# ---- block 1 ----
### Cell outlines without signal wires, block 1

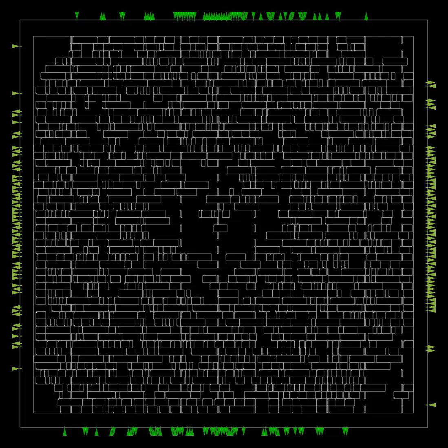

### src/rtl/pipe_pkg.sv
// Shared types and default sizes for the fetch/decode pipeline register stage.
package pipe_pkg;
  localparam int DATA_W_DEF = 96;
  localparam int CNT_W_DEF  = 16;

  typedef enum logic [1:0] {
    EMPTY = 2'd0,
    ONE   = 2'd1,
    TWO   = 2'd2
  } state_e;
endpackage

### src/rtl/pipe_stage_sat_counter.sv
// Saturating up-counter: adds i_amt when i_en, clamps at all-ones.
module sat_counter #(
  parameter int CNT_W = 16,
  parameter int AMT_W = 2
) (
  input  logic             CLK,
  input  logic             RESET_N,
  input  logic             i_en,
  input  logic [AMT_W-1:0] i_amt,
  output logic [CNT_W-1:0] o_cnt
);
  logic [CNT_W-1:0]       r_cnt;
  logic [CNT_W+AMT_W-1:0] w_sum;

  // Extra headroom bits make any carry out of CNT_W visible as overflow.
  assign w_sum = {{AMT_W{1'b0}}, r_cnt} + {{CNT_W{1'b0}}, i_amt};

  always_ff @(posedge CLK or negedge RESET_N) begin
    if (!RESET_N)                 r_cnt <= '0;
    else if (i_en) begin
      if (|w_sum[CNT_W+AMT_W-1:CNT_W]) r_cnt <= '1;
      else                             r_cnt <= w_sum[CNT_W-1:0];
    end
  end

  assign o_cnt = r_cnt;
endmodule

### src/rtl/pipe_stage.sv
// Valid/ready pipeline register with optional skid entry, hold, flush and drop count.
module pipe_stage
  import pipe_pkg::*;
#(
  parameter int DATA_W = DATA_W_DEF,
  parameter int SKID   = 1,
  parameter int CNT_W  = CNT_W_DEF
) (
  input  logic              CLK,
  input  logic              RESET_N,
  input  logic              in_valid,
  output logic              in_ready,
  input  logic [DATA_W-1:0] in_data,
  output logic              out_valid,
  input  logic              out_ready,
  output logic [DATA_W-1:0] out_data,
  input  logic              hold,
  input  logic              flush,
  output logic [1:0]        occupancy,
  output logic [CNT_W-1:0]  drop_cnt
);
  state_e            r_state, w_nxt;
  logic [DATA_W-1:0] r_main, w_skid;
  logic              w_acc, w_deq, w_ld_main, w_from_skid, w_ld_skid;
  logic [1:0]        w_drop_amt;

  assign w_acc     = in_valid & in_ready & ~flush;
  assign w_deq     = out_valid & out_ready & ~flush;
  assign out_valid = (r_state != EMPTY) & ~hold;
  assign out_data  = r_main;

  always_comb begin
    occupancy = 2'd0;
    case (r_state)
      ONE:     occupancy = 2'd1;
      TWO:     occupancy = 2'd2;
      default: occupancy = 2'd0;
    endcase
  end

  always_comb begin
    w_nxt       = r_state;
    w_ld_main   = 1'b0;
    w_from_skid = 1'b0;
    w_ld_skid   = 1'b0;
    case (r_state)
      EMPTY: if (w_acc) begin
        w_ld_main = 1'b1;
        w_nxt     = ONE;
      end
      ONE: begin
        if (w_acc && !w_deq) begin
          w_ld_skid = 1'b1;
          w_nxt     = TWO;
        end else if (w_deq && !w_acc) begin
          w_nxt = EMPTY;
        end else if (w_acc && w_deq) begin
          w_ld_main = 1'b1;
        end
      end
      TWO: if (w_deq) begin
        w_ld_main   = 1'b1;
        w_from_skid = 1'b1;
        w_nxt       = ONE;
      end
      default: w_nxt = EMPTY;
    endcase
    if (flush) w_nxt = EMPTY;
  end

  always_ff @(posedge CLK or negedge RESET_N) begin
    if (!RESET_N) begin
      r_state <= EMPTY;
      r_main  <= '0;
    end else begin
      r_state <= w_nxt;
      if (flush)          r_main <= '0;
      else if (w_ld_main) r_main <= w_from_skid ? w_skid : in_data;
    end
  end

  generate
    if (SKID != 0) begin : g_skid
      logic [DATA_W-1:0] r_skid;
      logic              r_in_ready;
      always_ff @(posedge CLK or negedge RESET_N) begin
        if (!RESET_N) begin
          r_skid     <= '0;
          r_in_ready <= 1'b1;
        end else begin
          if (flush)          r_skid <= '0;
          else if (w_ld_skid) r_skid <= in_data;
          // Registered ready: computed from the next state so it breaks the ready path.
          r_in_ready <= (w_nxt != TWO);
        end
      end
      assign w_skid   = r_skid;
      assign in_ready = r_in_ready;
    end else begin : g_noskid
      assign w_skid   = '0;
      assign in_ready = (r_state == EMPTY) | (out_ready & ~hold);
    end
  endgenerate

  assign w_drop_amt = occupancy + {1'b0, in_valid & in_ready};

  sat_counter #(.CNT_W(CNT_W), .AMT_W(2)) u_drop_cnt (
    .CLK     (CLK),
    .RESET_N (RESET_N),
    .i_en    (flush),
    .i_amt   (w_drop_amt),
    .o_cnt   (drop_cnt)
  );
endmodule
### config.mk
export PLATFORM = sky130hd
export DESIGN_NAME = pipe_stage
export DESIGN_NICKNAME = d
export VERILOG_FILES = /design/src/rtl/pipe_pkg.sv /design/src/rtl/pipe_stage_sat_counter.sv /design/src/rtl/pipe_stage.sv
export SDC_FILE = /design/constraint.sdc
export NUM_CORES = 1
export LEC_CHECK = 0
export ABC_CLOCK_PERIOD_IN_PS = 2500
export CORE_MARGIN = 5
export CORE_UTILIZATION = 47
export CTS_BUF_LIST = sky130_fd_sc_hd__clkbuf_8
export CTS_CLUSTER_DIAMETER = 120
export CTS_CLUSTER_SIZE = 12
export DETAILED_ROUTE_END_ITERATION = 8
export MAX_ROUTING_LAYER = met4
export PLACE_DENSITY_LB_ADDON = 0.15
export SLEW_MARGIN = 20
export SYNTH_ARGS = -nofsm -noshare
export SYNTH_HDL_FRONTEND = slang
export SYNTH_SLANG_ARGS = --single-unit
export TNS_END_PERCENT = 20
### constraint.sdc
create_clock -name CLK -period 2.5 [get_ports CLK]
set_input_delay 0.5 -clock CLK [delete_from_list [all_inputs] [get_ports CLK]]
set_output_delay 0.5 -clock CLK [all_outputs]
set_load 0.01 [all_outputs]
# ---- block 2 ----
===== src/rtl/alu_arbiter_pkg.sv =====
// alu_arbiter_pkg: shared width default, ALU mode codes and arbiter state encoding
package alu_arbiter_pkg;
  localparam int DATA_W_DEF = 16;
  localparam logic [2:0] MODE_ADD = 3'd0;
  localparam logic [2:0] MODE_SUB = 3'd1;
  localparam logic [2:0] MODE_AND = 3'd2;
  localparam logic [2:0] MODE_OR  = 3'd3;
  localparam logic [2:0] MODE_XOR = 3'd4;
  typedef enum logic [1:0] {S_IDLE = 2'd0, S_WAIT = 2'd1, S_DONE = 2'd2} state_t;
  function automatic int idx_w(input int n);
    return n > 1 ? $clog2(n) : 1;
  endfunction
endpackage


===== src/rtl/alu_arbiter_rr_pick.sv =====
// alu_arbiter_rr_pick: rotate-priority picker, first set req at or above ptr with wrap-around
module alu_arbiter_rr_pick #(
  parameter int NREQ = 4,
  parameter int IW = 2
) (
  input  logic [NREQ-1:0] req_i,
  input  logic [IW-1:0]   ptr_i,
  output logic [NREQ-1:0] onehot_o,
  output logic [IW-1:0]   idx_o
);
  logic [IW:0] pos;
  always_comb begin
    idx_o = '0;
    pos = '0;
    // scan farthest-first so the requester closest to ptr overwrites the choice last
    for (int k = NREQ - 1; k >= 0; k--) begin
      pos = {1'b0, ptr_i} + (IW+1)'(k);
      pos = pos >= (IW+1)'(NREQ) ? pos - (IW+1)'(NREQ) : pos;
      if (req_i[pos[IW-1:0]]) idx_o = pos[IW-1:0];
    end
    onehot_o = |req_i ? NREQ'(1) << idx_o : '0;
  end
endmodule


===== src/rtl/alu_arbiter.sv =====
// alu_arbiter: round-robin sequencer sharing one external ALU between NREQ requesters
module alu_arbiter
  import alu_arbiter_pkg::*;
#(
  parameter int DATA_W = DATA_W_DEF,
  parameter int NREQ = 4,
  parameter int ALU_LAT = 1
) (
  input  logic                   clk_i,
  input  logic                   reset_i,
  input  logic [NREQ-1:0]        req_i,
  input  logic [NREQ*DATA_W-1:0] op_a_i,
  input  logic [NREQ*DATA_W-1:0] op_b_i,
  input  logic [NREQ*3-1:0]      mode_i,
  output logic [NREQ-1:0]        gnt_o,
  output logic [NREQ-1:0]        done_o,
  output logic [DATA_W-1:0]      result_o,
  output logic                   busy_o,
  output logic [DATA_W-1:0]      alu_in1_o,
  output logic [DATA_W-1:0]      alu_in2_o,
  output logic [2:0]             alu_mode_o,
  input  logic [DATA_W-1:0]      alu_out_i
);
  localparam int IW = idx_w(NREQ);
  localparam int CW = idx_w(ALU_LAT + 1);
  state_t state_q, state_d;
  logic [IW-1:0] ptr_q, ptr_d, idx_q, idx_d, win_idx;
  logic [CW-1:0] cnt_q, cnt_d;
  logic [NREQ-1:0] gnt_q, gnt_d, done_q, done_d, win_oh;
  logic [DATA_W-1:0] result_q, result_d, in1_q, in1_d, in2_q, in2_d;
  logic [2:0] mode_q, mode_d;
  alu_arbiter_rr_pick #(.NREQ(NREQ), .IW(IW)) u_pick (
    .req_i(req_i),
    .ptr_i(ptr_q),
    .onehot_o(win_oh),
    .idx_o(win_idx)
  );
  always_ff @(posedge clk_i or posedge reset_i) begin
    if (reset_i) state_q <= S_IDLE;
    else state_q <= state_d;
  end
  always_comb begin
    state_d = S_IDLE;
    case (state_q)
      S_IDLE:  state_d = |req_i ? S_WAIT : S_IDLE;
      S_WAIT:  state_d = cnt_q == '0 ? S_DONE : S_WAIT;
      default: state_d = S_IDLE;
    endcase
  end
  always_comb begin
    ptr_d = ptr_q;
    idx_d = idx_q;
    cnt_d = cnt_q;
    gnt_d = gnt_q;
    done_d = done_q;
    result_d = result_q;
    in1_d = in1_q;
    in2_d = in2_q;
    mode_d = mode_q;
    case (state_q)
      S_IDLE: if (|req_i) begin
        idx_d = win_idx;
        gnt_d = win_oh;
        cnt_d = CW'(ALU_LAT);
        in1_d = op_a_i[win_idx*DATA_W +: DATA_W];
        in2_d = op_b_i[win_idx*DATA_W +: DATA_W];
        mode_d = mode_i[win_idx*3 +: 3];
      end
      S_WAIT: if (cnt_q != '0) cnt_d = cnt_q - CW'(1);
      else begin
        result_d = alu_out_i;
        done_d = gnt_q;
      end
      S_DONE: begin
        done_d = '0;
        gnt_d = '0;
        in1_d = '0;
        in2_d = '0;
        mode_d = '0;
        ptr_d = idx_q == IW'(NREQ - 1) ? '0 : idx_q + IW'(1);
      end
      default: begin
        ptr_d = '0;
        idx_d = '0;
        cnt_d = '0;
        gnt_d = '0;
        done_d = '0;
        result_d = '0;
        in1_d = '0;
        in2_d = '0;
        mode_d = '0;
      end
    endcase
  end
  always_ff @(posedge clk_i or posedge reset_i) begin
    if (reset_i) begin
      ptr_q <= '0;
      idx_q <= '0;
      cnt_q <= '0;
      gnt_q <= '0;
      done_q <= '0;
      result_q <= '0;
      in1_q <= '0;
      in2_q <= '0;
      mode_q <= '0;
    end else begin
      ptr_q <= ptr_d;
      idx_q <= idx_d;
      cnt_q <= cnt_d;
      gnt_q <= gnt_d;
      done_q <= done_d;
      result_q <= result_d;
      in1_q <= in1_d;
      in2_q <= in2_d;
      mode_q <= mode_d;
    end
  end
  assign gnt_o = gnt_q;
  assign done_o = done_q;
  assign result_o = result_q;
  assign busy_o = state_q != S_IDLE;
  assign alu_in1_o = in1_q;
  assign alu_in2_o = in2_q;
  assign alu_mode_o = mode_q;
endmodule


===== config.mk =====
export PLATFORM = sky130hd
export DESIGN_NAME = alu_arbiter
export DESIGN_NICKNAME = d
export VERILOG_FILES = /design/src/rtl/alu_arbiter_pkg.sv /design/src/rtl/alu_arbiter_rr_pick.sv /design/src/rtl/alu_arbiter.sv
export SDC_FILE = /design/constraint.sdc
export NUM_CORES = 1
export LEC_CHECK = 0
export CAP_MARGIN = 20
export CORE_ASPECT_RATIO = 1.25
export CORE_MARGIN = 2
export CORE_UTILIZATION = 37
export DETAILED_ROUTE_END_ITERATION = 16
export GPL_ROUTABILITY_DRIVEN = 0
export PLACE_DENSITY_LB_ADDON = 0.25
export SLEW_MARGIN = 15
export SYNTH_ARGS = -nofsm -noshare
export SYNTH_HDL_FRONTEND = slang
export SYNTH_SLANG_ARGS = --single-unit

===== constraint.sdc =====
create_clock -name clk_i -period 2.74 [get_ports clk_i]
set_input_delay 0.548 -clock clk_i [delete_from_list [all_inputs] [get_ports clk_i]]
set_output_delay 0.548 -clock clk_i [all_outputs]
set_load 0.02 [all_outputs]

# ---- block 3 ----
<file path="src/rtl/disp_sched.sv">
// disp_sched: round-robin sharing of the serial 7-segment display path with periodic refresh.
// Define DISP_PRIO_EN to give requester 0 fixed top priority over a round-robin of 1-3.
module disp_sched #(
  parameter int unsigned REFRESH_CYC = 50000000,
  parameter int unsigned TIMEOUT_CYC = 4096
) (
  input  logic         clk,
  input  logic         rst,
  input  logic [3:0]   req,
  input  logic [127:0] hexs_in,
  input  logic [3:0]   text_in,
  input  logic [31:0]  point_in,
  input  logic [31:0]  les_in,
  input  logic         p2s_done,
  output logic [3:0]   gnt,
  output logic         start,
  output logic [31:0]  hexs,
  output logic         text,
  output logic [7:0]   point,
  output logic [7:0]   les,
  output logic [1:0]   owner,
  output logic         busy,
  output logic         err
);
  typedef enum logic [1:0] {IDLE, LOAD, START, WAIT} state_t;
  localparam logic [31:0] RF_LIM = REFRESH_CYC - 1;
  localparam logic [31:0] TO_LIM = (TIMEOUT_CYC == 0) ? 32'd0 : TIMEOUT_CYC - 1;
  state_t state, state_nx;
  logic [1:0] ptr, sel, sel_q;
  logic [3:0] cand;
  logic [31:0] rcnt, tcnt;
  logic refresh, any_req, refresh_hit, timeout_hit, xfer_end;
`ifdef DISP_PRIO_EN
  assign cand = req[0] ? 4'b0001 : (req & 4'b1110);
`else
  assign cand = req;
`endif
  assign any_req = |req;
  assign refresh_hit = (REFRESH_CYC != 0) && (rcnt == RF_LIM);
  assign timeout_hit = tcnt >= TO_LIM;
  assign xfer_end = p2s_done || timeout_hit;
  // first candidate at or after the pointer, wrapping mod 4
  always_comb begin
    sel = ptr;
    for (int i = 3; i >= 0; i--)
      if (cand[ptr + 2'(i)]) sel = ptr + 2'(i);
  end
  always_ff @(posedge clk or negedge rst)
    if (!rst) state <= IDLE;
    else state <= state_nx;
  always_comb begin
    state_nx = state;
    case (state)
      IDLE:  state_nx = (any_req || refresh_hit) ? LOAD : IDLE;
      LOAD:  state_nx = START;
      START: state_nx = WAIT;
      WAIT:  state_nx = xfer_end ? IDLE : WAIT;
    endcase
  end
  always_comb begin
    start = state == START;
    busy  = state != IDLE;
    gnt   = (state == WAIT && p2s_done && !refresh && req[owner]) ? 4'b0001 << owner : 4'b0000;
  end
  always_ff @(posedge clk or negedge rst)
    if (!rst) begin
      ptr     <= '0;
      sel_q   <= '0;
      refresh <= 1'b0;
      rcnt    <= '0;
      tcnt    <= '0;
      hexs    <= '0;
      text    <= 1'b0;
      point   <= '0;
      les     <= '0;
      owner   <= '0;
      err     <= 1'b0;
    end else begin
      if (state == IDLE) begin
        rcnt    <= (any_req || refresh_hit) ? 32'd0 : (&rcnt ? rcnt : rcnt + 1'b1);
        sel_q   <= any_req ? sel : owner;
        refresh <= !any_req;
      end
      if (state == LOAD) begin
        hexs  <= hexs_in[{sel_q, 5'b0} +: 32];
        text  <= text_in[sel_q];
        point <= point_in[{sel_q, 3'b0} +: 8];
        les   <= les_in[{sel_q, 3'b0} +: 8];
        owner <= sel_q;
      end
      if (state == START) tcnt <= '0;
      if (state == WAIT) begin
        tcnt <= &tcnt ? tcnt : tcnt + 1'b1;
        if (xfer_end) begin
          ptr <= refresh ? ptr : owner + 2'd1;
          if (!p2s_done) err <= 1'b1;
        end
      end
    end
endmodule
</file>
<file path="config.mk">
export PLATFORM = sky130hd
export DESIGN_NAME = disp_sched
export DESIGN_NICKNAME = d
export VERILOG_FILES = /design/src/rtl/disp_sched.sv
export SDC_FILE = /design/constraint.sdc
export NUM_CORES = 1
export LEC_CHECK = 0
export ABC_AREA = 1
export CORE_MARGIN = 5
export CORE_UTILIZATION = 35
export CTS_BUF_LIST = sky130_fd_sc_hd__clkbuf_2 sky130_fd_sc_hd__clkbuf_4 sky130_fd_sc_hd__clkbuf_8
export CTS_CLUSTER_DIAMETER = 50
export DETAILED_ROUTE_END_ITERATION = 6
export SETUP_SLACK_MARGIN = 0.02
export SYNTH_ARGS = -nofsm -noshare
export SYNTH_HDL_FRONTEND = slang
export SYNTH_SLANG_ARGS = --single-unit
</file>
<file path="constraint.sdc">
create_clock -name clk -period 2.2 [get_ports clk]
set_input_delay 0.22 -clock clk [delete_from_list [all_inputs] [get_ports clk]]
set_output_delay 0.22 -clock clk [all_outputs]
set_load 0.01 [all_outputs]
</file>
# ---- block 4 ----
$ cat config.mk
export PLATFORM = sky130hd
export DESIGN_NAME = inst_fetch_ctrl
export DESIGN_NICKNAME = d
export VERILOG_FILES = /design/src/rtl/inst_fetch_ctrl.sv
export SDC_FILE = /design/constraint.sdc
export NUM_CORES = 1
export LEC_CHECK = 0
export ABC_AREA = 1
export CAP_MARGIN = 25
export CORE_UTILIZATION = 55
export CTS_BUF_LIST = sky130_fd_sc_hd__clkbuf_4
export DETAILED_ROUTE_END_ITERATION = 8
export PLACE_DENSITY = 0.85
export SYNTH_ARGS = -nofsm -noshare
export SYNTH_HDL_FRONTEND = slang
export SYNTH_SLANG_ARGS = --single-unit
$ cat constraint.sdc
create_clock -name clk -period 7.8 [get_ports clk]
set_clock_uncertainty 0.1 [all_clocks]
set_input_delay 1.17 -clock clk [delete_from_list [all_inputs] [get_ports clk]]
set_output_delay 1.17 -clock clk [all_outputs]
set_load 0.02 [all_outputs]
$ cat src/rtl/inst_fetch_ctrl.sv
// Fetch sequencer for the dual-issue front end.
// Owns the fetch PC, runs the instruction-memory read handshake, and buffers
// returned instruction pairs in an in-order queue that feeds decode.
// A redirect from branch resolution flushes the queue and restarts fetch.
//
// state   | meaning
// --------+-------------------------------------------------------------
// BOOT    | first cycle after reset, no request issued
// RUN     | requesting pairs at r_pc while the queue has room
// FULL    | queue holds DEPTH pairs, request held off until a pop
// RECOVER | single bubble after a redirect, request dropped
module inst_fetch_ctrl #(
   parameter int                ADDR_W   = 32,
   parameter int                DATA_W   = 32,
   parameter logic [ADDR_W-1:0] RESET_PC = '0,
   parameter int                DEPTH    = 4
) (
   input  logic              clk,
   input  logic              rst,
   output logic [ADDR_W-1:0] inst_address,
   output logic              InstMem_Read,
   input  logic              InstMem_Ready,
   input  logic [DATA_W-1:0] inst1_in,
   input  logic [DATA_W-1:0] inst2_in,
   input  logic              redirect_valid,
   input  logic [ADDR_W-1:0] redirect_pc,
   input  logic              dec_ready,
   output logic              dec_valid,
   output logic [DATA_W-1:0] dec_inst1,
   output logic [DATA_W-1:0] dec_inst2,
   output logic [ADDR_W-1:0] dec_pc,
   output logic [1:0]        fetch_state
);

   localparam int PTR_W = (DEPTH > 1) ? $clog2(DEPTH) : 1;
   localparam int CNT_W = PTR_W + 1;
   localparam logic [CNT_W-1:0] FULL_CNT = CNT_W'(DEPTH);
   localparam logic [CNT_W-1:0] LAST_CNT = CNT_W'(DEPTH - 1);
   localparam logic [ADDR_W-1:0] PAIR_STEP = ADDR_W'(8);

   typedef enum logic [1:0] {
      ST_BOOT    = 2'd0,
      ST_RUN     = 2'd1,
      ST_FULL    = 2'd2,
      ST_RECOVER = 2'd3
   } state_t;

   state_t             r_state;
   state_t             w_state_nxt;
   logic [ADDR_W-1:0]  r_pc;
   logic [PTR_W-1:0]   r_wr_ptr;
   logic [PTR_W-1:0]   r_rd_ptr;
   logic [CNT_W-1:0]   r_count;
   logic [DATA_W-1:0]  r_q_inst1 [DEPTH];
   logic [DATA_W-1:0]  r_q_inst2 [DEPTH];
   logic [ADDR_W-1:0]  r_q_pc    [DEPTH];

   logic               w_read;
   logic               w_dec_valid;
   logic               w_push;
   logic               w_pop;

   assign w_dec_valid = (r_count != '0);
   // A redirect on the same edge discards both the returning pair and any pop.
   assign w_push = w_read && InstMem_Ready && !redirect_valid;
   assign w_pop  = w_dec_valid && dec_ready && !redirect_valid;

   // State register.
   always_ff @(posedge clk or posedge rst) begin
      if (rst) begin
         r_state <= ST_BOOT;
      end else begin
         r_state <= w_state_nxt;
      end
   end

   // Next-state and request decode; redirect overrides every state.
   always_comb begin
      w_state_nxt = r_state;
      w_read      = 1'b0;
      case (r_state)
         ST_BOOT: begin
            w_state_nxt = ST_RUN;
         end
         ST_RUN: begin
            w_read = (r_count < FULL_CNT);
            if (w_push && !w_pop && (r_count == LAST_CNT)) begin
               w_state_nxt = ST_FULL;
            end
         end
         ST_FULL: begin
            if (w_pop) begin
               w_state_nxt = ST_RUN;
            end
         end
         ST_RECOVER: begin
            w_state_nxt = ST_RUN;
         end
         default: begin
            w_state_nxt = ST_BOOT;
         end
      endcase
      if (redirect_valid) begin
         w_state_nxt = ST_RECOVER;
      end
   end

   // Fetch PC: jump on redirect, otherwise step one pair per completed transfer.
   always_ff @(posedge clk or posedge rst) begin
      if (rst) begin
         r_pc <= RESET_PC;
      end else if (redirect_valid) begin
         r_pc <= redirect_pc;
      end else if (w_push) begin
         r_pc <= r_pc + PAIR_STEP;
      end
   end

   // Queue pointers and occupancy; flushed by redirect.
   always_ff @(posedge clk or posedge rst) begin
      if (rst) begin
         r_wr_ptr <= '0;
         r_rd_ptr <= '0;
         r_count  <= '0;
      end else if (redirect_valid) begin
         r_wr_ptr <= '0;
         r_rd_ptr <= '0;
         r_count  <= '0;
      end else begin
         if (w_push) begin
            r_wr_ptr <= r_wr_ptr + 1'b1;
         end
         if (w_pop) begin
            r_rd_ptr <= r_rd_ptr + 1'b1;
         end
         case ({w_push, w_pop})
            2'b10:   r_count <= r_count + 1'b1;
            2'b01:   r_count <= r_count - 1'b1;
            default: r_count <= r_count;
         endcase
      end
   end

   // Queue storage; contents are only observed through a valid head entry.
   always_ff @(posedge clk) begin
      if (w_push) begin
         r_q_inst1[r_wr_ptr] <= inst1_in;
         r_q_inst2[r_wr_ptr] <= inst2_in;
         r_q_pc[r_wr_ptr]    <= r_pc;
      end
   end

   assign inst_address = r_pc;
   assign InstMem_Read = w_read;
   assign dec_valid    = w_dec_valid;
   assign dec_inst1    = w_dec_valid ? r_q_inst1[r_rd_ptr] : '0;
   assign dec_inst2    = w_dec_valid ? r_q_inst2[r_rd_ptr] : '0;
   assign dec_pc       = w_dec_valid ? r_q_pc[r_rd_ptr]    : '0;
   assign fetch_state  = r_state;

endmodule

### Signal wires on met3, block 4

Bar = 50 um.
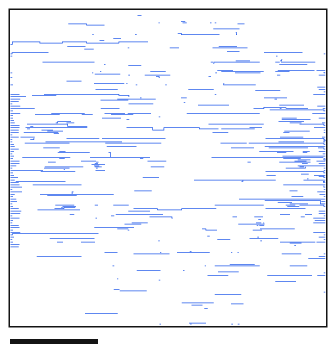
wire length on this layer: 3610 um
main direction: horizontal

==> run summary, block 4 <==
die height = 180 um
critical path startpoint category = flop
CTS root buffer = clkbuf_4
fp util = 0.566
Clock Path Buffers = 3
Hold Fails Final Rpt = 0
final instance area = 21500 um^2
Worst-path clk slew = 70 ps
TritonCTS clock tree = done
FMAX = 200 MHz
CP bufs+invs = 4
H-tree levels = 3
status = completed
# Taps = 396
most frequent cells in the layout = nor2_1 (445), edfxtp_1 (384), clkdlybuf4s50_1 (232)
first-pass GRT wire length = 66300 um
reg2reg setup slack = 4730 ps
LEAKAGE = 7.65 nW
Max VDD drop = 181 uV
Clock-cell share = 0.0611
pin slew with the least headroom to its limit = 893 ps
pre-CTS setup slack = 3220 ps
CTS Hold Buffers Added = 0
CP required = 6530 ps
Synth logic family = simple AND/OR/NAND/NOR gates
logic area = 4420 um^2
buffer share of cell area = 0.117
WP depth = 6
first drt pass iteration count = 5
clk_buf instances = 154
fraction of registers with async set/reset = 0.0965
Area leader share = 0.659
fin util = 0.694
Die Span X = 180 um
Tmin final = 5000 ps
MUX area fraction = 0
fraction of layout cells with a size suffix above 1 = 0.106
clk latency of the worst-skew pair = 720 ps
Setup crit start = r_rd_ptr[0]
die area = 32500 um^2
final worst slack = 2800 ps
endpoints failing setup = 0
Vias/cell = 5.57
## block 4: report_power, final
group          switching, W  internal, W  total (W)  leakage (nW)
combinational       0.00146     0.000938    0.00240          2.90
sequential         0.000143      0.00260    0.00274          3.97
clock              0.000849     0.000937    0.00179         0.784
## block 4: sequential cells by signal (all words and copies together) (netlist names)
| register | cells |
|---|---|
| r_q_inst1 | 128 |
| r_q_inst2 | 128 |
| r_q_pc | 128 |
| inst_address | 32 |
| r_count | 3 |
| fetch_state | 2 |
| r_rd_ptr | 2 |
| r_wr_ptr | 2 |
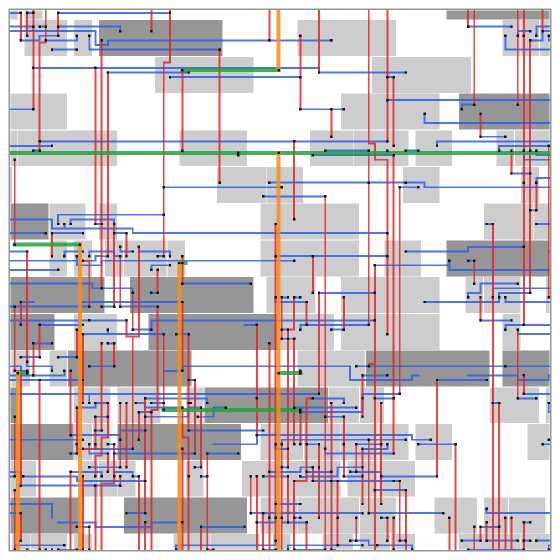
*A small window of the routed layout, block 1*
Region (56, 26) to (96, 66) um. Cells in grey, sequential cells in the stronger grey; small squares are vias.
legend:
  green:
    layer: met3
  red:
    layer: met2
  blue:
    layer: met1
  orange:
    layer: met4
most frequent: nand2_1 (16), dfrtp_1 (12), buf_12 (10)
sequential cells in the window: 13
netlist names of flops here include: g_skid.r_skid (5), out_data (5), r_state (2)
cells with their middle in the window: 84

About 'Cell outlines without signal wires' of block 1:
Seq/total area: 0.417
# Taps: 270
final cell count without fillers: 1538
fillcell total: 1694

==> run summary, block 1 <==
syn avg cell area = 9.00 um^2
sw frac = 0.286
Tmin final = 2320 ps
Setup crit start = r_state[0]
Post-Synth AOI/OAI Area = 0.0995
Worst R2R End = u_drop_cnt.o_cnt[15]
CP required = 2960 ps
status = completed
GR met3 Demand/Resource = 0.0401
cycle use final = 0.929
n_diodes = 1
fin util = 0.627
Clock-cell share = 0.0255
top post-synthesis cells by count = nand2_1 (398), dfrtp_1 (210), nor2_1 (106), nand3b_1 (97), a311oi_1 (96)
RD Place Congestion = 0.798
FMAX = 431 MHz
Signal inverters = 4
cell resize tally after clock tree synthesis = 0
Cell Pwr Density = 586 nW/um^2
first drt pass iteration count = 5
Basic Gates by Area = 0.298
clock share of power = 0.259
Synth Flop Type = dfrtp_1
Cell area leaders = dfrtp_1 (55%), nand2_1 (16%), a311oi_1 (8.8%), nand3b_1 (7.6%), nor2_1 (4.1%)
H-tree levels = 1
Critical Setup Path Class = flop to flop
Die Span X = 153 um
most frequent cells in the layout = nand2_1 (398), clkdlybuf4s50_1 (215), dfrtp_1 (210)
[block 1: metrics by stage]
stage                     hold WS, ps  area, um^2  total power, W  setup slack [ps]
after floorplan                   204        9610         0.00460              67.8
after global placement            456       12300         0.00556              -290
after detailed placement          463       12300         0.00557              -317
after CTS                         449       12600         0.00751               156
after global routing              475       12700         0.00783              6.68
final                             474       12700         0.00741               177
[block 1: power by group through the flow]
stage	registers, W	clock network (W)	logic, W
global route	0.00393	0.00214	0.00176
global placement	0.00395	0	0.00160
floorplan	0.00401	0	0.000589
CTS	0.00389	0.00200	0.00162
finish	0.00389	0.00192	0.00160
detailed placement	0.00395	0	0.00162
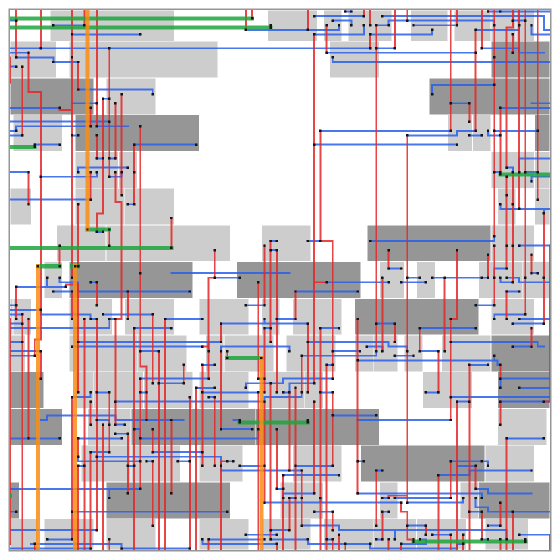
*A small window of the routed layout, block 2*
Region (26, 14) to (66, 54) um. Cells in grey, sequential cells in the stronger grey; small squares are vias.
legend:
  blue:
    layer: met1
  orange:
    layer: met4
  green:
    layer: met3
  red:
    layer: met2
netlist names of flops here include: alu_in2_o (8), gnt_o (3)
sequential cells in the window: 12
most frequent: clkdlybuf4s50_1 (22), nand2_1 (14), dfrtp_1 (12)
cells with their middle in the window: 84

==> run summary, block 2 <==
Yosys top cell by area = dfrtp_1
Distinct lib cells used = 29
clock share of power = 0.212
Seq share, synth = 0.467
most frequent logic cell in the layout = clkdlybuf4s50_1
mapped cell area = 3530 um^2
Clock Path Buffers = 2
H-tree levels = 3
IO buf count = 221
Worst R2R End = alu_in1_o[15]
Detail Placement HPWL = 8720 um
Flop pwr share = 0.282
status = completed
CP dominant cell by count = inv_1
sw frac = 0.377
CTS Hold Buffers Added = 0
hold crit path type = flop to flop
yosys stat area = 3530 um^2
WL final = 11400 um
Synth Flop Type = dfrtp_1
WP depth = 4
fin util = 0.668
logic area = 1680 um^2
Die Span X = 91.4 um
hold path cells = 2
Seq power = 0.00151 W
Cell area leaders = dfrtp_1 (47%), mux2i_1 (20%), o221ai_1 (8.7%), a22o_1 (5.7%), nand2_1 (5.0%)
Placed Area = 5860 um^2
unrepaired setup endpoints after global routing = false
ys cells = 312
DRT iter0 DRCs = 151
fp util = 0.383
clock sinks = 66
Cell Pwr Density = 872 nW/um^2
fraction of registers with async set/reset = 1.00
Tmin final = 2470 ps
count of warnings emitted by yosys = 0
pre-CTS setup slack = 231 ps
FMAX = 405 MHz
[block 2: area by class of cell]
type	instances	share of cell area
inverters	9	0.00549
well taps	123	0.0250
clock inverters	5	0.00894
repair buffers	232	0.381
multi-input cells	213	0.273
flip-flops and latches	66	0.268
clock buffers	10	0.0388
[block 2: sequential cells by signal (all words and copies together), names as in the netlist]
register    count
alu_in2_o      16
ptr_q           2
done_o          4
state_q         2
result_o       16
alu_mode_o      3
alu_in1_o      16
cnt_q           1
idx_q           2
gnt_o           4
[block 2: tightest hold or removal path, cell delays in order, from the launching register on]
cell      delay, ps
dfrtp_1         340
nand2_1          50
o221ai_1         60
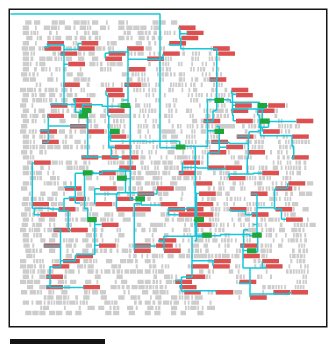
*Routed clock nets over the placement, block 3*
Bar = 50 um.
legend:
  cyan:
    item: clock wires
    length: 1890 um
  green:
    item: cells driving clock nets
    count: 17
  red:
    item: flip-flops
    count: 123
routed clock nets: 18

==> run summary, block 3 <==
Clock-cell share = 0.0331
Mapped Cells = 1317
# DRC = 0
Crit path largest cell delay = 440 ps
Comb gates = 1036
Net Switching = 0.00489 W
Hold Fails Final Rpt = 0
Seq share, synth = 0.363
fp util = 0.352
cell resize tally after clock tree synthesis = 11
DR WL/cell = 16.3 um
Post-CTS Setup Inserts = 2
Post-Synth AOI/OAI Area = 0.127
critical path arrival = 2350 ps
bufs w/o clock = 297
total CTS buffers = 17
fraction of layout cells with a size suffix above 1 = 0.0612
Synth Flop Type = dfrtp_1
CTS Hold Buffers Added = 1
Int Power = 0.00641 W
DRT iter0 DRCs = 626
n_diodes = 4
Detail Placement HPWL = 24200 um
Top class by area = combinational gates
Layout Skew = 14.6 ps
WP depth = 9
Critical Path End = rcnt[18]
FMAX = 507 MHz
Worst-path clk slew = 80 ps
remaining global-route overflow = 0
mapped cell area = 8480 um^2
Post-synth EDFFs = 0
most frequent logic cell in the layout = nand2_1
XORs/XNORs by Area = 0.0299
# Taps = 324
ys cells = 1317
CP Capture Type = flop
MUX area fraction = 0
Cell Pwr Density = 945 nW/um^2
Yosys top cell by area = dfrtp_1
status = completed
top post-synthesis cells by count = nand2_1 (372), nor2_1 (278), dfrtp_1 (123), o21ai_0 (104), nand3_1 (97)
Die Span X = 166 um
critical path's top delay family = simple AND/OR/NAND/NOR gates
[block 3: state kept, by name, indices dropped and copies added (netlist names)]
name,cells
err,1
hexs,32
les,8
owner,2
point,8
ptr,2
rcnt,32
refresh,1
sel_q,2
state,2
tcnt,32
text,1
[block 3: per-layer routing]
layer / track usage / part of all wire / vias up / wire, um
li1: - / - / 4785 / -
met3: 0.0708 / 0.079 / 53 / 2460
met1: 0.275 / 0.41 / 4325 / 12900
met5: 0 / 0 / - / 0
met2: 0.374 / 0.48 / 275 / 15000
met4: 0.0825 / 0.029 / 0 / 901

# ---- block 5 ----
<file path="config.mk">
export PLATFORM = sky130hd
export DESIGN_NAME = cart_loader
export DESIGN_NICKNAME = d
export VERILOG_FILES = /design/src/rtl/cart_loader.sv
export SDC_FILE = /design/constraint.sdc
export NUM_CORES = 1
export LEC_CHECK = 0
export CAP_MARGIN = 10
export CORE_ASPECT_RATIO = 1.25
export CORE_MARGIN = 1.5
export CORE_UTILIZATION = 50
export CTS_BUF_LIST = sky130_fd_sc_hd__clkbuf_8 sky130_fd_sc_hd__clkbuf_16
export DETAILED_ROUTE_END_ITERATION = 10
export GPL_TIMING_DRIVEN = 0
export PLACE_DENSITY = 0.71
export SYNTH_ARGS = -nofsm -noshare
export SYNTH_HDL_FRONTEND = slang
export SYNTH_SLANG_ARGS = --single-unit
</file>
<file path="constraint.sdc">
create_clock -name clk -period 3.8 [get_ports clk]
set_input_delay 0.57 -clock clk [delete_from_list [all_inputs] [get_ports clk]]
set_output_delay 0.57 -clock clk [all_outputs]
set_load 0.01 [all_outputs]
</file>
<file path="src/rtl/cart_loader.sv">
// cart_loader: boot sequencer that streams the cartridge ROM from SPI flash into block RAM,
// then releases the core. Define CART_LOADER_HDRCHK_EN to add the header checksum check (hdr_err).
module cart_loader #(
   parameter int          ROM_BYTES  = 32768,
   parameter logic [23:0] FLASH_BASE = 24'h100000,
   parameter int          SCLK_DIV   = 2,
   parameter int          RST_HOLD   = 16
) (
   input  logic        clk,
   input  logic        rst_n,
   input  logic        start,
   output logic        flash_sclk,
   output logic        flash_cs_n,
   output logic        flash_mosi,
   input  logic        flash_miso,
   input  logic [15:0] gb_addr,
   input  logic        gb_rd,
   output logic [15:0] mem_addr,
   output logic [7:0]  mem_din,
   output logic        mem_we,
   output logic        mem_en,
   output logic        gb_rst,
   output logic        busy,
   output logic        done
`ifdef CART_LOADER_HDRCHK_EN
   ,
   output logic        hdr_err
`endif
);

   localparam int          BCW       = $clog2(ROM_BYTES) + 1;
   localparam logic [BCW-1:0] BYTE_LAST = BCW'(ROM_BYTES - 1);
   localparam logic [BCW-1:0] BYTE_ONE  = BCW'(1);
   localparam logic [15:0] DIV_LAST  = 16'(SCLK_DIV - 1);
   localparam logic [31:0] CMD_WORD  = {8'h03, FLASH_BASE};

   typedef enum logic [2:0] {CS_SETUP, CMD, DATA, CS_HOLD, RELEASE, RUN} state_t;

   state_t         state_q, state_d;
   logic [15:0]    div_cnt_q, div_cnt_d;
   logic           sclk_q, sclk_d;
   logic           cs_n_q, cs_n_d;
   logic [31:0]    cmd_sr_q, cmd_sr_d;
   logic [6:0]     rx_sr_q, rx_sr_d;
   logic [4:0]     bit_cnt_q, bit_cnt_d;
   logic           mem_we_q, mem_we_d;
   logic [7:0]     mem_din_q, mem_din_d;
   logic [15:0]    addr_q, addr_d;
   logic [BCW-1:0] byte_cnt_q, byte_cnt_d;
   logic [15:0]    hold_cnt_q, hold_cnt_d;
   logic           gb_rst_q, gb_rst_d;
   logic           busy_q, busy_d;
   logic           done_q, done_d;

   logic div_tick, last_wr, hold_done, hdr_bad;

   assign div_tick  = (div_cnt_q == DIV_LAST);
   assign last_wr   = mem_we_q && (byte_cnt_q == BYTE_LAST);
   // The reset hold is counted from the final write, so it overlaps the CS_HOLD wait.
   assign hold_done = (({1'b0, hold_cnt_q} + 17'd1) >= 17'(RST_HOLD));

   always_ff @(posedge clk or negedge rst_n) begin
      if (!rst_n) begin
         state_q    <= CS_SETUP;
         div_cnt_q  <= '0;
         sclk_q     <= 1'b0;
         cs_n_q     <= 1'b1;
         cmd_sr_q   <= '0;
         rx_sr_q    <= '0;
         bit_cnt_q  <= '0;
         mem_we_q   <= 1'b0;
         mem_din_q  <= '0;
         addr_q     <= '0;
         byte_cnt_q <= '0;
         hold_cnt_q <= '0;
         gb_rst_q   <= 1'b1;
         busy_q     <= 1'b1;
         done_q     <= 1'b0;
      end else begin
         state_q    <= state_d;
         div_cnt_q  <= div_cnt_d;
         sclk_q     <= sclk_d;
         cs_n_q     <= cs_n_d;
         cmd_sr_q   <= cmd_sr_d;
         rx_sr_q    <= rx_sr_d;
         bit_cnt_q  <= bit_cnt_d;
         mem_we_q   <= mem_we_d;
         mem_din_q  <= mem_din_d;
         addr_q     <= addr_d;
         byte_cnt_q <= byte_cnt_d;
         hold_cnt_q <= hold_cnt_d;
         gb_rst_q   <= gb_rst_d;
         busy_q     <= busy_d;
         done_q     <= done_d;
      end
   end

   always_comb begin
      state_d = state_q;
      case (state_q)
         CS_SETUP: if (div_tick) state_d = CMD;
         CMD:      if (div_tick && sclk_q && bit_cnt_q == 5'd31) state_d = DATA;
         DATA:     if (last_wr) state_d = CS_HOLD;
         CS_HOLD:  if (div_tick) state_d = RELEASE;
         RELEASE:  if (hold_done) state_d = RUN;
         RUN:      if (start) state_d = CS_SETUP;
         default:  state_d = CS_SETUP;
      endcase
   end

   always_comb begin
      div_cnt_d  = div_tick ? '0 : div_cnt_q + 16'd1;
      sclk_d     = sclk_q;
      cs_n_d     = cs_n_q;
      cmd_sr_d   = cmd_sr_q;
      rx_sr_d    = rx_sr_q;
      bit_cnt_d  = bit_cnt_q;
      mem_we_d   = 1'b0;
      mem_din_d  = mem_din_q;
      addr_d     = mem_we_q ? addr_q + 16'd1 : addr_q;
      byte_cnt_d = mem_we_q ? byte_cnt_q + BYTE_ONE : byte_cnt_q;
      hold_cnt_d = hold_cnt_q;
      gb_rst_d   = gb_rst_q;
      busy_d     = busy_q;
      done_d     = done_q;
      case (state_q)
         CS_SETUP: begin
            cs_n_d    = 1'b0;
            sclk_d    = 1'b0;
            cmd_sr_d  = CMD_WORD;
            bit_cnt_d = '0;
         end
         CMD: begin
            if (div_tick) begin
               sclk_d = ~sclk_q;
               if (sclk_q) begin
                  cmd_sr_d  = {cmd_sr_q[30:0], 1'b0};
                  bit_cnt_d = bit_cnt_q + 5'd1;
               end
            end
         end
         DATA: begin
            if (last_wr) begin
               sclk_d     = 1'b0;
               cs_n_d     = 1'b1;
               div_cnt_d  = '0;
               hold_cnt_d = 16'd1;
            end else if (div_tick) begin
               sclk_d = ~sclk_q;
               // Sample MISO on the clk that raises SCLK; the flash changes it only on falling edges.
               if (!sclk_q) begin
                  rx_sr_d   = {rx_sr_q[5:0], flash_miso};
                  bit_cnt_d = (bit_cnt_q == 5'd7) ? 5'd0 : bit_cnt_q + 5'd1;
                  if (bit_cnt_q == 5'd7) begin
                     mem_we_d  = 1'b1;
                     mem_din_d = {rx_sr_q, flash_miso};
                  end
               end
            end
         end
         CS_HOLD: begin
            cs_n_d     = 1'b1;
            sclk_d     = 1'b0;
            hold_cnt_d = hold_cnt_q + 16'd1;
         end
         RELEASE: begin
            hold_cnt_d = hold_cnt_q + 16'd1;
            if (hold_done) begin
               gb_rst_d = hdr_bad;
               busy_d   = 1'b0;
               done_d   = 1'b1;
            end
         end
         RUN: begin
            div_cnt_d = '0;
            if (start) begin
               busy_d     = 1'b1;
               done_d     = 1'b0;
               gb_rst_d   = 1'b1;
               addr_d     = '0;
               byte_cnt_d = '0;
               hold_cnt_d = '0;
               bit_cnt_d  = '0;
            end
         end
         default: ;
      endcase
   end

`ifdef CART_LOADER_HDRCHK_EN
   logic [7:0] chk_q, chk_d;
   logic       hdr_err_q, hdr_err_d;

   always_ff @(posedge clk or negedge rst_n) begin
      if (!rst_n) begin
         chk_q     <= '0;
         hdr_err_q <= 1'b0;
      end else begin
         chk_q     <= chk_d;
         hdr_err_q <= hdr_err_d;
      end
   end

   // Running header checksum over 0x134..0x14C, compared against the byte stored at 0x14D.
   always_comb begin
      chk_d     = chk_q;
      hdr_err_d = hdr_err_q;
      if (state_q == RUN && start) begin
         chk_d     = '0;
         hdr_err_d = 1'b0;
      end else if (mem_we_q) begin
         if (addr_q >= 16'h0134 && addr_q <= 16'h014C) chk_d = chk_q - mem_din_q - 8'd1;
         else if (addr_q == 16'h014D) hdr_err_d = (mem_din_q != chk_q);
      end
   end

   assign hdr_err = hdr_err_q;
   assign hdr_bad = hdr_err_q;
`else
   assign hdr_bad = 1'b0;
`endif

   always_comb begin
      flash_sclk = sclk_q;
      flash_cs_n = cs_n_q;
      flash_mosi = cmd_sr_q[31];
      mem_din    = mem_din_q;
      gb_rst     = gb_rst_q;
      busy       = busy_q;
      done       = done_q;
      if (state_q == RUN) begin
         mem_addr = gb_addr;
         mem_en   = gb_rd;
         mem_we   = 1'b0;
      end else begin
         mem_addr = addr_q;
         mem_en   = mem_we_q;
         mem_we   = mem_we_q;
      end
   end

endmodule

</file>
# ---- block 6 ----
[config.mk]
export PLATFORM = sky130hd
export DESIGN_NAME = out_port_fifo
export DESIGN_NICKNAME = d
export VERILOG_FILES = /design/src/rtl/out_port_fifo.sv
export SDC_FILE = /design/constraint.sdc
export NUM_CORES = 1
export LEC_CHECK = 0
export ABC_CLOCK_PERIOD_IN_PS = 2500
export CORE_MARGIN = 2
export CORE_UTILIZATION = 50
export CTS_CLUSTER_SIZE = 16
export DETAILED_ROUTE_END_ITERATION = 12
export PLACE_DENSITY = 0.84
export SYNTH_ARGS = -nofsm -noshare
export SYNTH_HDL_FRONTEND = slang
export SYNTH_SLANG_ARGS = --single-unit
[constraint.sdc]
create_clock -name clk -period 2.5 [get_ports clk]
set_input_delay 0.5 -clock clk [delete_from_list [all_inputs] [get_ports clk]]
set_output_delay 0.5 -clock clk [all_outputs]
set_load 0.005 [all_outputs]
[src/rtl/out_port_fifo.sv]
// out_port_fifo: first-word-fall-through output buffer for the CPU OUT path.
// Each OUT pushes the accumulator value; a consumer drains it over valid/ready.
// 'full' is returned to the control unit so it can stall OUT instead of dropping data.
// Optional feature: define OUT_PORT_FIFO_OVF_EN to add a sticky overflow flag
// (ovf) and its synchronous clear (ovf_clr). When the macro is undefined, both
// ports are absent and dropped writes are silent.
module out_port_fifo #(
    parameter int DEPTH = 4,
    parameter int WIDTH = 8
) (
    input  logic                     clk,
    input  logic                     reset,
    input  logic                     wr_en,
    input  logic [WIDTH-1:0]         wr_data,
    output logic                     full,
    output logic                     m_valid,
    output logic [WIDTH-1:0]         m_data,
    input  logic                     m_ready,
    output logic [$clog2(DEPTH):0]   count
`ifdef OUT_PORT_FIFO_OVF_EN
    ,
    output logic                     ovf,
    input  logic                     ovf_clr
`endif
);

    localparam int AW = $clog2(DEPTH);
    localparam int CW = AW + 1;
    localparam logic [CW-1:0] DEPTH_C = CW'(DEPTH);

    logic [WIDTH-1:0] mem_q [DEPTH];
    logic [WIDTH-1:0] mem_d [DEPTH];
    logic [AW-1:0]    wp_q, wp_d;
    logic [AW-1:0]    rp_q, rp_d;
    logic [CW-1:0]    count_q, count_d;

    logic pop;
    logic push;

    // Status outputs come only from registered state, never from inputs.
    always_comb begin
        full    = (count_q == DEPTH_C);
        m_valid = (count_q != '0);
        m_data  = mem_q[rp_q];
        count   = count_q;
    end

    // Handshake decode: a pop frees a slot that a same-edge push may reuse.
    always_comb begin
        pop  = m_valid && m_ready;
        push = wr_en && (!full || pop);
    end

    // Next-state for storage, pointers and occupancy. Pointers wrap naturally
    // because DEPTH is a power of two.
    always_comb begin
        mem_d   = mem_q;
        wp_d    = wp_q;
        rp_d    = rp_q;
        count_d = count_q;
        if (push) begin
            mem_d[wp_q] = wr_data;
            wp_d        = wp_q + AW'(1);
        end
        if (pop) begin
            rp_d = rp_q + AW'(1);
        end
        if (push && !pop) begin
            count_d = count_q + CW'(1);
        end else if (pop && !push) begin
            count_d = count_q - CW'(1);
        end
    end

    // FIFO state registers; reset clears storage so m_data reads zero afterwards.
    always_ff @(posedge clk or posedge reset) begin
        if (reset) begin
            mem_q   <= '{default: '0};
            wp_q    <= '0;
            rp_q    <= '0;
            count_q <= '0;
        end else begin
            mem_q   <= mem_d;
            wp_q    <= wp_d;
            rp_q    <= rp_d;
            count_q <= count_d;
        end
    end

`ifdef OUT_PORT_FIFO_OVF_EN
    logic drop;
    logic ovf_q, ovf_d;

    // Sticky overflow: a dropped write sets the flag and beats a same-cycle clear.
    always_comb begin
        drop  = wr_en && !push;
        ovf_d = ovf_q;
        if (ovf_clr) begin
            ovf_d = 1'b0;
        end
        if (drop) begin
            ovf_d = 1'b1;
        end
        ovf = ovf_q;
    end

    // Overflow flag register.
    always_ff @(posedge clk or posedge reset) begin
        if (reset) begin
            ovf_q <= 1'b0;
        end else begin
            ovf_q <= ovf_d;
        end
    end
`endif

endmodule

# ---- block 7 ----
==> src/rtl/bcd_serial_add_ctrl.sv <==
// Digit-serial packed-BCD adder sequencer: drives one shared external 1-digit BCD
// adder, LS digit first, one digit per clock, with a start/done handshake.
module bcd_serial_add_ctrl #(
  parameter int unsigned NDIG = 4
) (
  input  logic                clk,
  input  logic                rst_n,
  input  logic                start_i,
  input  logic [4*NDIG-1:0]   a_i,
  input  logic [4*NDIG-1:0]   b_i,
  input  logic                cin_i,
  output logic                busy_o,
  output logic                done_o,
  output logic                err_o,
  output logic [4*NDIG-1:0]   sum_o,
  output logic                cout_o,
  output logic [3:0]          add_a_o,
  output logic [3:0]          add_b_o,
  output logic                add_cin_o,
  input  logic [3:0]          add_ms_i,
  input  logic [3:0]          add_ls_i
);

  localparam int unsigned IDX_W = (NDIG > 1) ? $clog2(NDIG) : 1;

  typedef enum logic [1:0] {
    S_IDLE = 2'd0,
    S_ADD  = 2'd1,
    S_DONE = 2'd2
  } state_e;

  state_e                     state_q, state_d;
  logic [IDX_W-1:0]           idx_q, idx_d;
  logic                       carry_q, carry_d;
  logic [NDIG-1:0][3:0]       a_q, a_d, b_q, b_d, sum_q, sum_d;
  logic                       cout_q, cout_d;
  logic                       err_q, err_d;
  logic                       busy_q, busy_d;
  logic                       done_q, done_d;

  logic [NDIG-1:0][3:0]       a_dig_c, b_dig_c;
  logic [NDIG-1:0]            bad_dig_c;
  logic                       any_bad_c;
  logic                       last_c;
  logic                       unused_ms_c;

  // Only the LSB of the adder's carry digit is meaningful.
  assign unused_ms_c = ^add_ms_i[3:1];

  assign a_dig_c = a_i;
  assign b_dig_c = b_i;

  for (genvar g = 0; g < NDIG; g++) begin : g_dig_chk
    assign bad_dig_c[g] = (a_dig_c[g] > 4'd9) | (b_dig_c[g] > 4'd9);
  end
  assign any_bad_c = |bad_dig_c;
  assign last_c    = (idx_q == IDX_W'(NDIG - 1));

  // State and datapath registers
  always_ff @(posedge clk or negedge rst_n) begin
    if (!rst_n) begin
      state_q <= S_IDLE;
      idx_q   <= '0;
      carry_q <= 1'b0;
      a_q     <= '0;
      b_q     <= '0;
      sum_q   <= '0;
      cout_q  <= 1'b0;
      err_q   <= 1'b0;
      busy_q  <= 1'b0;
      done_q  <= 1'b0;
    end else begin
      state_q <= state_d;
      idx_q   <= idx_d;
      carry_q <= carry_d;
      a_q     <= a_d;
      b_q     <= b_d;
      sum_q   <= sum_d;
      cout_q  <= cout_d;
      err_q   <= err_d;
      busy_q  <= busy_d;
      done_q  <= done_d;
    end
  end

  // Next-state logic
  always_comb begin
    state_d = state_q;
    unique case (state_q)
      S_IDLE:  if (start_i) state_d = any_bad_c ? S_DONE : S_ADD;
      S_ADD:   if (last_c)  state_d = S_DONE;
      S_DONE:  state_d = S_IDLE;
      default: state_d = S_IDLE;
    endcase
  end

  // Adder drive and datapath updates
  always_comb begin
    idx_d     = idx_q;
    carry_d   = carry_q;
    a_d       = a_q;
    b_d       = b_q;
    sum_d     = sum_q;
    cout_d    = cout_q;
    err_d     = err_q;
    add_a_o   = 4'd0;
    add_b_o   = 4'd0;
    add_cin_o = 1'b0;
    unique case (state_q)
      S_IDLE: begin
        if (start_i) begin
          a_d     = a_i;
          b_d     = b_i;
          carry_d = cin_i;
          idx_d   = '0;
          sum_d   = '0;
          cout_d  = 1'b0;
          err_d   = any_bad_c;
        end
      end
      S_ADD: begin
        add_a_o       = a_q[idx_q];
        add_b_o       = b_q[idx_q];
        add_cin_o     = carry_q;
        sum_d[idx_q]  = add_ls_i;
        carry_d       = add_ms_i[0];
        idx_d         = idx_q + IDX_W'(1);
        if (last_c) begin
          cout_d = add_ms_i[0];
          idx_d  = '0;
        end
      end
      default: ;
    endcase
    busy_d = (state_d == S_ADD);
    done_d = (state_d == S_DONE);
  end

  assign busy_o = busy_q;
  assign done_o = done_q;
  assign err_o  = err_q;
  assign sum_o  = sum_q;
  assign cout_o = cout_q;

endmodule

==> config.mk <==
export PLATFORM = sky130hd
export DESIGN_NAME = bcd_serial_add_ctrl
export DESIGN_NICKNAME = d
export VERILOG_FILES = /design/src/rtl/bcd_serial_add_ctrl.sv
export SDC_FILE = /design/constraint.sdc
export NUM_CORES = 1
export LEC_CHECK = 0
export CORE_UTILIZATION = 42
export DETAILED_ROUTE_END_ITERATION = 10
export PLACE_DENSITY = 0.74
export SLEW_MARGIN = 20
export SYNTH_ARGS = -nofsm -noshare
export SYNTH_HDL_FRONTEND = slang
export SYNTH_SLANG_ARGS = --single-unit
export TNS_END_PERCENT = 50
==> constraint.sdc <==
create_clock -name clk -period 3.35 [get_ports clk]
set_input_delay 0.335 -clock clk [delete_from_list [all_inputs] [get_ports clk]]
set_output_delay 0.335 -clock clk [all_outputs]
set_load 0.01 [all_outputs]
### Signal wires on met3, block 5

Bar = 20 um.
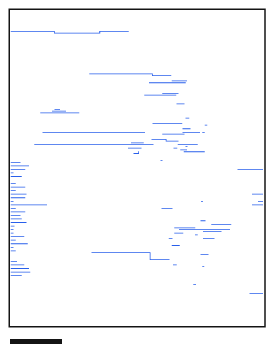
nets with wire on the layer: 66
longest straight run: 45.5 um

==> run summary, block 5 <==
status = completed
fraction of registers with async set/reset = 1.00
count of warnings emitted by yosys = 0
Top class by area = combinational gates
Tmin final = 3580 ps
Layout Skew = 8.30 ps
Yosys top cell by area = dfrtp_1
row count = 43
Post-synth regs = 104
Post-Synthesis Net Count = 619
die height = 121 um
Flop pwr share = 0.446
fillcell total = 892
worst-path cell with the longest stage delay = clkdlybuf4s50_1
Net Switching = 0.00116 W
cycle use final = 0.941
fraction of layout cells with a size suffix above 1 = 0.112
critical path startpoint category = flop
most frequent logic cell in the layout = dfrtp_1
Antenna Nets Post-Route = 0
most frequent cells in the layout = dfrtp_1 (102), nor2_1 (84), nand2_1 (69)
Mapped Cells = 589
Cell area leaders = dfrtp_1 (45%), nor2_1 (5.6%), mux2_2 (4.8%), nand2_1 (4.7%), o21ai_0 (4.2%)
clock sinks = 104
CTS Hold Buffers Added = 0
Detail Placement HPWL = 8700 um
Vias/cell = 5.76
vias in the first global route = 4534
Max FO, Critical Path = 10
Post-synth EDFFs = 0
top post-synthesis cells by count = dfrtp_1 (102), nor2_1 (84), nand2_1 (70), o21ai_0 (47)
Met1 Wirelength = 5370 um
Cell Pwr Density = 500 nW/um^2
clk_buf instances = 9
layer with the highest usage = met2
-- block 5: timing repair --
action                                  CTS  global route
endpoints found under the setup margin    0            10
resized                                   0             1
hold endpoints to repair                  0             0
-- block 5: logic make-up (layout without fill, tap and decap cells) --
group	count (synthesis)	after routing	synth area share
xor+xnor	42	42	0.0655
flops	104	104	0.464
compound gates	94	94	0.106
fa+ha+maj	9	9	0.0201
simple gates	268	268	0.241
mux	36	36	0.0767
buf+inv	36	105	0.0272
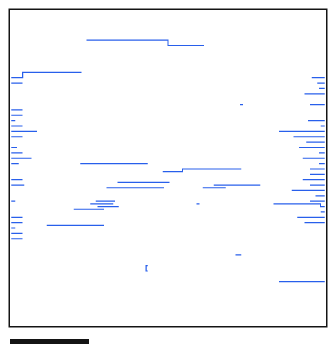
*Signal wires on met3, block 7*
Bar = 20 um.
longest straight run: 20.5 um
wire length on this layer: 339 um
main direction: horizontal
share of all routed wire: 5.7%

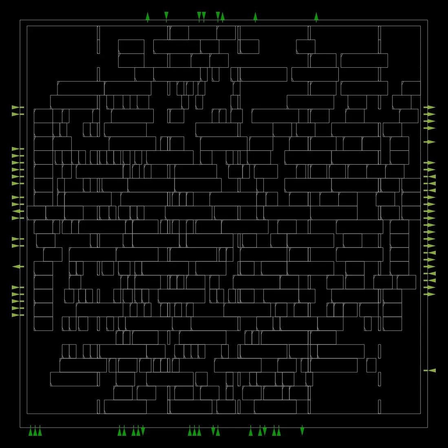
*Cell outlines without signal wires, block 7*
core area: 5890 um^2
final cell count without fillers: 392
fin util: 0.594
# Taps: 75

==> run summary, block 7 <==
status = completed
critical path arrival = 2340 ps
Clock Path Buffers = 2
total CTS buffers = 9
Antenna Nets Post-Route = 0
Die Span X = 80.1 um
top post-synthesis cells by count = nand2_1 (100), dfrtp_1 (57), a32o_1 (17), o21ai_0 (10), buf_2 (9)
Post-synth EDFFs = 0
H-tree levels = 3
grt met2 use = 0.336
GR met3 Demand/Resource = 0.0580
critical path startpoint category = flop
ys cells = 242
count leader, synth = nand2_1
Synth Flop Type = dfrtp_1
Final Net Count = 360
Worst-path clk slew = 60 ps
clk latency of the worst-skew pair = 330 ps
Basic Gates by Area = 0.205
Setup crit start = idx_q[0]
RD Place Congestion = 0.784
cycle use final = 0.799
TritonCTS clock tree = done
Post-Synth AOI/OAI Area = 0.113
Post-Synthesis Net Count = 290
die area = 6410 um^2
fp util = 0.435
yosys stat area = 2560 um^2
count of warnings emitted by yosys = 0
Detail Placement HPWL = 4220 um
Crit path largest cell delay = 760 ps
CTS root buffer = clkbuf_8
met1 usage = 0.278
CP Cell Sequence = mux4_2 > and2_1 > clkdlybuf4s50_1
Met1 Wirelength = 2660 um
first drt pass iteration count = 4
pre-CTS setup slack = 990 ps
first-pass GRT wire length = 9920 um
fraction of registers with async set/reset = 1.00
n_diodes = 0
syn avg cell area = 10.6 um^2
Critical Setup Path Class = flop to output port
==> block 7: power by group <==
| group | switching [W] | internal [W] | leakage (nW) |
|---|---|---|---|
| Sequential | 0.0000458 | 0.000760 | 0.732 |
| Clock | 0.000259 | 0.000347 | 0.102 |
| Combinational | 0.000119 | 0.000124 | 0.766 |
==> block 7: final cells by class <==
cell class / instances / area [um^2]
repair buffers: 73 / 716
well taps: 75 / 93.8
fillers: 545 / 2390
multi-input cells: 168 / 1050
inverters: 3 / 11.3
flip-flops and latches: 57 / 1430
clock buffers: 14 / 183
clock inverters: 2 / 10.0
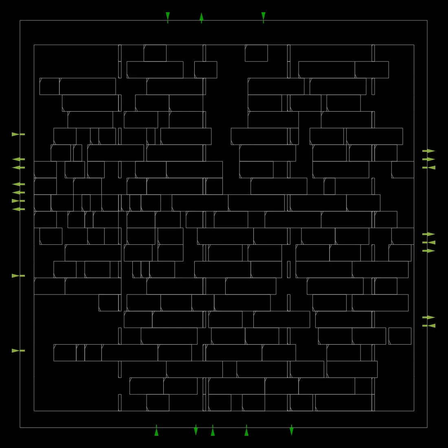
*Cell outlines without signal wires, block 6*
fin util: 0.629
# Taps: 48
Seq/total area: 0.418
fillcell total: 288
sequential cell count: 39

==> run summary, block 6 <==
Layout Skew = 3.54 ps
bufs w/o clock = 31
clk pwr = 0.000396 W
final worst slack = 122 ps
critical path arrival = 2550 ps
ys cells = 115
HP Start = mem_q[19]
buffer share of cell area = 0.125
Met1 Wirelength = 1570 um
first-pass GRT wire length = 5770 um
Post-Synthesis Net Count = 133
logic area = 908 um^2
clock sinks = 39
Total Power = 0.00317 W
core area = 3720 um^2
Post-synth regs = 39
Hold Fails Final Rpt = 0
vias in the first global route = 1151
Detail Placement HPWL = 2380 um
status = completed
## block 6: layout by cell type (no fill, tap or decap), types with 4 or more instances in the layout
| master | count |
|---|---|
| dfrtp_1 | 39 |
| mux2_4 | 32 |
| clkdlybuf4s50_1 | 24 |
| mux4_2 | 8 |
| buf_4 | 7 |
| inv_1 | 5 |
| ha_1 | 5 |
| clkbuf_8 | 5 |
| and3_4 | 4 |
| xnor2_1 | 4 |
## block 6: critical path: stages
cell,delay [ps]
clkdlybuf4s50_1,430
or4b_4,550
nand2_1,100
inv_1,40
ha_1,180
inv_1,70
fa_1,410
mux2_2,270

==> notes/layouts.md <==
Pictures saved along the way, in no particular order.

A small window of the routed layout.
shot_01.png
Region (20, 4) to (60, 44) um. Cells in grey, sequential cells in the stronger grey; small squares are vias.
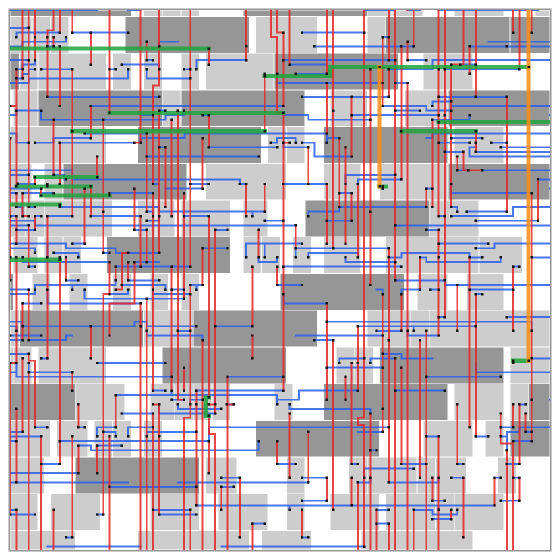
shot_02.png
Region (13, 0) to (53, 40) um. Cells in grey, sequential cells in the stronger grey; small squares are vias.
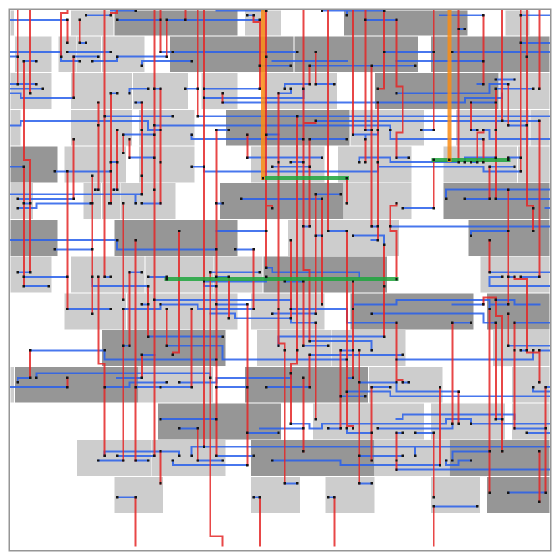
shot_03.png
Region (29, 16) to (69, 56) um. Cells in grey, sequential cells in the stronger grey; small squares are vias.
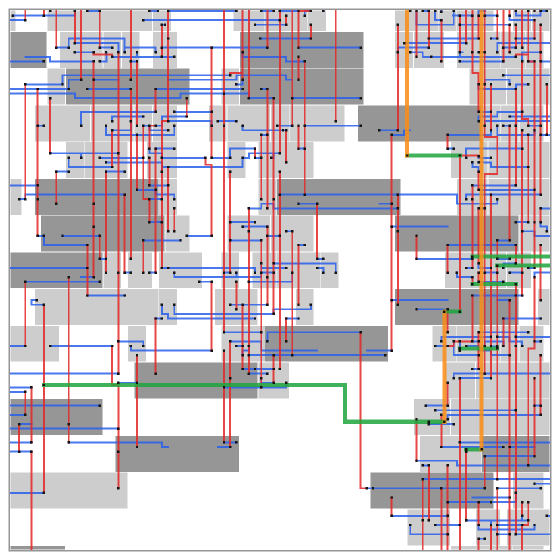
block 5 -> shot_03.png
block 7 -> shot_01.png
block 6 -> shot_02.png


# ---- block 8 ----
### Wiring by layer, block 8

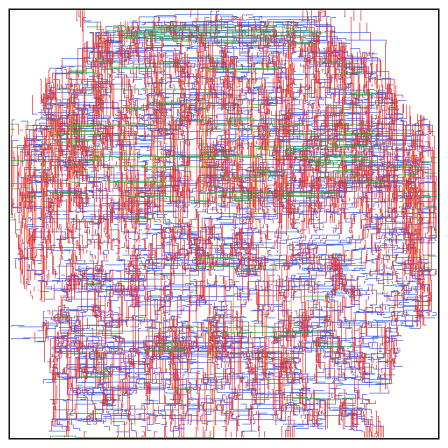

[src/rtl/mpc_mvmult_row_seq_if.sv]
// ----------------------------------------------------------------------------
// mpc_mvmult_row_seq_if : start/busy, H-ROM, x-memory and y-result signals
// Rev 1.0
// ----------------------------------------------------------------------------
`default_nettype none
`timescale 1ns/1ps

interface mpc_mvmult_row_seq_if #(
  parameter int AW = 5,
  parameter int HW = 18,
  parameter int XW = 32
);
  logic          start;
  logic          busy;
  logic [AW-1:0] h_address0;
  logic          h_ce0;
  logic [HW-1:0] h_q0;
  logic [AW-1:0] x_address0;
  logic          x_ce0;
  logic [XW-1:0] x_q0;
  logic [XW-1:0] y;
  logic          y_valid;
  logic          y_ready;

  modport master (
    output start, h_q0, x_q0, y_ready,
    input  busy, h_address0, h_ce0, x_address0, x_ce0, y, y_valid
  );

  modport slave (
    input  start, h_q0, x_q0, y_ready,
    output busy, h_address0, h_ce0, x_address0, x_ce0, y, y_valid
  );
endinterface

`default_nettype wire

[src/rtl/mpc_mvmult_row_seq.sv]
// ----------------------------------------------------------------------------
// mpc_mvmult_row_seq : one-row H*x dot product (ROM/x walk, pipelined MAC)
// Optional MVROW_SAT_EN: saturate y to signed XW range instead of wrapping.
// Rev 1.0
// ----------------------------------------------------------------------------
`default_nettype none
`timescale 1ns/1ps

module mpc_mvmult_row_seq #(
  parameter int N    = 24,
  parameter int AW   = 5,
  parameter int HW   = 18,
  parameter int XW   = 32,
  parameter int FRAC = 16,
  parameter int ACCW = 56
) (
  input wire logic            clk,
  input wire logic            reset,
  mpc_mvmult_row_seq_if.slave bus
);

  localparam logic [1:0]    c_IDLE  = 2'd0;
  localparam logic [1:0]    c_ISSUE = 2'd1;
  localparam logic [1:0]    c_DRAIN = 2'd2;
  localparam logic [1:0]    c_DONE  = 2'd3;
  localparam int            c_PW    = HW + XW;
  localparam logic [AW-1:0] c_LAST  = AW'(N - 1);
  localparam logic [AW-1:0] c_ONE   = AW'(1);

  logic [1:0]             r_state;
  logic [1:0]             w_next;
  logic [AW-1:0]          r_index;
  logic                   r_v1;
  logic                   r_v2;
  logic signed [c_PW-1:0] r_prod;
  logic signed [c_PW-1:0] w_hx;
  logic signed [c_PW-1:0] w_xx;
  logic signed [ACCW-1:0] r_acc;
  logic signed [ACCW-1:0] w_shift;
  logic [XW-1:0]          r_y;
  logic [XW-1:0]          w_ynext;
  logic                   w_issue;
  logic                   w_empty;
  logic                   w_load;

  assign w_empty = !r_v1 && !r_v2;
  assign w_load  = (r_state == c_IDLE) && bus.start;

  always_ff @(posedge clk) begin
    if (!reset) r_state <= c_IDLE;
    else        r_state <= w_next;
  end

  always_comb begin
    w_next = r_state;
    case (r_state)
      c_IDLE:  if (bus.start)          w_next = c_ISSUE;
      c_ISSUE: if (r_index == c_LAST)  w_next = c_DRAIN;
      c_DRAIN: if (w_empty)            w_next = c_DONE;
      c_DONE:  if (bus.y_ready)        w_next = c_IDLE;
      default:                         w_next = c_IDLE;
    endcase
  end

  always_comb begin
    w_issue     = 1'b0;
    bus.busy    = 1'b1;
    bus.y_valid = 1'b0;
    case (r_state)
      c_IDLE:  bus.busy    = 1'b0;
      c_ISSUE: w_issue     = 1'b1;
      c_DONE:  bus.y_valid = 1'b1;
      default: ;
    endcase
  end

  assign bus.h_ce0      = w_issue;
  assign bus.x_ce0      = w_issue;
  assign bus.h_address0 = r_index;
  assign bus.x_address0 = r_index;
  assign bus.y          = r_y;

  // Operands widened first so the product is formed at full HW+XW precision.
  assign w_hx    = c_PW'($signed(bus.h_q0));
  assign w_xx    = c_PW'($signed(bus.x_q0));
  assign w_shift = r_acc >>> FRAC;

`ifdef MVROW_SAT_EN
  logic [ACCW-XW:0] w_hi;
  assign w_hi = w_shift[ACCW-1:XW-1];
  always_comb begin
    w_ynext = XW'(w_shift);
    if (!((&w_hi) || !(|w_hi)))
      w_ynext = w_shift[ACCW-1] ? {1'b1, {(XW-1){1'b0}}} : {1'b0, {(XW-1){1'b1}}};
  end
`else
  assign w_ynext = XW'(w_shift);
`endif

  always_ff @(posedge clk) begin
    if (!reset) begin
      r_index <= '0;
      r_v1    <= 1'b0;
      r_v2    <= 1'b0;
      r_prod  <= '0;
      r_acc   <= '0;
      r_y     <= '0;
    end else begin
      r_v1 <= w_issue;
      r_v2 <= r_v1;
      if (r_v1) r_prod <= w_hx * w_xx;
      if (w_load) begin
        r_acc   <= '0;
        r_index <= '0;
      end else begin
        if (r_v2) r_acc <= r_acc + ACCW'(r_prod);
        if (w_issue && (r_index != c_LAST)) r_index <= r_index + c_ONE;
      end
      if ((r_state == c_DRAIN) && w_empty) r_y <= w_ynext;
    end
  end

endmodule

`default_nettype wire

[src/flat_wrapper.sv]
// flat-port wrapper written by rule: the top's interface ports become plain ports
module mpc_mvmult_row_seq_flat 
#(
  parameter int N    = 24,
  parameter int AW   = 5,
  parameter int HW   = 18,
  parameter int XW   = 32,
  parameter int FRAC = 16,
  parameter int ACCW = 56
)
  (clk, reset, bus_start, bus_h_q0, bus_x_q0, bus_y_ready, bus_busy, bus_h_address0, bus_h_ce0, bus_x_address0, bus_x_ce0, bus_y, bus_y_valid);
  mpc_mvmult_row_seq_if #(.AW(AW), .HW(HW), .XW(XW)) bus_i ();
  input wire logic clk;
  input wire logic reset;
  input wire logic [$bits(bus_i.start)-1:0] bus_start;
  input wire logic [$bits(bus_i.h_q0)-1:0] bus_h_q0;
  input wire logic [$bits(bus_i.x_q0)-1:0] bus_x_q0;
  input wire logic [$bits(bus_i.y_ready)-1:0] bus_y_ready;
  output wire logic [$bits(bus_i.busy)-1:0] bus_busy;
  output wire logic [$bits(bus_i.h_address0)-1:0] bus_h_address0;
  output wire logic [$bits(bus_i.h_ce0)-1:0] bus_h_ce0;
  output wire logic [$bits(bus_i.x_address0)-1:0] bus_x_address0;
  output wire logic [$bits(bus_i.x_ce0)-1:0] bus_x_ce0;
  output wire logic [$bits(bus_i.y)-1:0] bus_y;
  output wire logic [$bits(bus_i.y_valid)-1:0] bus_y_valid;
  assign bus_i.start = bus_start;
  assign bus_i.h_q0 = bus_h_q0;
  assign bus_i.x_q0 = bus_x_q0;
  assign bus_i.y_ready = bus_y_ready;
  assign bus_busy = bus_i.busy;
  assign bus_h_address0 = bus_i.h_address0;
  assign bus_h_ce0 = bus_i.h_ce0;
  assign bus_x_address0 = bus_i.x_address0;
  assign bus_x_ce0 = bus_i.x_ce0;
  assign bus_y = bus_i.y;
  assign bus_y_valid = bus_i.y_valid;
  mpc_mvmult_row_seq #(.N(N), .AW(AW), .HW(HW), .XW(XW), .FRAC(FRAC), .ACCW(ACCW)) u_core (.clk(clk), .reset(reset), .bus(bus_i));
endmodule
[config.mk]
export PLATFORM = sky130hd
export DESIGN_NAME = mpc_mvmult_row_seq_flat
export DESIGN_NICKNAME = d
export VERILOG_FILES = /design/src/rtl/mpc_mvmult_row_seq_if.sv /design/src/rtl/mpc_mvmult_row_seq.sv /design/src/flat_wrapper.sv
export SDC_FILE = /design/constraint.sdc
export NUM_CORES = 2
export LEC_CHECK = 0
export CAP_MARGIN = 20
export CORE_UTILIZATION = 55
export CTS_CLUSTER_SIZE = 25
export DETAILED_ROUTE_END_ITERATION = 8
export PLACE_DENSITY = 0.7
export SLEW_MARGIN = 20
export SYNTH_ARGS = -nofsm -noshare
export SYNTH_HDL_FRONTEND = slang
export SYNTH_SLANG_ARGS = --single-unit
[constraint.sdc]
create_clock -name clk -period 9.3 [get_ports clk]
set_clock_uncertainty 0.1 [all_clocks]
set_input_delay 0.93 -clock clk [delete_from_list [all_inputs] [get_ports clk]]
set_output_delay 0.93 -clock clk [all_outputs]
set_load 0.01 [all_outputs]
# ---- block 9 ----
<file path="src/rtl/mm_pkg.sv">
// Shared defaults for the FC0 matching memory: field widths, depth, and the
// occupancy counter width helper.
package mm_pkg;

  localparam int MM_KEY_W  = 28;
  localparam int MM_DATA_W = 32;
  localparam int MM_DEPTH  = 16;

  // Counter must represent 0..depth inclusive.
  function automatic int occ_width(input int depth);
    return $clog2(depth) + 1;
  endfunction

endpackage

</file>
<file path="src/rtl/mm_entry.sv">
// One matching-memory cell: valid flop, key/data storage and the key comparator.
module mm_entry
  import mm_pkg::*;
#(
  parameter int KEY_W  = MM_KEY_W,
  parameter int DATA_W = MM_DATA_W
) (
  input  logic              clk,
  input  logic              rst,
  input  logic              set,
  input  logic              clr,
  input  logic [KEY_W-1:0]  wkey,
  input  logic [DATA_W-1:0] wdata,
  input  logic [KEY_W-1:0]  lkey,
  output logic              valid,
  output logic              match,
  output logic [DATA_W-1:0] data
);

  logic [KEY_W-1:0] key_q;

  always_ff @(posedge clk or negedge rst) begin
    if (!rst)     valid <= 1'b0;
    else if (clr) valid <= 1'b0;
    else if (set) valid <= 1'b1;
  end

  // Payload is qualified by valid, so it needs no reset.
  always_ff @(posedge clk) begin
    if (set) begin
      key_q <= wkey;
      data  <= wdata;
    end
  end

  assign match = valid & (key_q == lkey);

endmodule

</file>
<file path="src/rtl/mm_match_array.sv">
// FC0 matching memory: tokens that find their partner leave as a pair, the rest
// wait in the lowest free entry.
module mm_match_array
  import mm_pkg::*;
#(
  parameter int KEY_W  = MM_KEY_W,
  parameter int DATA_W = MM_DATA_W,
  parameter int DEPTH  = MM_DEPTH,
  parameter int IDX_W  = $clog2(DEPTH)
) (
  input  logic              clk,
  input  logic              rst,
  input  logic              flush,
  input  logic              in_valid,
  output logic              in_ready,
  input  logic [KEY_W-1:0]  in_key,
  input  logic [DATA_W-1:0] in_data,
  output logic              out_valid,
  input  logic              out_ready,
  output logic [KEY_W-1:0]  out_key,
  output logic [DATA_W-1:0] out_data_a,
  output logic [DATA_W-1:0] out_data_b,
  output logic [IDX_W-1:0]  out_idx,
  output logic [IDX_W:0]    occupancy,
  output logic              full,
  output logic              empty
);

  localparam int OCC_W = occ_width(DEPTH);
  localparam logic [OCC_W-1:0] DEPTH_C = OCC_W'(DEPTH);

  logic [DEPTH-1:0]  valid_vec, match_vec, set_vec, clr_vec;
  logic [DATA_W-1:0] ent_data [DEPTH];
  logic [IDX_W-1:0]  hit_idx, free_idx;
  logic              hit, out_free, accept;

  for (genvar g = 0; g < DEPTH; g++) begin : g_entry
    mm_entry #(.KEY_W(KEY_W), .DATA_W(DATA_W)) u_entry (
      .clk   (clk),
      .rst   (rst),
      .set   (set_vec[g]),
      .clr   (clr_vec[g]),
      .wkey  (in_key),
      .wdata (in_data),
      .lkey  (in_key),
      .valid (valid_vec[g]),
      .match (match_vec[g]),
      .data  (ent_data[g])
    );
  end

  // Downward scans leave the lowest qualifying index as the final assignment.
  always_comb begin
    hit_idx  = '0;
    free_idx = '0;
    for (int i = DEPTH - 1; i >= 0; i--) begin
      if (match_vec[i])  hit_idx  = IDX_W'(i);
      if (!valid_vec[i]) free_idx = IDX_W'(i);
    end
  end

  assign hit      = |match_vec;
  assign full     = (occupancy == DEPTH_C);
  assign empty    = (occupancy == '0);
  assign out_free = !out_valid | out_ready;
  assign in_ready = !flush & (hit ? out_free : !full);
  assign accept   = in_valid & in_ready;

  always_comb begin
    set_vec = '0;
    clr_vec = {DEPTH{flush}};
    if (accept && hit)  clr_vec[hit_idx]  = 1'b1;
    if (accept && !hit) set_vec[free_idx] = 1'b1;
  end

  always_ff @(posedge clk or negedge rst) begin
    if (!rst) begin
      out_valid  <= 1'b0;
      out_key    <= '0;
      out_data_a <= '0;
      out_data_b <= '0;
      out_idx    <= '0;
    end else if (flush) begin
      out_valid <= 1'b0;
    end else if (accept && hit) begin
      out_valid  <= 1'b1;
      out_key    <= in_key;
      out_data_a <= ent_data[hit_idx];
      out_data_b <= in_data;
      out_idx    <= hit_idx;
    end else if (out_ready) begin
      out_valid <= 1'b0;
    end
  end

  always_ff @(posedge clk or negedge rst) begin
    if (!rst)                  occupancy <= '0;
    else if (flush)            occupancy <= '0;
    else if (accept && hit)    occupancy <= occupancy - OCC_W'(1);
    else if (accept)           occupancy <= occupancy + OCC_W'(1);
  end

  // Stored keys are unique, so a lookup may match at most one entry.
  a_single_match: assert property (@(posedge clk) disable iff (!rst) $onehot0(match_vec));

endmodule

</file>
<file path="config.mk">
export PLATFORM = sky130hd
export DESIGN_NAME = mm_match_array
export DESIGN_NICKNAME = d
export VERILOG_FILES = /design/src/rtl/mm_pkg.sv /design/src/rtl/mm_entry.sv /design/src/rtl/mm_match_array.sv
export SDC_FILE = /design/constraint.sdc
export NUM_CORES = 2
export LEC_CHECK = 0
export CORE_MARGIN = 2
export CORE_UTILIZATION = 45
export CTS_BUF_LIST = sky130_fd_sc_hd__clkbuf_8
export CTS_CLUSTER_SIZE = 40
export DETAILED_ROUTE_END_ITERATION = 8
export GPL_TIMING_DRIVEN = 0
export HOLD_SLACK_MARGIN = 0.03
export SYNTH_ARGS = -nofsm -noshare
export SYNTH_HDL_FRONTEND = slang
export SYNTH_HIERARCHICAL = 1
export SYNTH_SLANG_ARGS = --single-unit
</file>
<file path="constraint.sdc">
create_clock -name clk -period 12.81 [get_ports clk]
set_input_delay 1.9215 -clock clk [delete_from_list [all_inputs] [get_ports clk]]
set_output_delay 1.9215 -clock clk [all_outputs]
set_load 0.01 [all_outputs]
</file>
### Routed clock nets over the placement, block 9

Bar = 100 um.
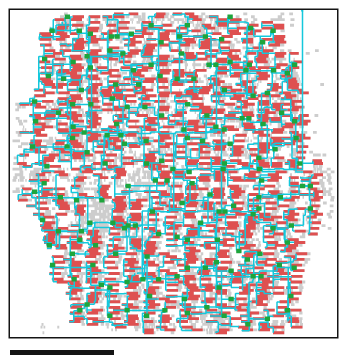
legend:
  red:
    item: flip-flops
    count: 1078
  cyan:
    item: clock wires
    length: 13000 um
  green:
    item: cells driving clock nets
    count: 173
routed clock nets: 174

==> run summary, block 9 <==
status = completed
GRT Total Usage = 0.234
clk_buf instances = 188
DR WL/cell = 24.6 um
largest registers = g_entry.u_entry/data: 512 flops, g_entry.u_entry/key_q: 448 flops
Slew Limit Headroom = 0.0570
Max-Cap Viols = 0
remaining global-route overflow = 0
Hold Fails Final Rpt = 0
CP required = 13550 ps
CTS root buffer = clkbuf_8
Basic Gates by Area = 0.0756
Post-synth EDFFs = 960
final instance area = 51400 um^2
worst-case reg-to-reg path depth = 16
top post-synthesis cells by count = edfxtp_1 (960), xor2_1 (308), nand2_1 (287), xnor2_1 (144), a21oi_1 (121)
most frequent cells in the layout = edfxtp_1 (960), xor2_1 (308), nand2_1 (287)
worst-path cell with the longest stage delay = clkbuf_1
Crit path largest cell delay = 1090 ps
Yosys top cell by area = edfxtp_1
fraction of layout cells with a size suffix above 1 = 0.163
XORs/XNORs by Area = 0.0908
mapped cell area = 43600 um^2
Layout area overhead = 17.9%
Die Span X = 315 um
Met1 Wirelength = 50900 um
total CTS buffers = 173
count leader, synth = edfxtp_1
cell resize tally after clock tree synthesis = 0
final worst slack = 4560 ps
CP bufs+invs = 4
Post-Synth AOI/OAI Area = 0.0585
clk latency of the worst-skew pair = 830 ps
H-tree levels = 4
Most flops, register = g_entry.u_entry/data
Synth Flop Type = edfxtp_1
Clock Path Buffers = 3
Post-synth regs = 1078
critical path startpoint category = input pin
CTS Hold Buffers Added = 0
Detail Placement HPWL = 77700 um
-- block 9: path summary, 6_finish.rpt --
path | end | slack, ps
max reg2reg | occupancy[4] | 5970
max | occupancy[4] | 4560
max in group asynchronous | out_key[1] | 10880
min | out_key[2] | 470
min reg2reg | out_key[2] | 470
min in group asynchronous | out_data_a[8] | 1010
-- block 9: worst reg2reg max path, delay by kind of cell, from the launching register on --
kind	cells	cell delay, ps
and+or+nand+nor	7	2910
buffers and inverters	3	2240
AOI/OAI and AO/OA	3	540
adders and majority gates	1	480
DFF	1	380
xor gates and xnor gates	2	250
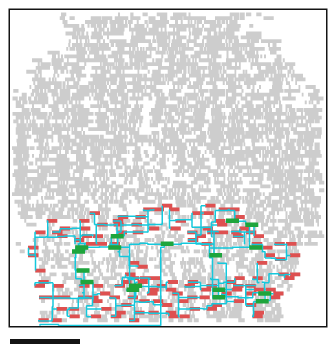
*Routed clock nets over the placement, block 8*
Bar = 50 um.
legend:
  red:
    item: flip-flops
    count: 137
  cyan:
    item: clock wires
    length: 1920 um
  green:
    item: cells driving clock nets
    count: 17
routed clock nets: 18

## Picture notes: 'Wiring by layer' of block 8
legend:
  blue:
    layer: met1
    wire_length: 26.7 mm
  green:
    layer: met3
    wire_length: 3750 um
  red:
    layer: met2
    wire_length: 33.3 mm
  orange:
    layer: met4
    wire_length: 1470 um

==> run summary, block 8 <==
status = completed
n_diodes = 0
fillcell total = 4337
first drt pass iteration count = 5
Seq share, synth = 0.100
critical path's top delay family = adder cells
Max Transition Viols Final = 0
Basic Gates by Area = 0.170
layer with the highest usage = met2
# Taps = 664
Max-Cap Viols = 0
DRT iter0 DRCs = 1393
largest net degree at the start of global routing = 91
Signal inverters = 644
hold crit path type = flop to flop
met1 usage = 0.350
Top class by area = combinational gates
bufs w/o clock = 143
most frequent logic cell in the layout = inv_1
top post-synthesis cells by count = inv_1 (644), fa_1 (540), nand2_1 (464), and2_1 (219), ha_1 (171)
antenna violations before repair = 0
reg2reg setup slack = 5590 ps
critical path arrival = 8210 ps
CTS Hold Buffers Added = 0
mapped cell area = 27300 um^2
pre-CTS setup slack = 928 ps
Worst R2R End = u_core.r_acc[44]
TritonCTS clock tree = done
CP Cell Sequence = clkdlybuf4s50_1 > buf_4 > and2_1 > fa_1 > inv_1 > fa_1 > fa_1 > inv_1 > fa_1 > fa_1 > inv_1 > fa_1 > inv_1 > ha_1 > and4_1 > nand2_1 > a211oi_2 > nor3_1 > o31ai_1 > a41oi_1 > nor2b_1 > o21ai_0 > nand4b_1 > o211ai_1
die area = 50500 um^2
clk_buf instances = 20
Max FO, Critical Path = 19
Post-synth regs = 137
Vias/cell = 5.42
==> block 8: kinds of logic (layout without fill, tap and decap cells) <==
kind of cell,after synthesis,after routing
compound gates,376,376
buf+inv,810,819
mux,58,58
simple gates,966,966
fa+ha+maj,711,711
xor+xnor,89,89
flops,137,137
==> block 8: worst min-delay path: cells and delay by family (launching register included) <==
kind	cells	cell delay [ps]
and+or+nand+nor	1	40
AOI/OAI and AO/OA	1	60
DFF	1	310

# ---- block 10 ----
$ cat src/rtl/rr_arbiter_pkg.sv
// Shared constants and state encoding for the 8-way round-robin arbiter.
package rr_arbiter_pkg;

    localparam int N_REQ = 8;
    localparam int IDX_W = 3;
    localparam int CNT_W = 8;

    typedef enum logic {
        IDLE  = 1'b0,
        GRANT = 1'b1
    } state_e;

endpackage

$ cat src/rtl/rr_arbiter_8_dec.sv
// Enabled 3-to-8 decoder turning the registered grant index into one-hot select lines.
module onehot_dec_3_8 (
    input  logic [2:0] a,
    input  logic       e,
    output logic [7:0] y
);

    always_comb begin
        y = e ? (8'b1 << a) : 8'b0;
    end

endmodule

$ cat src/rtl/rr_arbiter_8.sv
// Round-robin arbiter for 8 requesters sharing one decoded resource.
// Optional hold limit compiled in with `define RR_ARBITER_TIMEOUT_EN (uses MAX_HOLD).
module rr_arbiter_8
    import rr_arbiter_pkg::*;
#(
    parameter int MAX_HOLD = 16
) (
    input  logic                  clk,
    input  logic                  rst,
    input  logic [N_REQ-1:0]      req,
    output logic [N_REQ-1:0]      gnt,
    output logic [IDX_W-1:0]      gnt_idx,
    output logic                  gnt_valid
);

    // state | meaning
    // IDLE  | no grant outstanding, arbitrate any request from last_q+1
    // GRANT | idx_q owns the resource until it drops req (or is forced off)

    generate
        if (MAX_HOLD < 2 || MAX_HOLD > 255) begin : g_bad_max_hold
            $error("rr_arbiter_8: MAX_HOLD must be in 2..255");
        end
    endgenerate

    state_e             state_q, state_d;
    logic [IDX_W-1:0]   idx_q, idx_d;
    logic [IDX_W-1:0]   last_q, last_d;
    logic [N_REQ-1:0]   others;
    logic [IDX_W:0]     scan_idle;
    logic [IDX_W:0]     scan_rot;
    logic               force_rot;
    logic               release_gnt;

    // Rotate so slot last+1 sits at bit 0, take the lowest set bit, undo the rotation.
    // MSB of the result flags that any bit was found.
    function automatic logic [IDX_W:0] rr_scan(input logic [N_REQ-1:0] v,
                                               input logic [IDX_W-1:0] last);
        logic [2*N_REQ-1:0] dbl;
        logic [N_REQ-1:0]   rot;
        logic [IDX_W-1:0]   start;
        start   = last + 1'b1;
        dbl     = {v, v} >> start;
        rot     = dbl[N_REQ-1:0];
        rr_scan = '0;
        for (int i = N_REQ - 1; i >= 0; i--) begin
            if (rot[i]) begin
                rr_scan = {1'b1, start + IDX_W'(i)};
            end
        end
    endfunction

    assign others    = req & ~(N_REQ'(1) << idx_q);
    assign scan_idle = rr_scan(req, last_q);
    assign scan_rot  = rr_scan(others, idx_q);

`ifdef RR_ARBITER_TIMEOUT_EN
    logic [CNT_W-1:0] cnt_q, cnt_d;
    logic             hold_max;

    assign hold_max  = (cnt_q == CNT_W'(MAX_HOLD - 1));
    assign force_rot = hold_max && (others != '0);
`else
    assign force_rot = 1'b0;
`endif

    assign release_gnt = !req[idx_q] || force_rot;

    always_ff @(posedge clk) begin
        if (rst) begin
            state_q <= IDLE;
            idx_q   <= '0;
            last_q  <= IDX_W'(N_REQ - 1);
`ifdef RR_ARBITER_TIMEOUT_EN
            cnt_q   <= '0;
`endif
        end else begin
            state_q <= state_d;
            idx_q   <= idx_d;
            last_q  <= last_d;
`ifdef RR_ARBITER_TIMEOUT_EN
            cnt_q   <= cnt_d;
`endif
        end
    end

    always_comb begin
        state_d = state_q;
        idx_d   = idx_q;
        last_d  = last_q;
`ifdef RR_ARBITER_TIMEOUT_EN
        cnt_d   = cnt_q;
`endif
        case (state_q)
            IDLE: begin
                if (scan_idle[IDX_W]) begin
                    state_d = GRANT;
                    idx_d   = scan_idle[IDX_W-1:0];
                    last_d  = scan_idle[IDX_W-1:0];
`ifdef RR_ARBITER_TIMEOUT_EN
                    cnt_d   = '0;
`endif
                end
            end
            GRANT: begin
                if (!release_gnt) begin
`ifdef RR_ARBITER_TIMEOUT_EN
                    cnt_d = hold_max ? cnt_q : cnt_q + 1'b1;
`endif
                end else if (scan_rot[IDX_W]) begin
                    // Hand over in the same edge so back-to-back grants have no bubble.
                    idx_d  = scan_rot[IDX_W-1:0];
                    last_d = scan_rot[IDX_W-1:0];
`ifdef RR_ARBITER_TIMEOUT_EN
                    cnt_d  = '0;
`endif
                end else begin
                    state_d = IDLE;
                    idx_d   = '0;
                end
            end
            default: begin
                state_d = IDLE;
                idx_d   = '0;
            end
        endcase
    end

    always_comb begin
        gnt_valid = (state_q == GRANT);
        gnt_idx   = idx_q;
    end

    onehot_dec_3_8 u_dec (
        .a (gnt_idx),
        .e (gnt_valid),
        .y (gnt)
    );

endmodule

$ cat config.mk
export PLATFORM = sky130hd
export DESIGN_NAME = rr_arbiter_8
export DESIGN_NICKNAME = d
export VERILOG_FILES = /design/src/rtl/rr_arbiter_pkg.sv /design/src/rtl/rr_arbiter_8_dec.sv /design/src/rtl/rr_arbiter_8.sv
export SDC_FILE = /design/constraint.sdc
export NUM_CORES = 1
export LEC_CHECK = 0
export CAP_MARGIN = 40
export CELL_PAD_IN_SITES_DETAIL_PLACEMENT = 1
export CELL_PAD_IN_SITES_GLOBAL_PLACEMENT = 1
export CORE_UTILIZATION = 44
export CTS_CLUSTER_SIZE = 10
export DETAILED_ROUTE_END_ITERATION = 12
export PLACE_DENSITY_LB_ADDON = 0.1
export SYNTH_ARGS = -nofsm -noshare
export SYNTH_HDL_FRONTEND = slang
export SYNTH_SLANG_ARGS = --single-unit
$ cat constraint.sdc
create_clock -name clk -period 5.2 [get_ports clk]
set_input_delay 1.3 -clock clk [delete_from_list [all_inputs] [get_ports clk]]
set_output_delay 1.3 -clock clk [all_outputs]
set_load 0.1 [all_outputs]
# ---- block 11 ----
**src/rtl/frame_crc_inserter.sv**
```systemverilog
// Frame CRC inserter: passes bytes through with one clock of latency, replaces the
// flagged CRC byte with a running CRC-8 (poly 0x07) and checks SOP/payload/CRC/EOP framing.
module frame_crc_inserter (
  input  logic       clk,
  input  logic       reset,
  input  logic [7:0] data,
  input  logic       is_control_byte,
  input  logic       is_crc_byte,
  input  logic       crc_reset,
  output logic [7:0] tx_data,
  output logic       tx_is_k,
  output logic       frame_done,
  output logic       frame_error,
  output logic [7:0] error_count
);

  // state    | meaning
  // HUNT     | waiting for SOP
  // PAYLOAD  | counting payload bytes
  // WAIT_EOP | CRC seen, EOP expected
  typedef enum logic [1:0] {HUNT, PAYLOAD, WAIT_EOP} state_t;

  localparam logic [7:0] SOP_CHAR = 8'h3C;
  localparam logic [7:0] EOP_CHAR = 8'hBC;
  localparam logic [3:0] GOOD_LEN = 4'd7;

  state_t     state_q, state_d;
  logic [3:0] cnt_q, cnt_d;
  logic [7:0] acc_q, acc_d;
  logic [7:0] tx_data_q, tx_data_d;
  logic       tx_is_k_q;
  logic       done_q, done_d;
  logic       err_q, err_d;
  logic [7:0] ecnt_q, ecnt_d;
  logic       is_sop, is_eop;

  function automatic logic [7:0] crc8_step(input logic [7:0] crc, input logic [7:0] d);
    logic [7:0] c;
    c = crc ^ d;
    for (int i = 0; i < 8; i++) begin
      c = c[7] ? ((c << 1) ^ 8'h07) : (c << 1);
    end
    return c;
  endfunction

  assign is_sop = is_control_byte && (data == SOP_CHAR);
  assign is_eop = is_control_byte && (data == EOP_CHAR);

  always_comb begin
    acc_d     = acc_q;
    tx_data_d = is_crc_byte ? acc_q : data;
    if (crc_reset) begin
      acc_d = 8'h00;
    end else if (!is_control_byte && !is_crc_byte) begin
      acc_d = crc8_step(acc_q, data);
    end
  end

  always_comb begin
    state_d = state_q;
    cnt_d   = cnt_q;
    err_d   = 1'b0;
    done_d  = 1'b0;
    if (is_crc_byte && (is_control_byte || crc_reset)) begin
      err_d   = 1'b1;
      state_d = HUNT;
    end else if (is_control_byte && !is_sop && !is_eop) begin
      err_d   = 1'b1;
      state_d = HUNT;
    end else if (crc_reset && !is_sop) begin
      err_d   = 1'b1;
      state_d = HUNT;
    end else if (is_sop) begin
      // An SOP without crc_reset cannot start a frame, so it is treated as malformed.
      if (!crc_reset) begin
        err_d   = 1'b1;
        state_d = HUNT;
      end else begin
        err_d   = (state_q != HUNT);
        state_d = PAYLOAD;
        cnt_d   = 4'd0;
      end
    end else if (is_eop) begin
      if (state_q == WAIT_EOP) begin
        done_d = 1'b1;
      end else begin
        err_d = 1'b1;
      end
      state_d = HUNT;
    end else if (is_crc_byte) begin
      unique case (state_q)
        PAYLOAD: begin
          err_d   = (cnt_q != GOOD_LEN);
          state_d = WAIT_EOP;
        end
        WAIT_EOP: begin
          err_d   = 1'b1;
          state_d = HUNT;
        end
        default: ;
      endcase
    end else begin
      unique case (state_q)
        PAYLOAD: begin
          if (cnt_q != 4'hF) cnt_d = cnt_q + 4'd1;
        end
        WAIT_EOP: begin
          err_d   = 1'b1;
          state_d = HUNT;
        end
        default: ;
      endcase
    end
  end

  always_comb begin
    ecnt_d = ecnt_q;
    if (err_d && (ecnt_q != 8'hFF)) ecnt_d = ecnt_q + 8'd1;
  end

  always_ff @(posedge clk or negedge reset) begin
    if (!reset) begin
      state_q   <= HUNT;
      cnt_q     <= 4'd0;
      acc_q     <= 8'h00;
      tx_data_q <= 8'h00;
      tx_is_k_q <= 1'b0;
      done_q    <= 1'b0;
      err_q     <= 1'b0;
      ecnt_q    <= 8'h00;
    end else begin
      state_q   <= state_d;
      cnt_q     <= cnt_d;
      acc_q     <= acc_d;
      tx_data_q <= tx_data_d;
      tx_is_k_q <= is_control_byte;
      done_q    <= done_d;
      err_q     <= err_d;
      ecnt_q    <= ecnt_d;
    end
  end

  assign tx_data     = tx_data_q;
  assign tx_is_k     = tx_is_k_q;
  assign frame_done  = done_q;
  assign frame_error = err_q;
  assign error_count = ecnt_q;

endmodule

```
**config.mk**
```make
export PLATFORM = sky130hd
export DESIGN_NAME = frame_crc_inserter
export DESIGN_NICKNAME = d
export VERILOG_FILES = /design/src/rtl/frame_crc_inserter.sv
export SDC_FILE = /design/constraint.sdc
export NUM_CORES = 1
export LEC_CHECK = 0
export CAP_MARGIN = 0
export CORE_ASPECT_RATIO = 1.4
export CORE_MARGIN = 5
export CORE_UTILIZATION = 58
export CTS_BUF_LIST = sky130_fd_sc_hd__clkbuf_8
export DETAILED_ROUTE_END_ITERATION = 10
export GPL_TIMING_DRIVEN = 0
export PLACE_DENSITY = 0.87
export SYNTH_ARGS = -nofsm -noshare
export SYNTH_HDL_FRONTEND = slang
export SYNTH_SLANG_ARGS = --single-unit
```
**constraint.sdc**
```tcl
create_clock -name clk -period 2.7 [get_ports clk]
set_input_delay 0.54 -clock clk [delete_from_list [all_inputs] [get_ports clk]]
set_output_delay 0.54 -clock clk [all_outputs]
set_load 0.01 [all_outputs]
```
### Routed clock nets over the placement, block 10

Bar = 20 um.
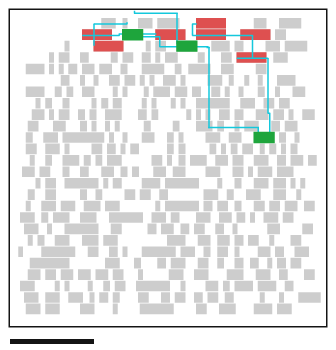
legend:
  red:
    item: flip-flops
    count: 7
  green:
    item: cells driving clock nets
    count: 3
  cyan:
    item: clock wires
    length: 155 um
routed clock nets: 4

==> run summary, block 10 <==
status = completed
Critical Setup Path Class = input pin to flop
top post-synthesis cells by count = nand2_1 (33), nor2_1 (25), a21oi_1 (22), mux2i_1 (22), clkbuf_1 (21)
Antenna Nets Post-Route = 0
first-pass GRT wire length = 13200 um
IO buf count = 21
CTS Hold Buffers Added = 0
I/O pin total = 22
worst hold endpoint = last_q[1]
Clock Path Buffers = 2
WL final = 8140 um
bufs w/o clock = 36
Basic Gates by Area = 0.236
critical path arrival = 4390 ps
Worst R2R End = gnt_idx[1]
# DRC = 0
Tmin final = 4290 ps
## block 10: registers in the layout (all words and copies together), names as in the netlist
register   flops
gnt_valid      1
gnt_idx        3
last_q         3
## block 10: through the flow
step / instances / utilization / hold WS [ps]
3_3_place_gp: 393 / 0.503 / 538
2_1_floorplan: 320 / - / 461
4_1_cts: 402 / 0.529 / 577
6_report: 402 / 0.529 / 574
3_5_place_dp: 398 / 0.520 / 536
5_1_grt: 402 / 0.529 / 617
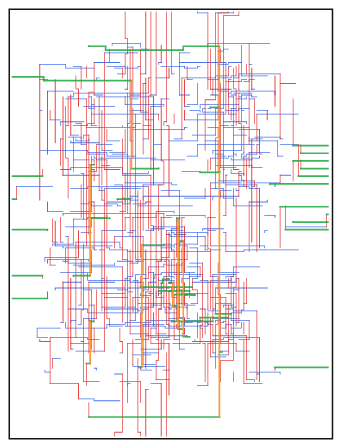
*Wiring by layer, block 11*
legend:
  orange:
    layer: met4
    wire_length: 171 um
  blue:
    layer: met1
    wire_length: 1440 um
  green:
    layer: met3
    wire_length: 227 um
  red:
    layer: met2
    wire_length: 2080 um

==> run summary, block 11 <==
status = completed
Critical Setup Path Class = input pin to flop
Final Net Count = 220
H-tree levels = 2
Worst R2R End = error_count[1]
Top class by area = combinational gates
# DRC = 0
final worst slack = 101 ps
DR WL/cell = 16.2 um
Vias/cell = 5.82
Clock Path Buffers = 2
Post-synth regs = 33
fin util = 0.728
WL final = 3920 um
Met2 Wirelength = 2080 um
Max-Cap Viols = 0
FMAX = 385 MHz
fp util = 0.592
largest net degree at the start of global routing = 34
Clock-cell share = 0.0370
Synth logic family = XOR/XNOR gates
clock sinks = 33
GRT Total Usage = 0.200
first-pass GRT wire length = 6680 um
DRT iter0 DRCs = 54
block 11: worst max-delay path by stage:
stage / from / to / slack (ps) / depth (start not counted)
3_5_place_dp: is_control_byte / cnt_q[3] / -130 / 7
2_1_floorplan: data[6] / acc_q[2] / 510 / 6
3_3_place_gp: data[0] / acc_q[2] / -30 / 6
6_report: is_control_byte / cnt_q[3] / 100 / 7
5_1_grt: is_control_byte / cnt_q[3] / 50 / 7
4_1_cts: is_control_byte / cnt_q[3] / 170 / 7

# ---- block 12 ----
### A small window of the routed layout, block 12

Region (19, 3) to (59, 43) um. Cells in grey, sequential cells in the stronger grey; small squares are vias.
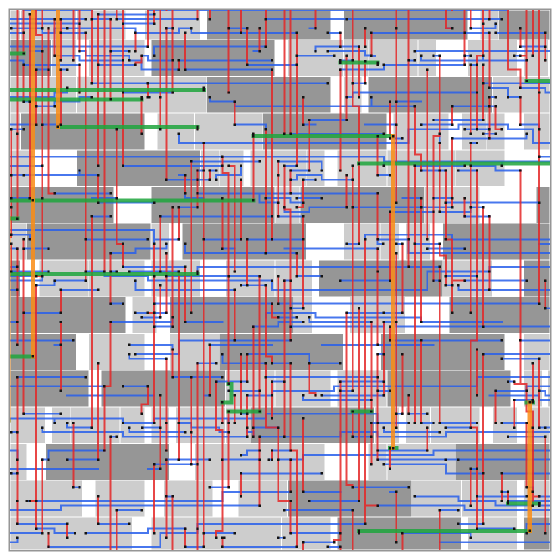

--- src/rtl/regfile_scoreboard.sv ---
// regfile_scoreboard
// Two-read / one-write register file with a busy-bit scoreboard for long-latency
// writebacks and a one-deep shadow bank for context save/restore.
//
// Optional feature macro: REGFILE_BYPASS_EN
//   defined   : a same-cycle write is forwarded combinationally to rd_a_data,
//               rd_b_data and tap_data when the addresses match. The write also
//               masks the matching busy bit in the stall equation. Forwarding is
//               suppressed by a valid restore in the same cycle.
//   undefined : reads and stall see only the pre-edge register and busy state.
//
// Ports
//   clk, reset               clock (rising edge), asynchronous active-high reset
//   rd_a_addr / rd_a_data    read port A (combinational)
//   rd_b_addr / rd_b_data    read port B (combinational)
//   tap_data                 contents of register TAP_REG (combinational)
//   wr_en/wr_addr/wr_data    write port; a write clears the busy bit of its register
//   busy_set/busy_addr       mark a register as pending a long-latency writeback
//   rd_a_used / rd_b_used    the read on that port is consumed this cycle
//   stall                    a consumed read targets a busy register
//   snap_save                copy the live registers into the shadow bank
//   snap_restore             copy the shadow bank back (only when snap_valid)
//   snap_valid               the shadow bank holds a saved context

module regfile_scoreboard #(
    parameter int unsigned WIDTH   = 8,
    parameter int unsigned DEPTH   = 4,
    parameter int unsigned TAP_REG = 1,
    localparam int unsigned AW     = $clog2(DEPTH)
) (
    input  logic             clk,
    input  logic             reset,
    input  logic [AW-1:0]    rd_a_addr,
    input  logic [AW-1:0]    rd_b_addr,
    output logic [WIDTH-1:0] rd_a_data,
    output logic [WIDTH-1:0] rd_b_data,
    output logic [WIDTH-1:0] tap_data,
    input  logic             wr_en,
    input  logic [AW-1:0]    wr_addr,
    input  logic [WIDTH-1:0] wr_data,
    input  logic             busy_set,
    input  logic [AW-1:0]    busy_addr,
    input  logic             rd_a_used,
    input  logic             rd_b_used,
    output logic             stall,
    input  logic             snap_save,
    input  logic             snap_restore,
    output logic             snap_valid
);

    localparam logic [AW-1:0] TAP_IDX = AW'(TAP_REG);

    logic [DEPTH-1:0][WIDTH-1:0] regs_q,   regs_d;
    logic [DEPTH-1:0][WIDTH-1:0] shadow_q, shadow_d;
    logic [DEPTH-1:0]            busy_q,   busy_d;
    logic                        valid_q,  valid_d;

    logic restore_c;
    logic fwd_en_c;
    logic hit_a_c;
    logic hit_b_c;
    logic hit_tap_c;

    // A restore only acts when a context has actually been saved.
    assign restore_c = snap_restore & valid_q;

    // Forwarding is blocked by reset so outputs read zero while reset is high,
    // and by a valid restore because the restore discards the write.
`ifdef REGFILE_BYPASS_EN
    assign fwd_en_c = wr_en & ~restore_c & ~reset;
`else
    assign fwd_en_c = 1'b0;
`endif

    assign hit_a_c   = fwd_en_c & (wr_addr == rd_a_addr);
    assign hit_b_c   = fwd_en_c & (wr_addr == rd_b_addr);
    assign hit_tap_c = fwd_en_c & (wr_addr == TAP_IDX);

    // Combinational read ports and tap.
    assign rd_a_data = hit_a_c   ? wr_data : regs_q[rd_a_addr];
    assign rd_b_data = hit_b_c   ? wr_data : regs_q[rd_b_addr];
    assign tap_data  = hit_tap_c ? wr_data : regs_q[TAP_IDX];

    // A forwarded write satisfies the pending writeback, so it masks that busy bit.
    assign stall = (rd_a_used & busy_q[rd_a_addr] & ~hit_a_c)
                 | (rd_b_used & busy_q[rd_b_addr] & ~hit_b_c);

    assign snap_valid = valid_q;

    // Next-state: restore overrides write/busy; save always samples pre-edge regs,
    // which turns save+restore into a swap of live and shadow contexts.
    always_comb begin
        regs_d   = regs_q;
        shadow_d = shadow_q;
        busy_d   = busy_q;
        valid_d  = valid_q;

        if (restore_c) begin
            regs_d  = shadow_q;
            busy_d  = '0;
            valid_d = 1'b0;
        end else begin
            if (wr_en) begin
                regs_d[wr_addr] = wr_data;
                busy_d[wr_addr] = 1'b0;
            end
            // Applied after the write so a same-address set wins.
            if (busy_set) begin
                busy_d[busy_addr] = 1'b1;
            end
        end

        if (snap_save) begin
            shadow_d = regs_q;
            valid_d  = 1'b1;
        end
    end

    // State registers.
    always_ff @(posedge clk or posedge reset) begin
        if (reset) begin
            regs_q   <= '0;
            shadow_q <= '0;
            busy_q   <= '0;
            valid_q  <= 1'b0;
        end else begin
            regs_q   <= regs_d;
            shadow_q <= shadow_d;
            busy_q   <= busy_d;
            valid_q  <= valid_d;
        end
    end

endmodule

--- config.mk ---
export PLATFORM = sky130hd
export DESIGN_NAME = regfile_scoreboard
export DESIGN_NICKNAME = d
export VERILOG_FILES = /design/src/rtl/regfile_scoreboard.sv
export SDC_FILE = /design/constraint.sdc
export NUM_CORES = 1
export LEC_CHECK = 0
export ABC_CLOCK_PERIOD_IN_PS = 4200
export CAP_MARGIN = 10
export CORE_UTILIZATION = 60
export CTS_BUF_LIST = sky130_fd_sc_hd__clkbuf_8
export CTS_CLUSTER_DIAMETER = 30
export DETAILED_ROUTE_END_ITERATION = 12
export PLACE_DENSITY = 0.95
export SYNTH_ARGS = -nofsm -noshare
export SYNTH_HDL_FRONTEND = slang
export SYNTH_SLANG_ARGS = --single-unit
--- constraint.sdc ---
create_clock -name clk -period 4.2 [get_ports clk]
set_clock_uncertainty 0.15 [all_clocks]
set_input_delay 0.63 -clock clk [delete_from_list [all_inputs] [get_ports clk]]
set_output_delay 0.63 -clock clk [all_outputs]
set_load 0.02 [all_outputs]
# ---- block 13 ----
## src/rtl/pc_stack.sv

```systemverilog
// Fetch-stage program counter with load/branch/call/return and a LIFO return stack.
// Define PC_STACK_ERR_EN to enable sticky overflow/underflow flags and err_clr.
module pc_stack #(
  parameter int              WIDTH     = 8,
  parameter int              DEPTH     = 4,
  parameter logic [WIDTH-1:0] RESET_VEC = '0,
  localparam int             LW        = $clog2(DEPTH+1)
) (
  input  logic             clock,
  input  logic             reset,
  input  logic [WIDTH-1:0] pcin,
  input  logic [WIDTH-1:0] offset,
  input  logic             incr,
  input  logic             load,
  input  logic             branch,
  input  logic             call,
  input  logic             ret,
  input  logic             err_clr,
  output logic [WIDTH-1:0] pcout,
  output logic [LW-1:0]    level,
  output logic             full,
  output logic             empty,
  output logic [1:0]       err
);

  localparam int             IW       = $clog2(DEPTH);
  localparam logic [LW-1:0]  LVL_FULL = LW'(DEPTH);
  localparam logic [IW-1:0]  TOP_IDX  = IW'(DEPTH-1);

  logic [WIDTH-1:0] pc_q, pc_d;
  logic [LW-1:0]    lvl_q, lvl_d;
  logic [WIDTH-1:0] stk_q [DEPTH];

  logic [WIDTH-1:0] pc_inc;
  logic [WIDTH-1:0] top;
  logic [IW-1:0]    rd_idx;
  logic [IW-1:0]    wr_idx;
  logic             wr_en;
  logic             is_full;
  logic             is_empty;
  logic             ovf;
  logic             unf;

  logic do_load;
  logic do_br;
  logic do_call;
  logic do_ret;
  logic do_incr;

  assign pc_inc   = pc_q + WIDTH'(1);
  assign is_full  = (lvl_q == LVL_FULL);
  assign is_empty = (lvl_q == '0);
  assign rd_idx   = IW'(lvl_q - LW'(1));
  assign top      = stk_q[rd_idx];

  // Reduce the raw strobes to a one-hot command honouring priority.
  assign do_load = load;
  assign do_br   = branch & ~load;
  assign do_call = call & ~load & ~branch;
  assign do_ret  = ret & ~load & ~branch & ~call;
  assign do_incr = incr & ~(load | branch | call | ret);

  always_comb begin
    pc_d   = pc_q;
    lvl_d  = lvl_q;
    wr_en  = 1'b0;
    wr_idx = IW'(lvl_q);
    ovf    = 1'b0;
    unf    = 1'b0;
    unique case (1'b1)
      do_load: pc_d = pcin;
      do_br:   pc_d = pc_q + offset;
      do_call: begin
        if (!is_full) begin
          wr_en = 1'b1;
          lvl_d = lvl_q + LW'(1);
          pc_d  = pcin;
        end else begin
          ovf = 1'b1;
`ifndef PC_STACK_ERR_EN
          // Without error reporting, a full stack keeps the newest return.
          wr_en  = 1'b1;
          wr_idx = TOP_IDX;
          pc_d   = pcin;
`endif
        end
      end
      do_ret: begin
        if (!is_empty) begin
          pc_d  = top;
          lvl_d = lvl_q - LW'(1);
        end else begin
          unf = 1'b1;
        end
      end
      do_incr: pc_d = pc_inc;
      default: ;
    endcase
  end

  always_ff @(posedge clock or posedge reset) begin
    if (reset) begin
      pc_q  <= RESET_VEC;
      lvl_q <= '0;
    end else begin
      pc_q  <= pc_d;
      lvl_q <= lvl_d;
    end
  end

  // Entries above level are don't-care, so the array needs no reset.
  always_ff @(posedge clock) begin
    if (wr_en) begin
      stk_q[wr_idx] <= pc_inc;
    end
  end

`ifdef PC_STACK_ERR_EN
  logic [1:0] err_q, err_d;

  assign err_d = (err_clr ? 2'b00 : err_q) | {unf, ovf};

  always_ff @(posedge clock or posedge reset) begin
    if (reset) begin
      err_q <= 2'b00;
    end else begin
      err_q <= err_d;
    end
  end

  assign err = err_q;
`else
  logic [2:0] unused_err;
  assign unused_err = {err_clr, ovf, unf};
  assign err        = 2'b00;
`endif

  assign pcout = pc_q;
  assign level = lvl_q;
  assign full  = is_full;
  assign empty = is_empty;

endmodule
```

## config.mk

```make
export PLATFORM = sky130hd
export DESIGN_NAME = pc_stack
export DESIGN_NICKNAME = d
export VERILOG_FILES = /design/src/rtl/pc_stack.sv
export SDC_FILE = /design/constraint.sdc
export NUM_CORES = 1
export LEC_CHECK = 0
export ABC_AREA = 1
export CAP_MARGIN = 30
export CORE_MARGIN = 4
export CORE_UTILIZATION = 26
export DETAILED_ROUTE_END_ITERATION = 8
export GPL_TIMING_DRIVEN = 0
export SETUP_SLACK_MARGIN = 0.15
export SYNTH_ARGS = -nofsm -noshare
export SYNTH_HDL_FRONTEND = slang
export SYNTH_SLANG_ARGS = --single-unit
export TNS_END_PERCENT = 50
```

## constraint.sdc

```tcl
create_clock -name clock -period 2.9 [get_ports clock]
set_input_delay 0.58 -clock clock [delete_from_list [all_inputs] [get_ports clock]]
set_output_delay 0.58 -clock clock [all_outputs]
set_load 0.005 [all_outputs]
```

# ---- block 14 ----
$ cat src/rtl/video_timing_gen.sv
// ============================================================================
// Module   : video_timing_gen
// Purpose  : Pixel-rate video timing with sync, blank, coordinates and a test pattern.
// Revision : 1.0 - initial release
// ============================================================================
`default_nettype none

module video_timing_gen #(
  parameter int C_res_x = 640,
  parameter int C_hfp   = 16,
  parameter int C_hsync = 96,
  parameter int C_hbp   = 48,
  parameter int C_res_y = 480,
  parameter int C_vfp   = 10,
  parameter int C_vsync = 2,
  parameter int C_vbp   = 33,
  parameter int C_bits  = 10
) (
  input  logic              clk_pixel,
  input  logic              reset,
  input  logic              clk_pixel_ena,
  output logic [C_bits-1:0] o_x,
  output logic [C_bits-1:0] o_y,
  output logic [7:0]        o_r,
  output logic [7:0]        o_g,
  output logic [7:0]        o_b,
  output logic              o_hsync,
  output logic              o_vsync,
  output logic              o_blank,
  output logic              o_frame,
  output logic [7:0]        o_frame_cnt
);

  localparam int H_TOTAL = C_res_x + C_hfp + C_hsync + C_hbp;
  localparam int V_TOTAL = C_res_y + C_vfp + C_vsync + C_vbp;

  localparam logic [C_bits-1:0] H_LAST = C_bits'(H_TOTAL - 1);
  localparam logic [C_bits-1:0] V_LAST = C_bits'(V_TOTAL - 1);
  localparam logic [C_bits-1:0] ACT_X  = C_bits'(C_res_x);
  localparam logic [C_bits-1:0] ACT_Y  = C_bits'(C_res_y);
  localparam logic [C_bits-1:0] HS_BEG = C_bits'(C_res_x + C_hfp);
  localparam logic [C_bits-1:0] HS_END = C_bits'(C_res_x + C_hfp + C_hsync);
  localparam logic [C_bits-1:0] VS_BEG = C_bits'(C_res_y + C_vfp);
  localparam logic [C_bits-1:0] VS_END = C_bits'(C_res_y + C_vfp + C_vsync);
  localparam logic [C_bits-1:0] ONE    = {{(C_bits-1){1'b0}}, 1'b1};

  logic [C_bits-1:0] cx_q, cx_d, cy_q, cy_d;
  logic [C_bits-1:0] x_q, x_d, y_q, y_d;
  logic [7:0]        r_q, r_d, g_q, g_d, b_q, b_d, cnt_q, cnt_d;
  logic              hs_q, hs_d, vs_q, vs_d, blank_q, blank_d, frame_q, frame_d;
  logic              active;

  always_comb begin
    cx_d = (cx_q == H_LAST) ? '0 : cx_q + ONE;
    cy_d = cy_q;
    if (cx_q == H_LAST) begin
      cy_d = (cy_q == V_LAST) ? '0 : cy_q + ONE;
    end

    active  = (cx_q < ACT_X) && (cy_q < ACT_Y);
    hs_d    = (cx_q >= HS_BEG) && (cx_q < HS_END);
    vs_d    = (cy_q >= VS_BEG) && (cy_q < VS_END);
    blank_d = !active;
    frame_d = (cx_q == '0) && (cy_q == '0);
    // Counter advances on the frame-start cycle so the pattern shows the new count.
    cnt_d   = frame_d ? cnt_q + 8'd1 : cnt_q;

    x_d = active ? cx_q : '0;
    y_d = active ? cy_q : '0;
    r_d = active ? 8'(cx_q) : 8'd0;
    g_d = active ? 8'(cy_q) : 8'd0;
    b_d = active ? (cnt_d ^ {cx_q[5], cy_q[5], 6'b0}) : 8'd0;
  end

  always_ff @(posedge clk_pixel or posedge reset) begin
    if (reset) begin
      cx_q    <= '0;
      cy_q    <= '0;
      x_q     <= '0;
      y_q     <= '0;
      r_q     <= 8'd0;
      g_q     <= 8'd0;
      b_q     <= 8'd0;
      cnt_q   <= 8'd0;
      hs_q    <= 1'b0;
      vs_q    <= 1'b0;
      blank_q <= 1'b1;
      frame_q <= 1'b0;
    end else if (clk_pixel_ena) begin
      cx_q    <= cx_d;
      cy_q    <= cy_d;
      x_q     <= x_d;
      y_q     <= y_d;
      r_q     <= r_d;
      g_q     <= g_d;
      b_q     <= b_d;
      cnt_q   <= cnt_d;
      hs_q    <= hs_d;
      vs_q    <= vs_d;
      blank_q <= blank_d;
      frame_q <= frame_d;
    end
  end

  assign o_x         = x_q;
  assign o_y         = y_q;
  assign o_r         = r_q;
  assign o_g         = g_q;
  assign o_b         = b_q;
  assign o_hsync     = hs_q;
  assign o_vsync     = vs_q;
  assign o_blank     = blank_q;
  assign o_frame     = frame_q;
  assign o_frame_cnt = cnt_q;

endmodule

`default_nettype wire

$ cat config.mk
export PLATFORM = sky130hd
export DESIGN_NAME = video_timing_gen
export DESIGN_NICKNAME = d
export VERILOG_FILES = /design/src/rtl/video_timing_gen.sv
export SDC_FILE = /design/constraint.sdc
export NUM_CORES = 1
export LEC_CHECK = 0
export CAP_MARGIN = 20
export CORE_ASPECT_RATIO = 1.4
export CORE_MARGIN = 3
export CORE_UTILIZATION = 33
export CTS_BUF_LIST = sky130_fd_sc_hd__clkbuf_16
export CTS_CLUSTER_DIAMETER = 50
export DETAILED_ROUTE_END_ITERATION = 7
export GPL_TIMING_DRIVEN = 0
export HOLD_SLACK_MARGIN = 0.02
export SYNTH_ARGS = -nofsm -noshare
export SYNTH_HDL_FRONTEND = slang
export SYNTH_SLANG_ARGS = --single-unit
$ cat constraint.sdc
create_clock -name clk_pixel -period 2.7 [get_ports clk_pixel]
set_clock_uncertainty 0.1 [all_clocks]
set_input_delay 0.54 -clock clk_pixel [delete_from_list [all_inputs] [get_ports clk_pixel]]
set_output_delay 0.54 -clock clk_pixel [all_outputs]
set_load 0.01 [all_outputs]
### Wiring by layer, block 13

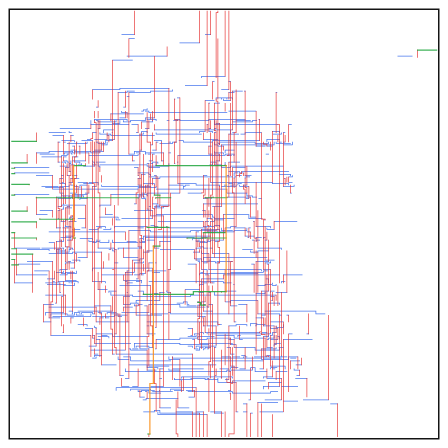
legend:
  blue:
    layer: met1
    wire_length: 2680 um
  orange:
    layer: met4
    wire_length: 98.8 um
  green:
    layer: met3
    wire_length: 160 um
  red:
    layer: met2
    wire_length: 3090 um

==> run summary, block 13 <==
status = completed
CP Cell Sequence = buf_4 > inv_4 > buf_6 > ha_1 > inv_1 > nor2_2 > clkdlybuf4s50_1
WL final = 6030 um
Mapped Cells = 316
Critical Setup Path Class = flop to output port
Vias/cell = 4.32
Met2 Wirelength = 3090 um
Clock Path Buffers = 2
Hold Fails Final Rpt = 0
clock sinks = 43
fin util = 0.331
RD Place Congestion = 0.878
endpoints failing setup = 0
syn avg cell area = 8.30 um^2
final worst slack = 247 ps
total CTS buffers = 5
most frequent cells in the layout = nand2_1 (108), nand3_1 (37), clkdlybuf4s50_1 (35)
DRT iter0 DRCs = 107
Yosys top cell by area = edfxtp_1
Reg area = 1240 um^2
count of warnings emitted by yosys = 0
Placed Area = 3160 um^2
die height = 108 um
Crit path largest cell delay = 530 ps
Cell Pwr Density = 729 nW/um^2
IO buf count = 35
setup TNS = 0 ps
worst-path cell with the longest stage delay = clkdlybuf4s50_1
CP required = 2320 ps
I/O pin total = 39
Max VDD drop = 287 uV
CTS Hold Buffers Added = 0
==> block 13: cell families (layout without fill, tap and decap cells) <==
kind of cell / after synthesis / count (layout) / share of synthesized area
AND/OR/NAND/NOR: 186 / 186 / 0.315
buffers and inverters: 44 / 90 / 0.0759
flip-flops: 43 / 43 / 0.471
AND-OR/OR-AND: 19 / 19 / 0.0363
adder cells (fa/ha/maj): 14 / 14 / 0.0697
XOR/XNOR: 9 / 9 / 0.0301
other: 1 / 2 / 0.00143
==> block 13: state kept, by name, indices dropped and copies added, names as in the netlist <==
signal / cells
stk_q: 32
pcout: 8
level: 3
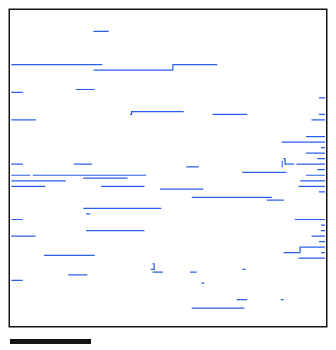
*Signal wires on met3, block 12*
Bar = 20 um.
main direction: horizontal
share of all routed wire: 5.4%
nets with wire on the layer: 49
longest straight run: 27.6 um

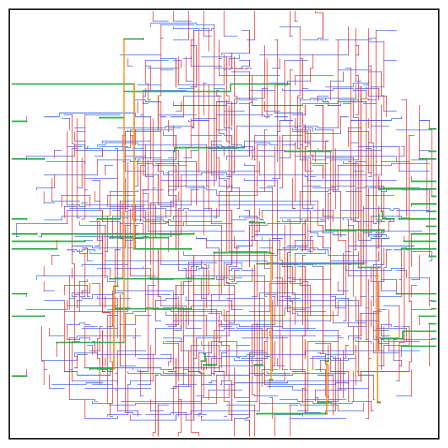
*Wiring by layer, block 12*
legend:
  red:
    layer: met2
    wire_length: 3530 um
  blue:
    layer: met1
    wire_length: 3150 um
  green:
    layer: met3
    wire_length: 390 um
  orange:
    layer: met4
    wire_length: 157 um

About 'A small window of the routed layout' of block 12:
legend:
  orange:
    layer: met4
  red:
    layer: met2
  green:
    layer: met3
  blue:
    layer: met1
sequential cells in the window: 29
cells with their middle in the window: 103
netlist names of flops here include: regs_q (13), shadow_q (13), tap_data (3)
most frequent: dfrtp_1 (29), mux2i_1 (14), o21ai_0 (14)

==> run summary, block 12 <==
status = completed
critical path arrival = 2730 ps
first-pass GRT wire length = 12100 um
DR WL/cell = 19.2 um
Placed Cells = 362
remaining global-route overflow = 0
met1 usage = 0.360
Met2 Wirelength = 3530 um
MUX area fraction = 0.332
pin slew with the least headroom to its limit = 1060 ps
Vias/cell = 6.14
Antenna Nets Post-Route = 0
Max VDD drop = 306 uV
total CTS buffers = 9
CP required = 3420 ps
combinational share of cell area = 0.380
Max FO, Critical Path = 6
OpenROAD warning count = 26
Crit path largest cell delay = 730 ps
Mapped Cells = 264
pre-CTS setup slack = 712 ps
fin util = 0.734
top post-synthesis cells by count = dfrtp_1 (69), nand2_1 (33), mux2_2 (32), mux2i_1 (32), o21ai_0 (32)
Die Span X = 77.7 um
Post-Synthesis Net Count = 288
cycle use final = 0.837
Cell area leaders = dfrtp_1 (50%), mux4_1 (11%), mux2_2 (10%), mux2i_1 (9.3%), o21ai_0 (4.7%)
Post-synth regs = 69
WHS = 333 ps
Reg area = 1730 um^2
CP Capture Type = output port
fp util = 0.624
GRT Total Usage = 0.273
endpoints failing setup = 0
# Taps = 72
CP bufs+invs = 3
Max Transition Viols Final = 0
H-tree levels = 3
Seq share, synth = 0.502
==> block 12: final timing paths <==
check | from | to | slack (ps) | cells past startpoint
setup / recovery | rd_b_addr[0] | rd_b_data[3] | 690 | 4
hold / removal | shadow_q[10] | tap_data[2] | 330 | 2
setup reg to reg | snap_valid | regs_q[25] | 2400 | 2
hold reg to reg | shadow_q[10] | tap_data[2] | 330 | 2
max in group asynchronous | reset | shadow_q[22] | 2450 | 3
min in group asynchronous | reset | shadow_q[19] | 490 | 2
==> block 12: worst register-to-register path, stage by stage (launching register included) <==
cell,delay (ps)
dfrtp_1,360
and2_2,850
o21ai_0,260
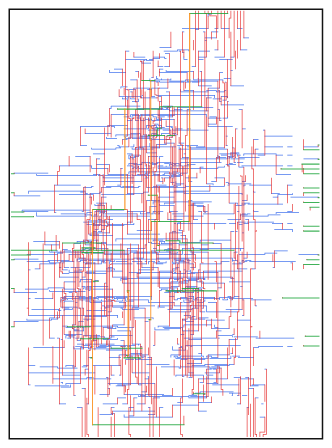
*Wiring by layer, block 14*
legend:
  orange:
    layer: met4
    wire_length: 250 um
  blue:
    layer: met1
    wire_length: 3340 um
  green:
    layer: met3
    wire_length: 328 um
  red:
    layer: met2
    wire_length: 3830 um

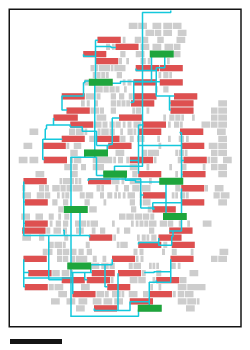
*Routed clock nets over the placement, block 14*
Bar = 20 um.
legend:
  green:
    item: cells driving clock nets
    count: 9
  red:
    item: flip-flops
    count: 60
  cyan:
    item: clock wires
    length: 896 um
routed clock nets: 10

==> run summary, block 14 <==
worst r2r src = cx_q[0]
sw frac = 0.287
cycle use final = 0.938
endpoints failing setup = 0
Post-Synthesis Net Count = 344
critical path arrival = 2650 ps
n_diodes = 0
Met1 Wirelength = 3340 um
setup TNS = 0 ps
unrepaired setup endpoints after global routing = false
Seq power = 0.00106 W
Worst-path clk slew = 50 ps
WP depth = 6
top post-synthesis cells by count = dfrtp_1 (59), nand2_1 (37), inv_1 (33), o22ai_1 (21)
worst-case reg-to-reg path depth = 6
final cell count without fillers = 516
# DRC = 0
H-tree levels = 3
RD Place Congestion = 0.825
Critical Path End = o_frame_cnt[1]
CP Cell Sequence = inv_1 > ha_1 > or4b_2 > nor4_4 > nand3_1 > a21bo_2
largest net degree at the start of global routing = 42
Area leader share = 0.468
largest power group = registers
fraction of layout cells with a size suffix above 1 = 0.112
Max FO, Critical Path = 8
Mapped Cells = 336
CP required = 2820 ps
Critical Setup Path Class = flop to flop
hold path cells = 1
Detail Placement HPWL = 5530 um
Tmin final = 2530 ps
Comb pwr share = 0.211
IO buf count = 57
yosys stat area = 3150 um^2
status = completed
fin util = 0.450
Post-synth EDFFs = 0
Reg area = 1500 um^2
Max-Cap Viols = 0
pre-CTS setup slack = 196 ps
[block 14: cell families after synthesis]
group | Yosys count | share of synthesized area
buf+inv | 72 | 0.112
simple gates | 125 | 0.223
fa+ha+maj | 5 | 0.0198
xor+xnor | 19 | 0.0528
compound gates | 53 | 0.110
mux | 2 | 0.00635
flops | 60 | 0.476
[block 14: layout make-up]
cell class | count | area share
well taps | 107 | 0.0324
inverters | 33 | 0.0300
plain buffers | 39 | 0.0554
clock buffers | 9 | 0.0545
repair buffers | 58 | 0.143
flip-flops and latches | 60 | 0.364
clock inverters | 6 | 0.00636
multi-input cells | 204 | 0.314


==> notes/layouts.md <==
Pictures saved along the way, in no particular order.

A small window of the routed layout.
Plate I
Region (92, 47) to (132, 87) um. Cells in grey, sequential cells in the stronger grey; small squares are vias.
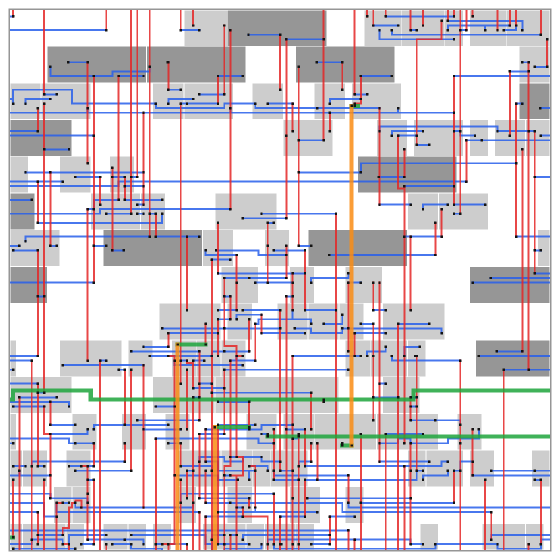
Plate II
Region (34, 13) to (74, 53) um. Cells in grey, sequential cells in the stronger grey; small squares are vias.
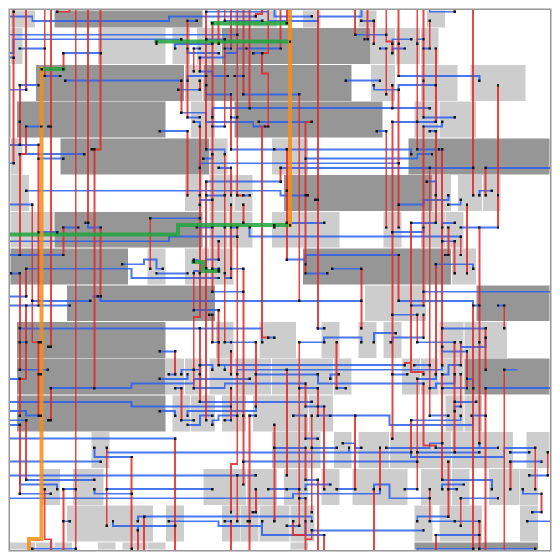
Plate III
Region (138, 75) to (178, 115) um. Cells in grey, sequential cells in the stronger grey; small squares are vias.
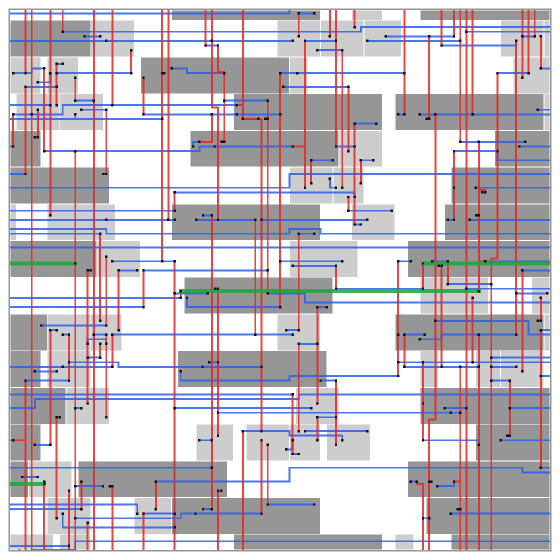
Plate IV
Region (18, 3) to (58, 43) um. Cells in grey, sequential cells in the stronger grey; small squares are vias.
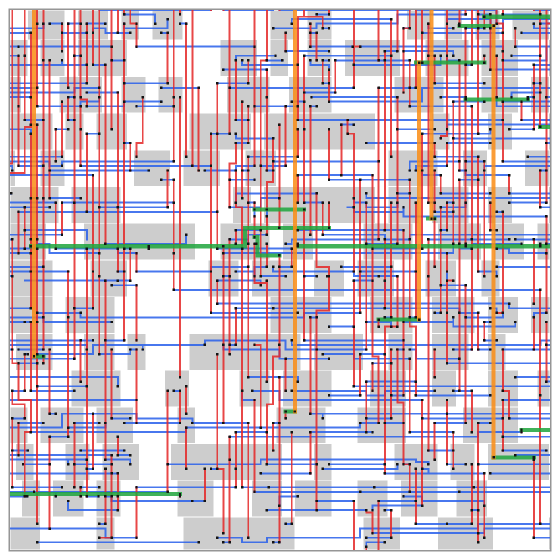
Plate V
Region (63, 30) to (103, 70) um. Cells in grey, sequential cells in the stronger grey; small squares are vias.
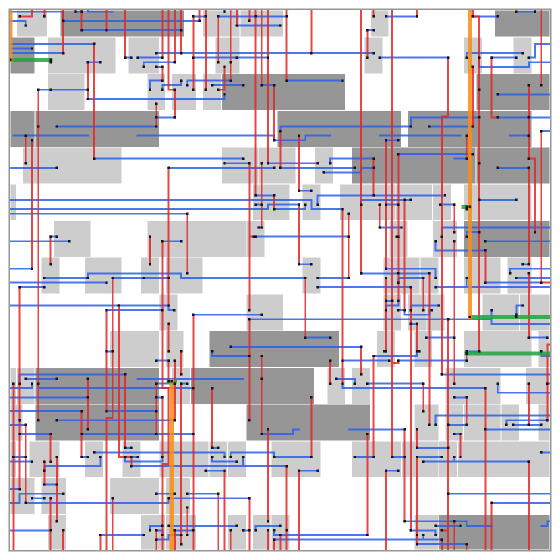
Plate VI
Region (24, 17) to (64, 57) um. Cells in grey, sequential cells in the stronger grey; small squares are vias.
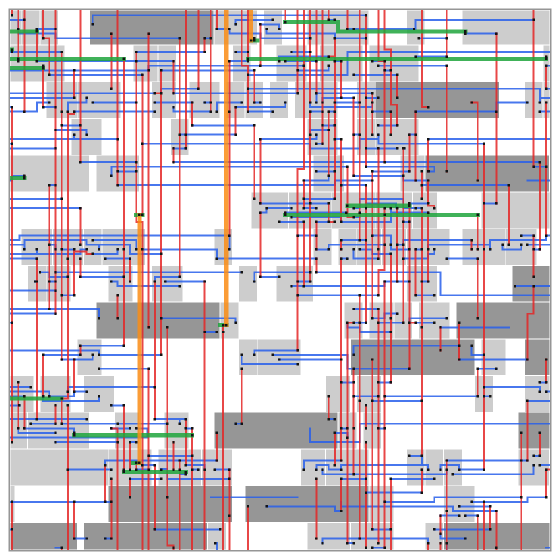
| picture | from |
|---|---|
| Plate I | block 8 |
| Plate V | block 3 |
| Plate III | block 9 |
| Plate II | block 13 |
| Plate VI | block 14 |
| Plate IV | block 10 |


==> screenshots <==
Cell outlines without signal wires.
panel A
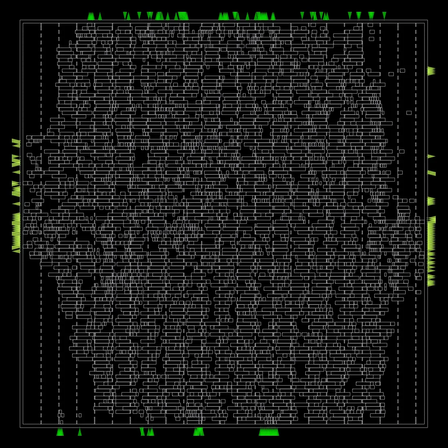
panel B
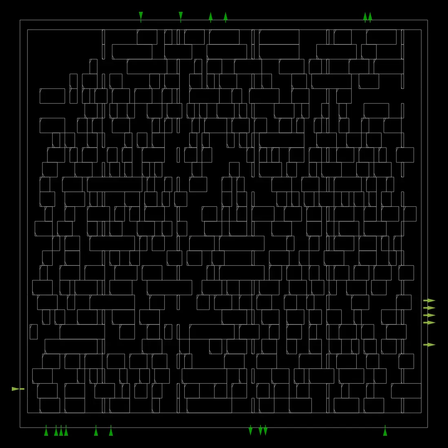
panel C
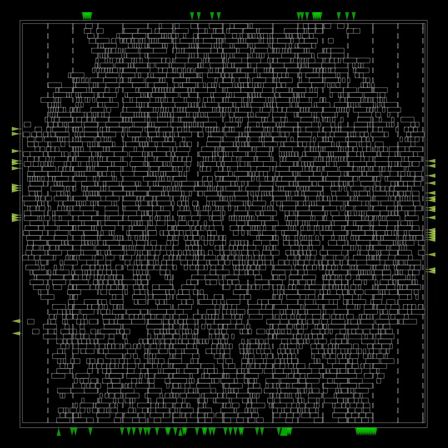
panel D
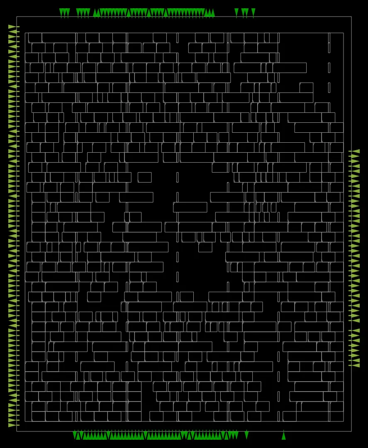
panel E
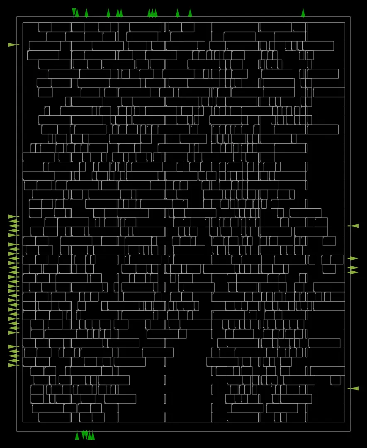
panel F
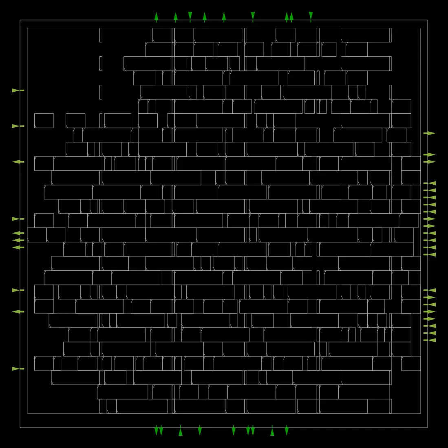
Of these, most cells: panel A
panel F: block 12
panel C: block 8
panel B: block 10
panel D: block 2
panel E: block 5
panel A: block 9

Power and IR drop assume default switching activity.
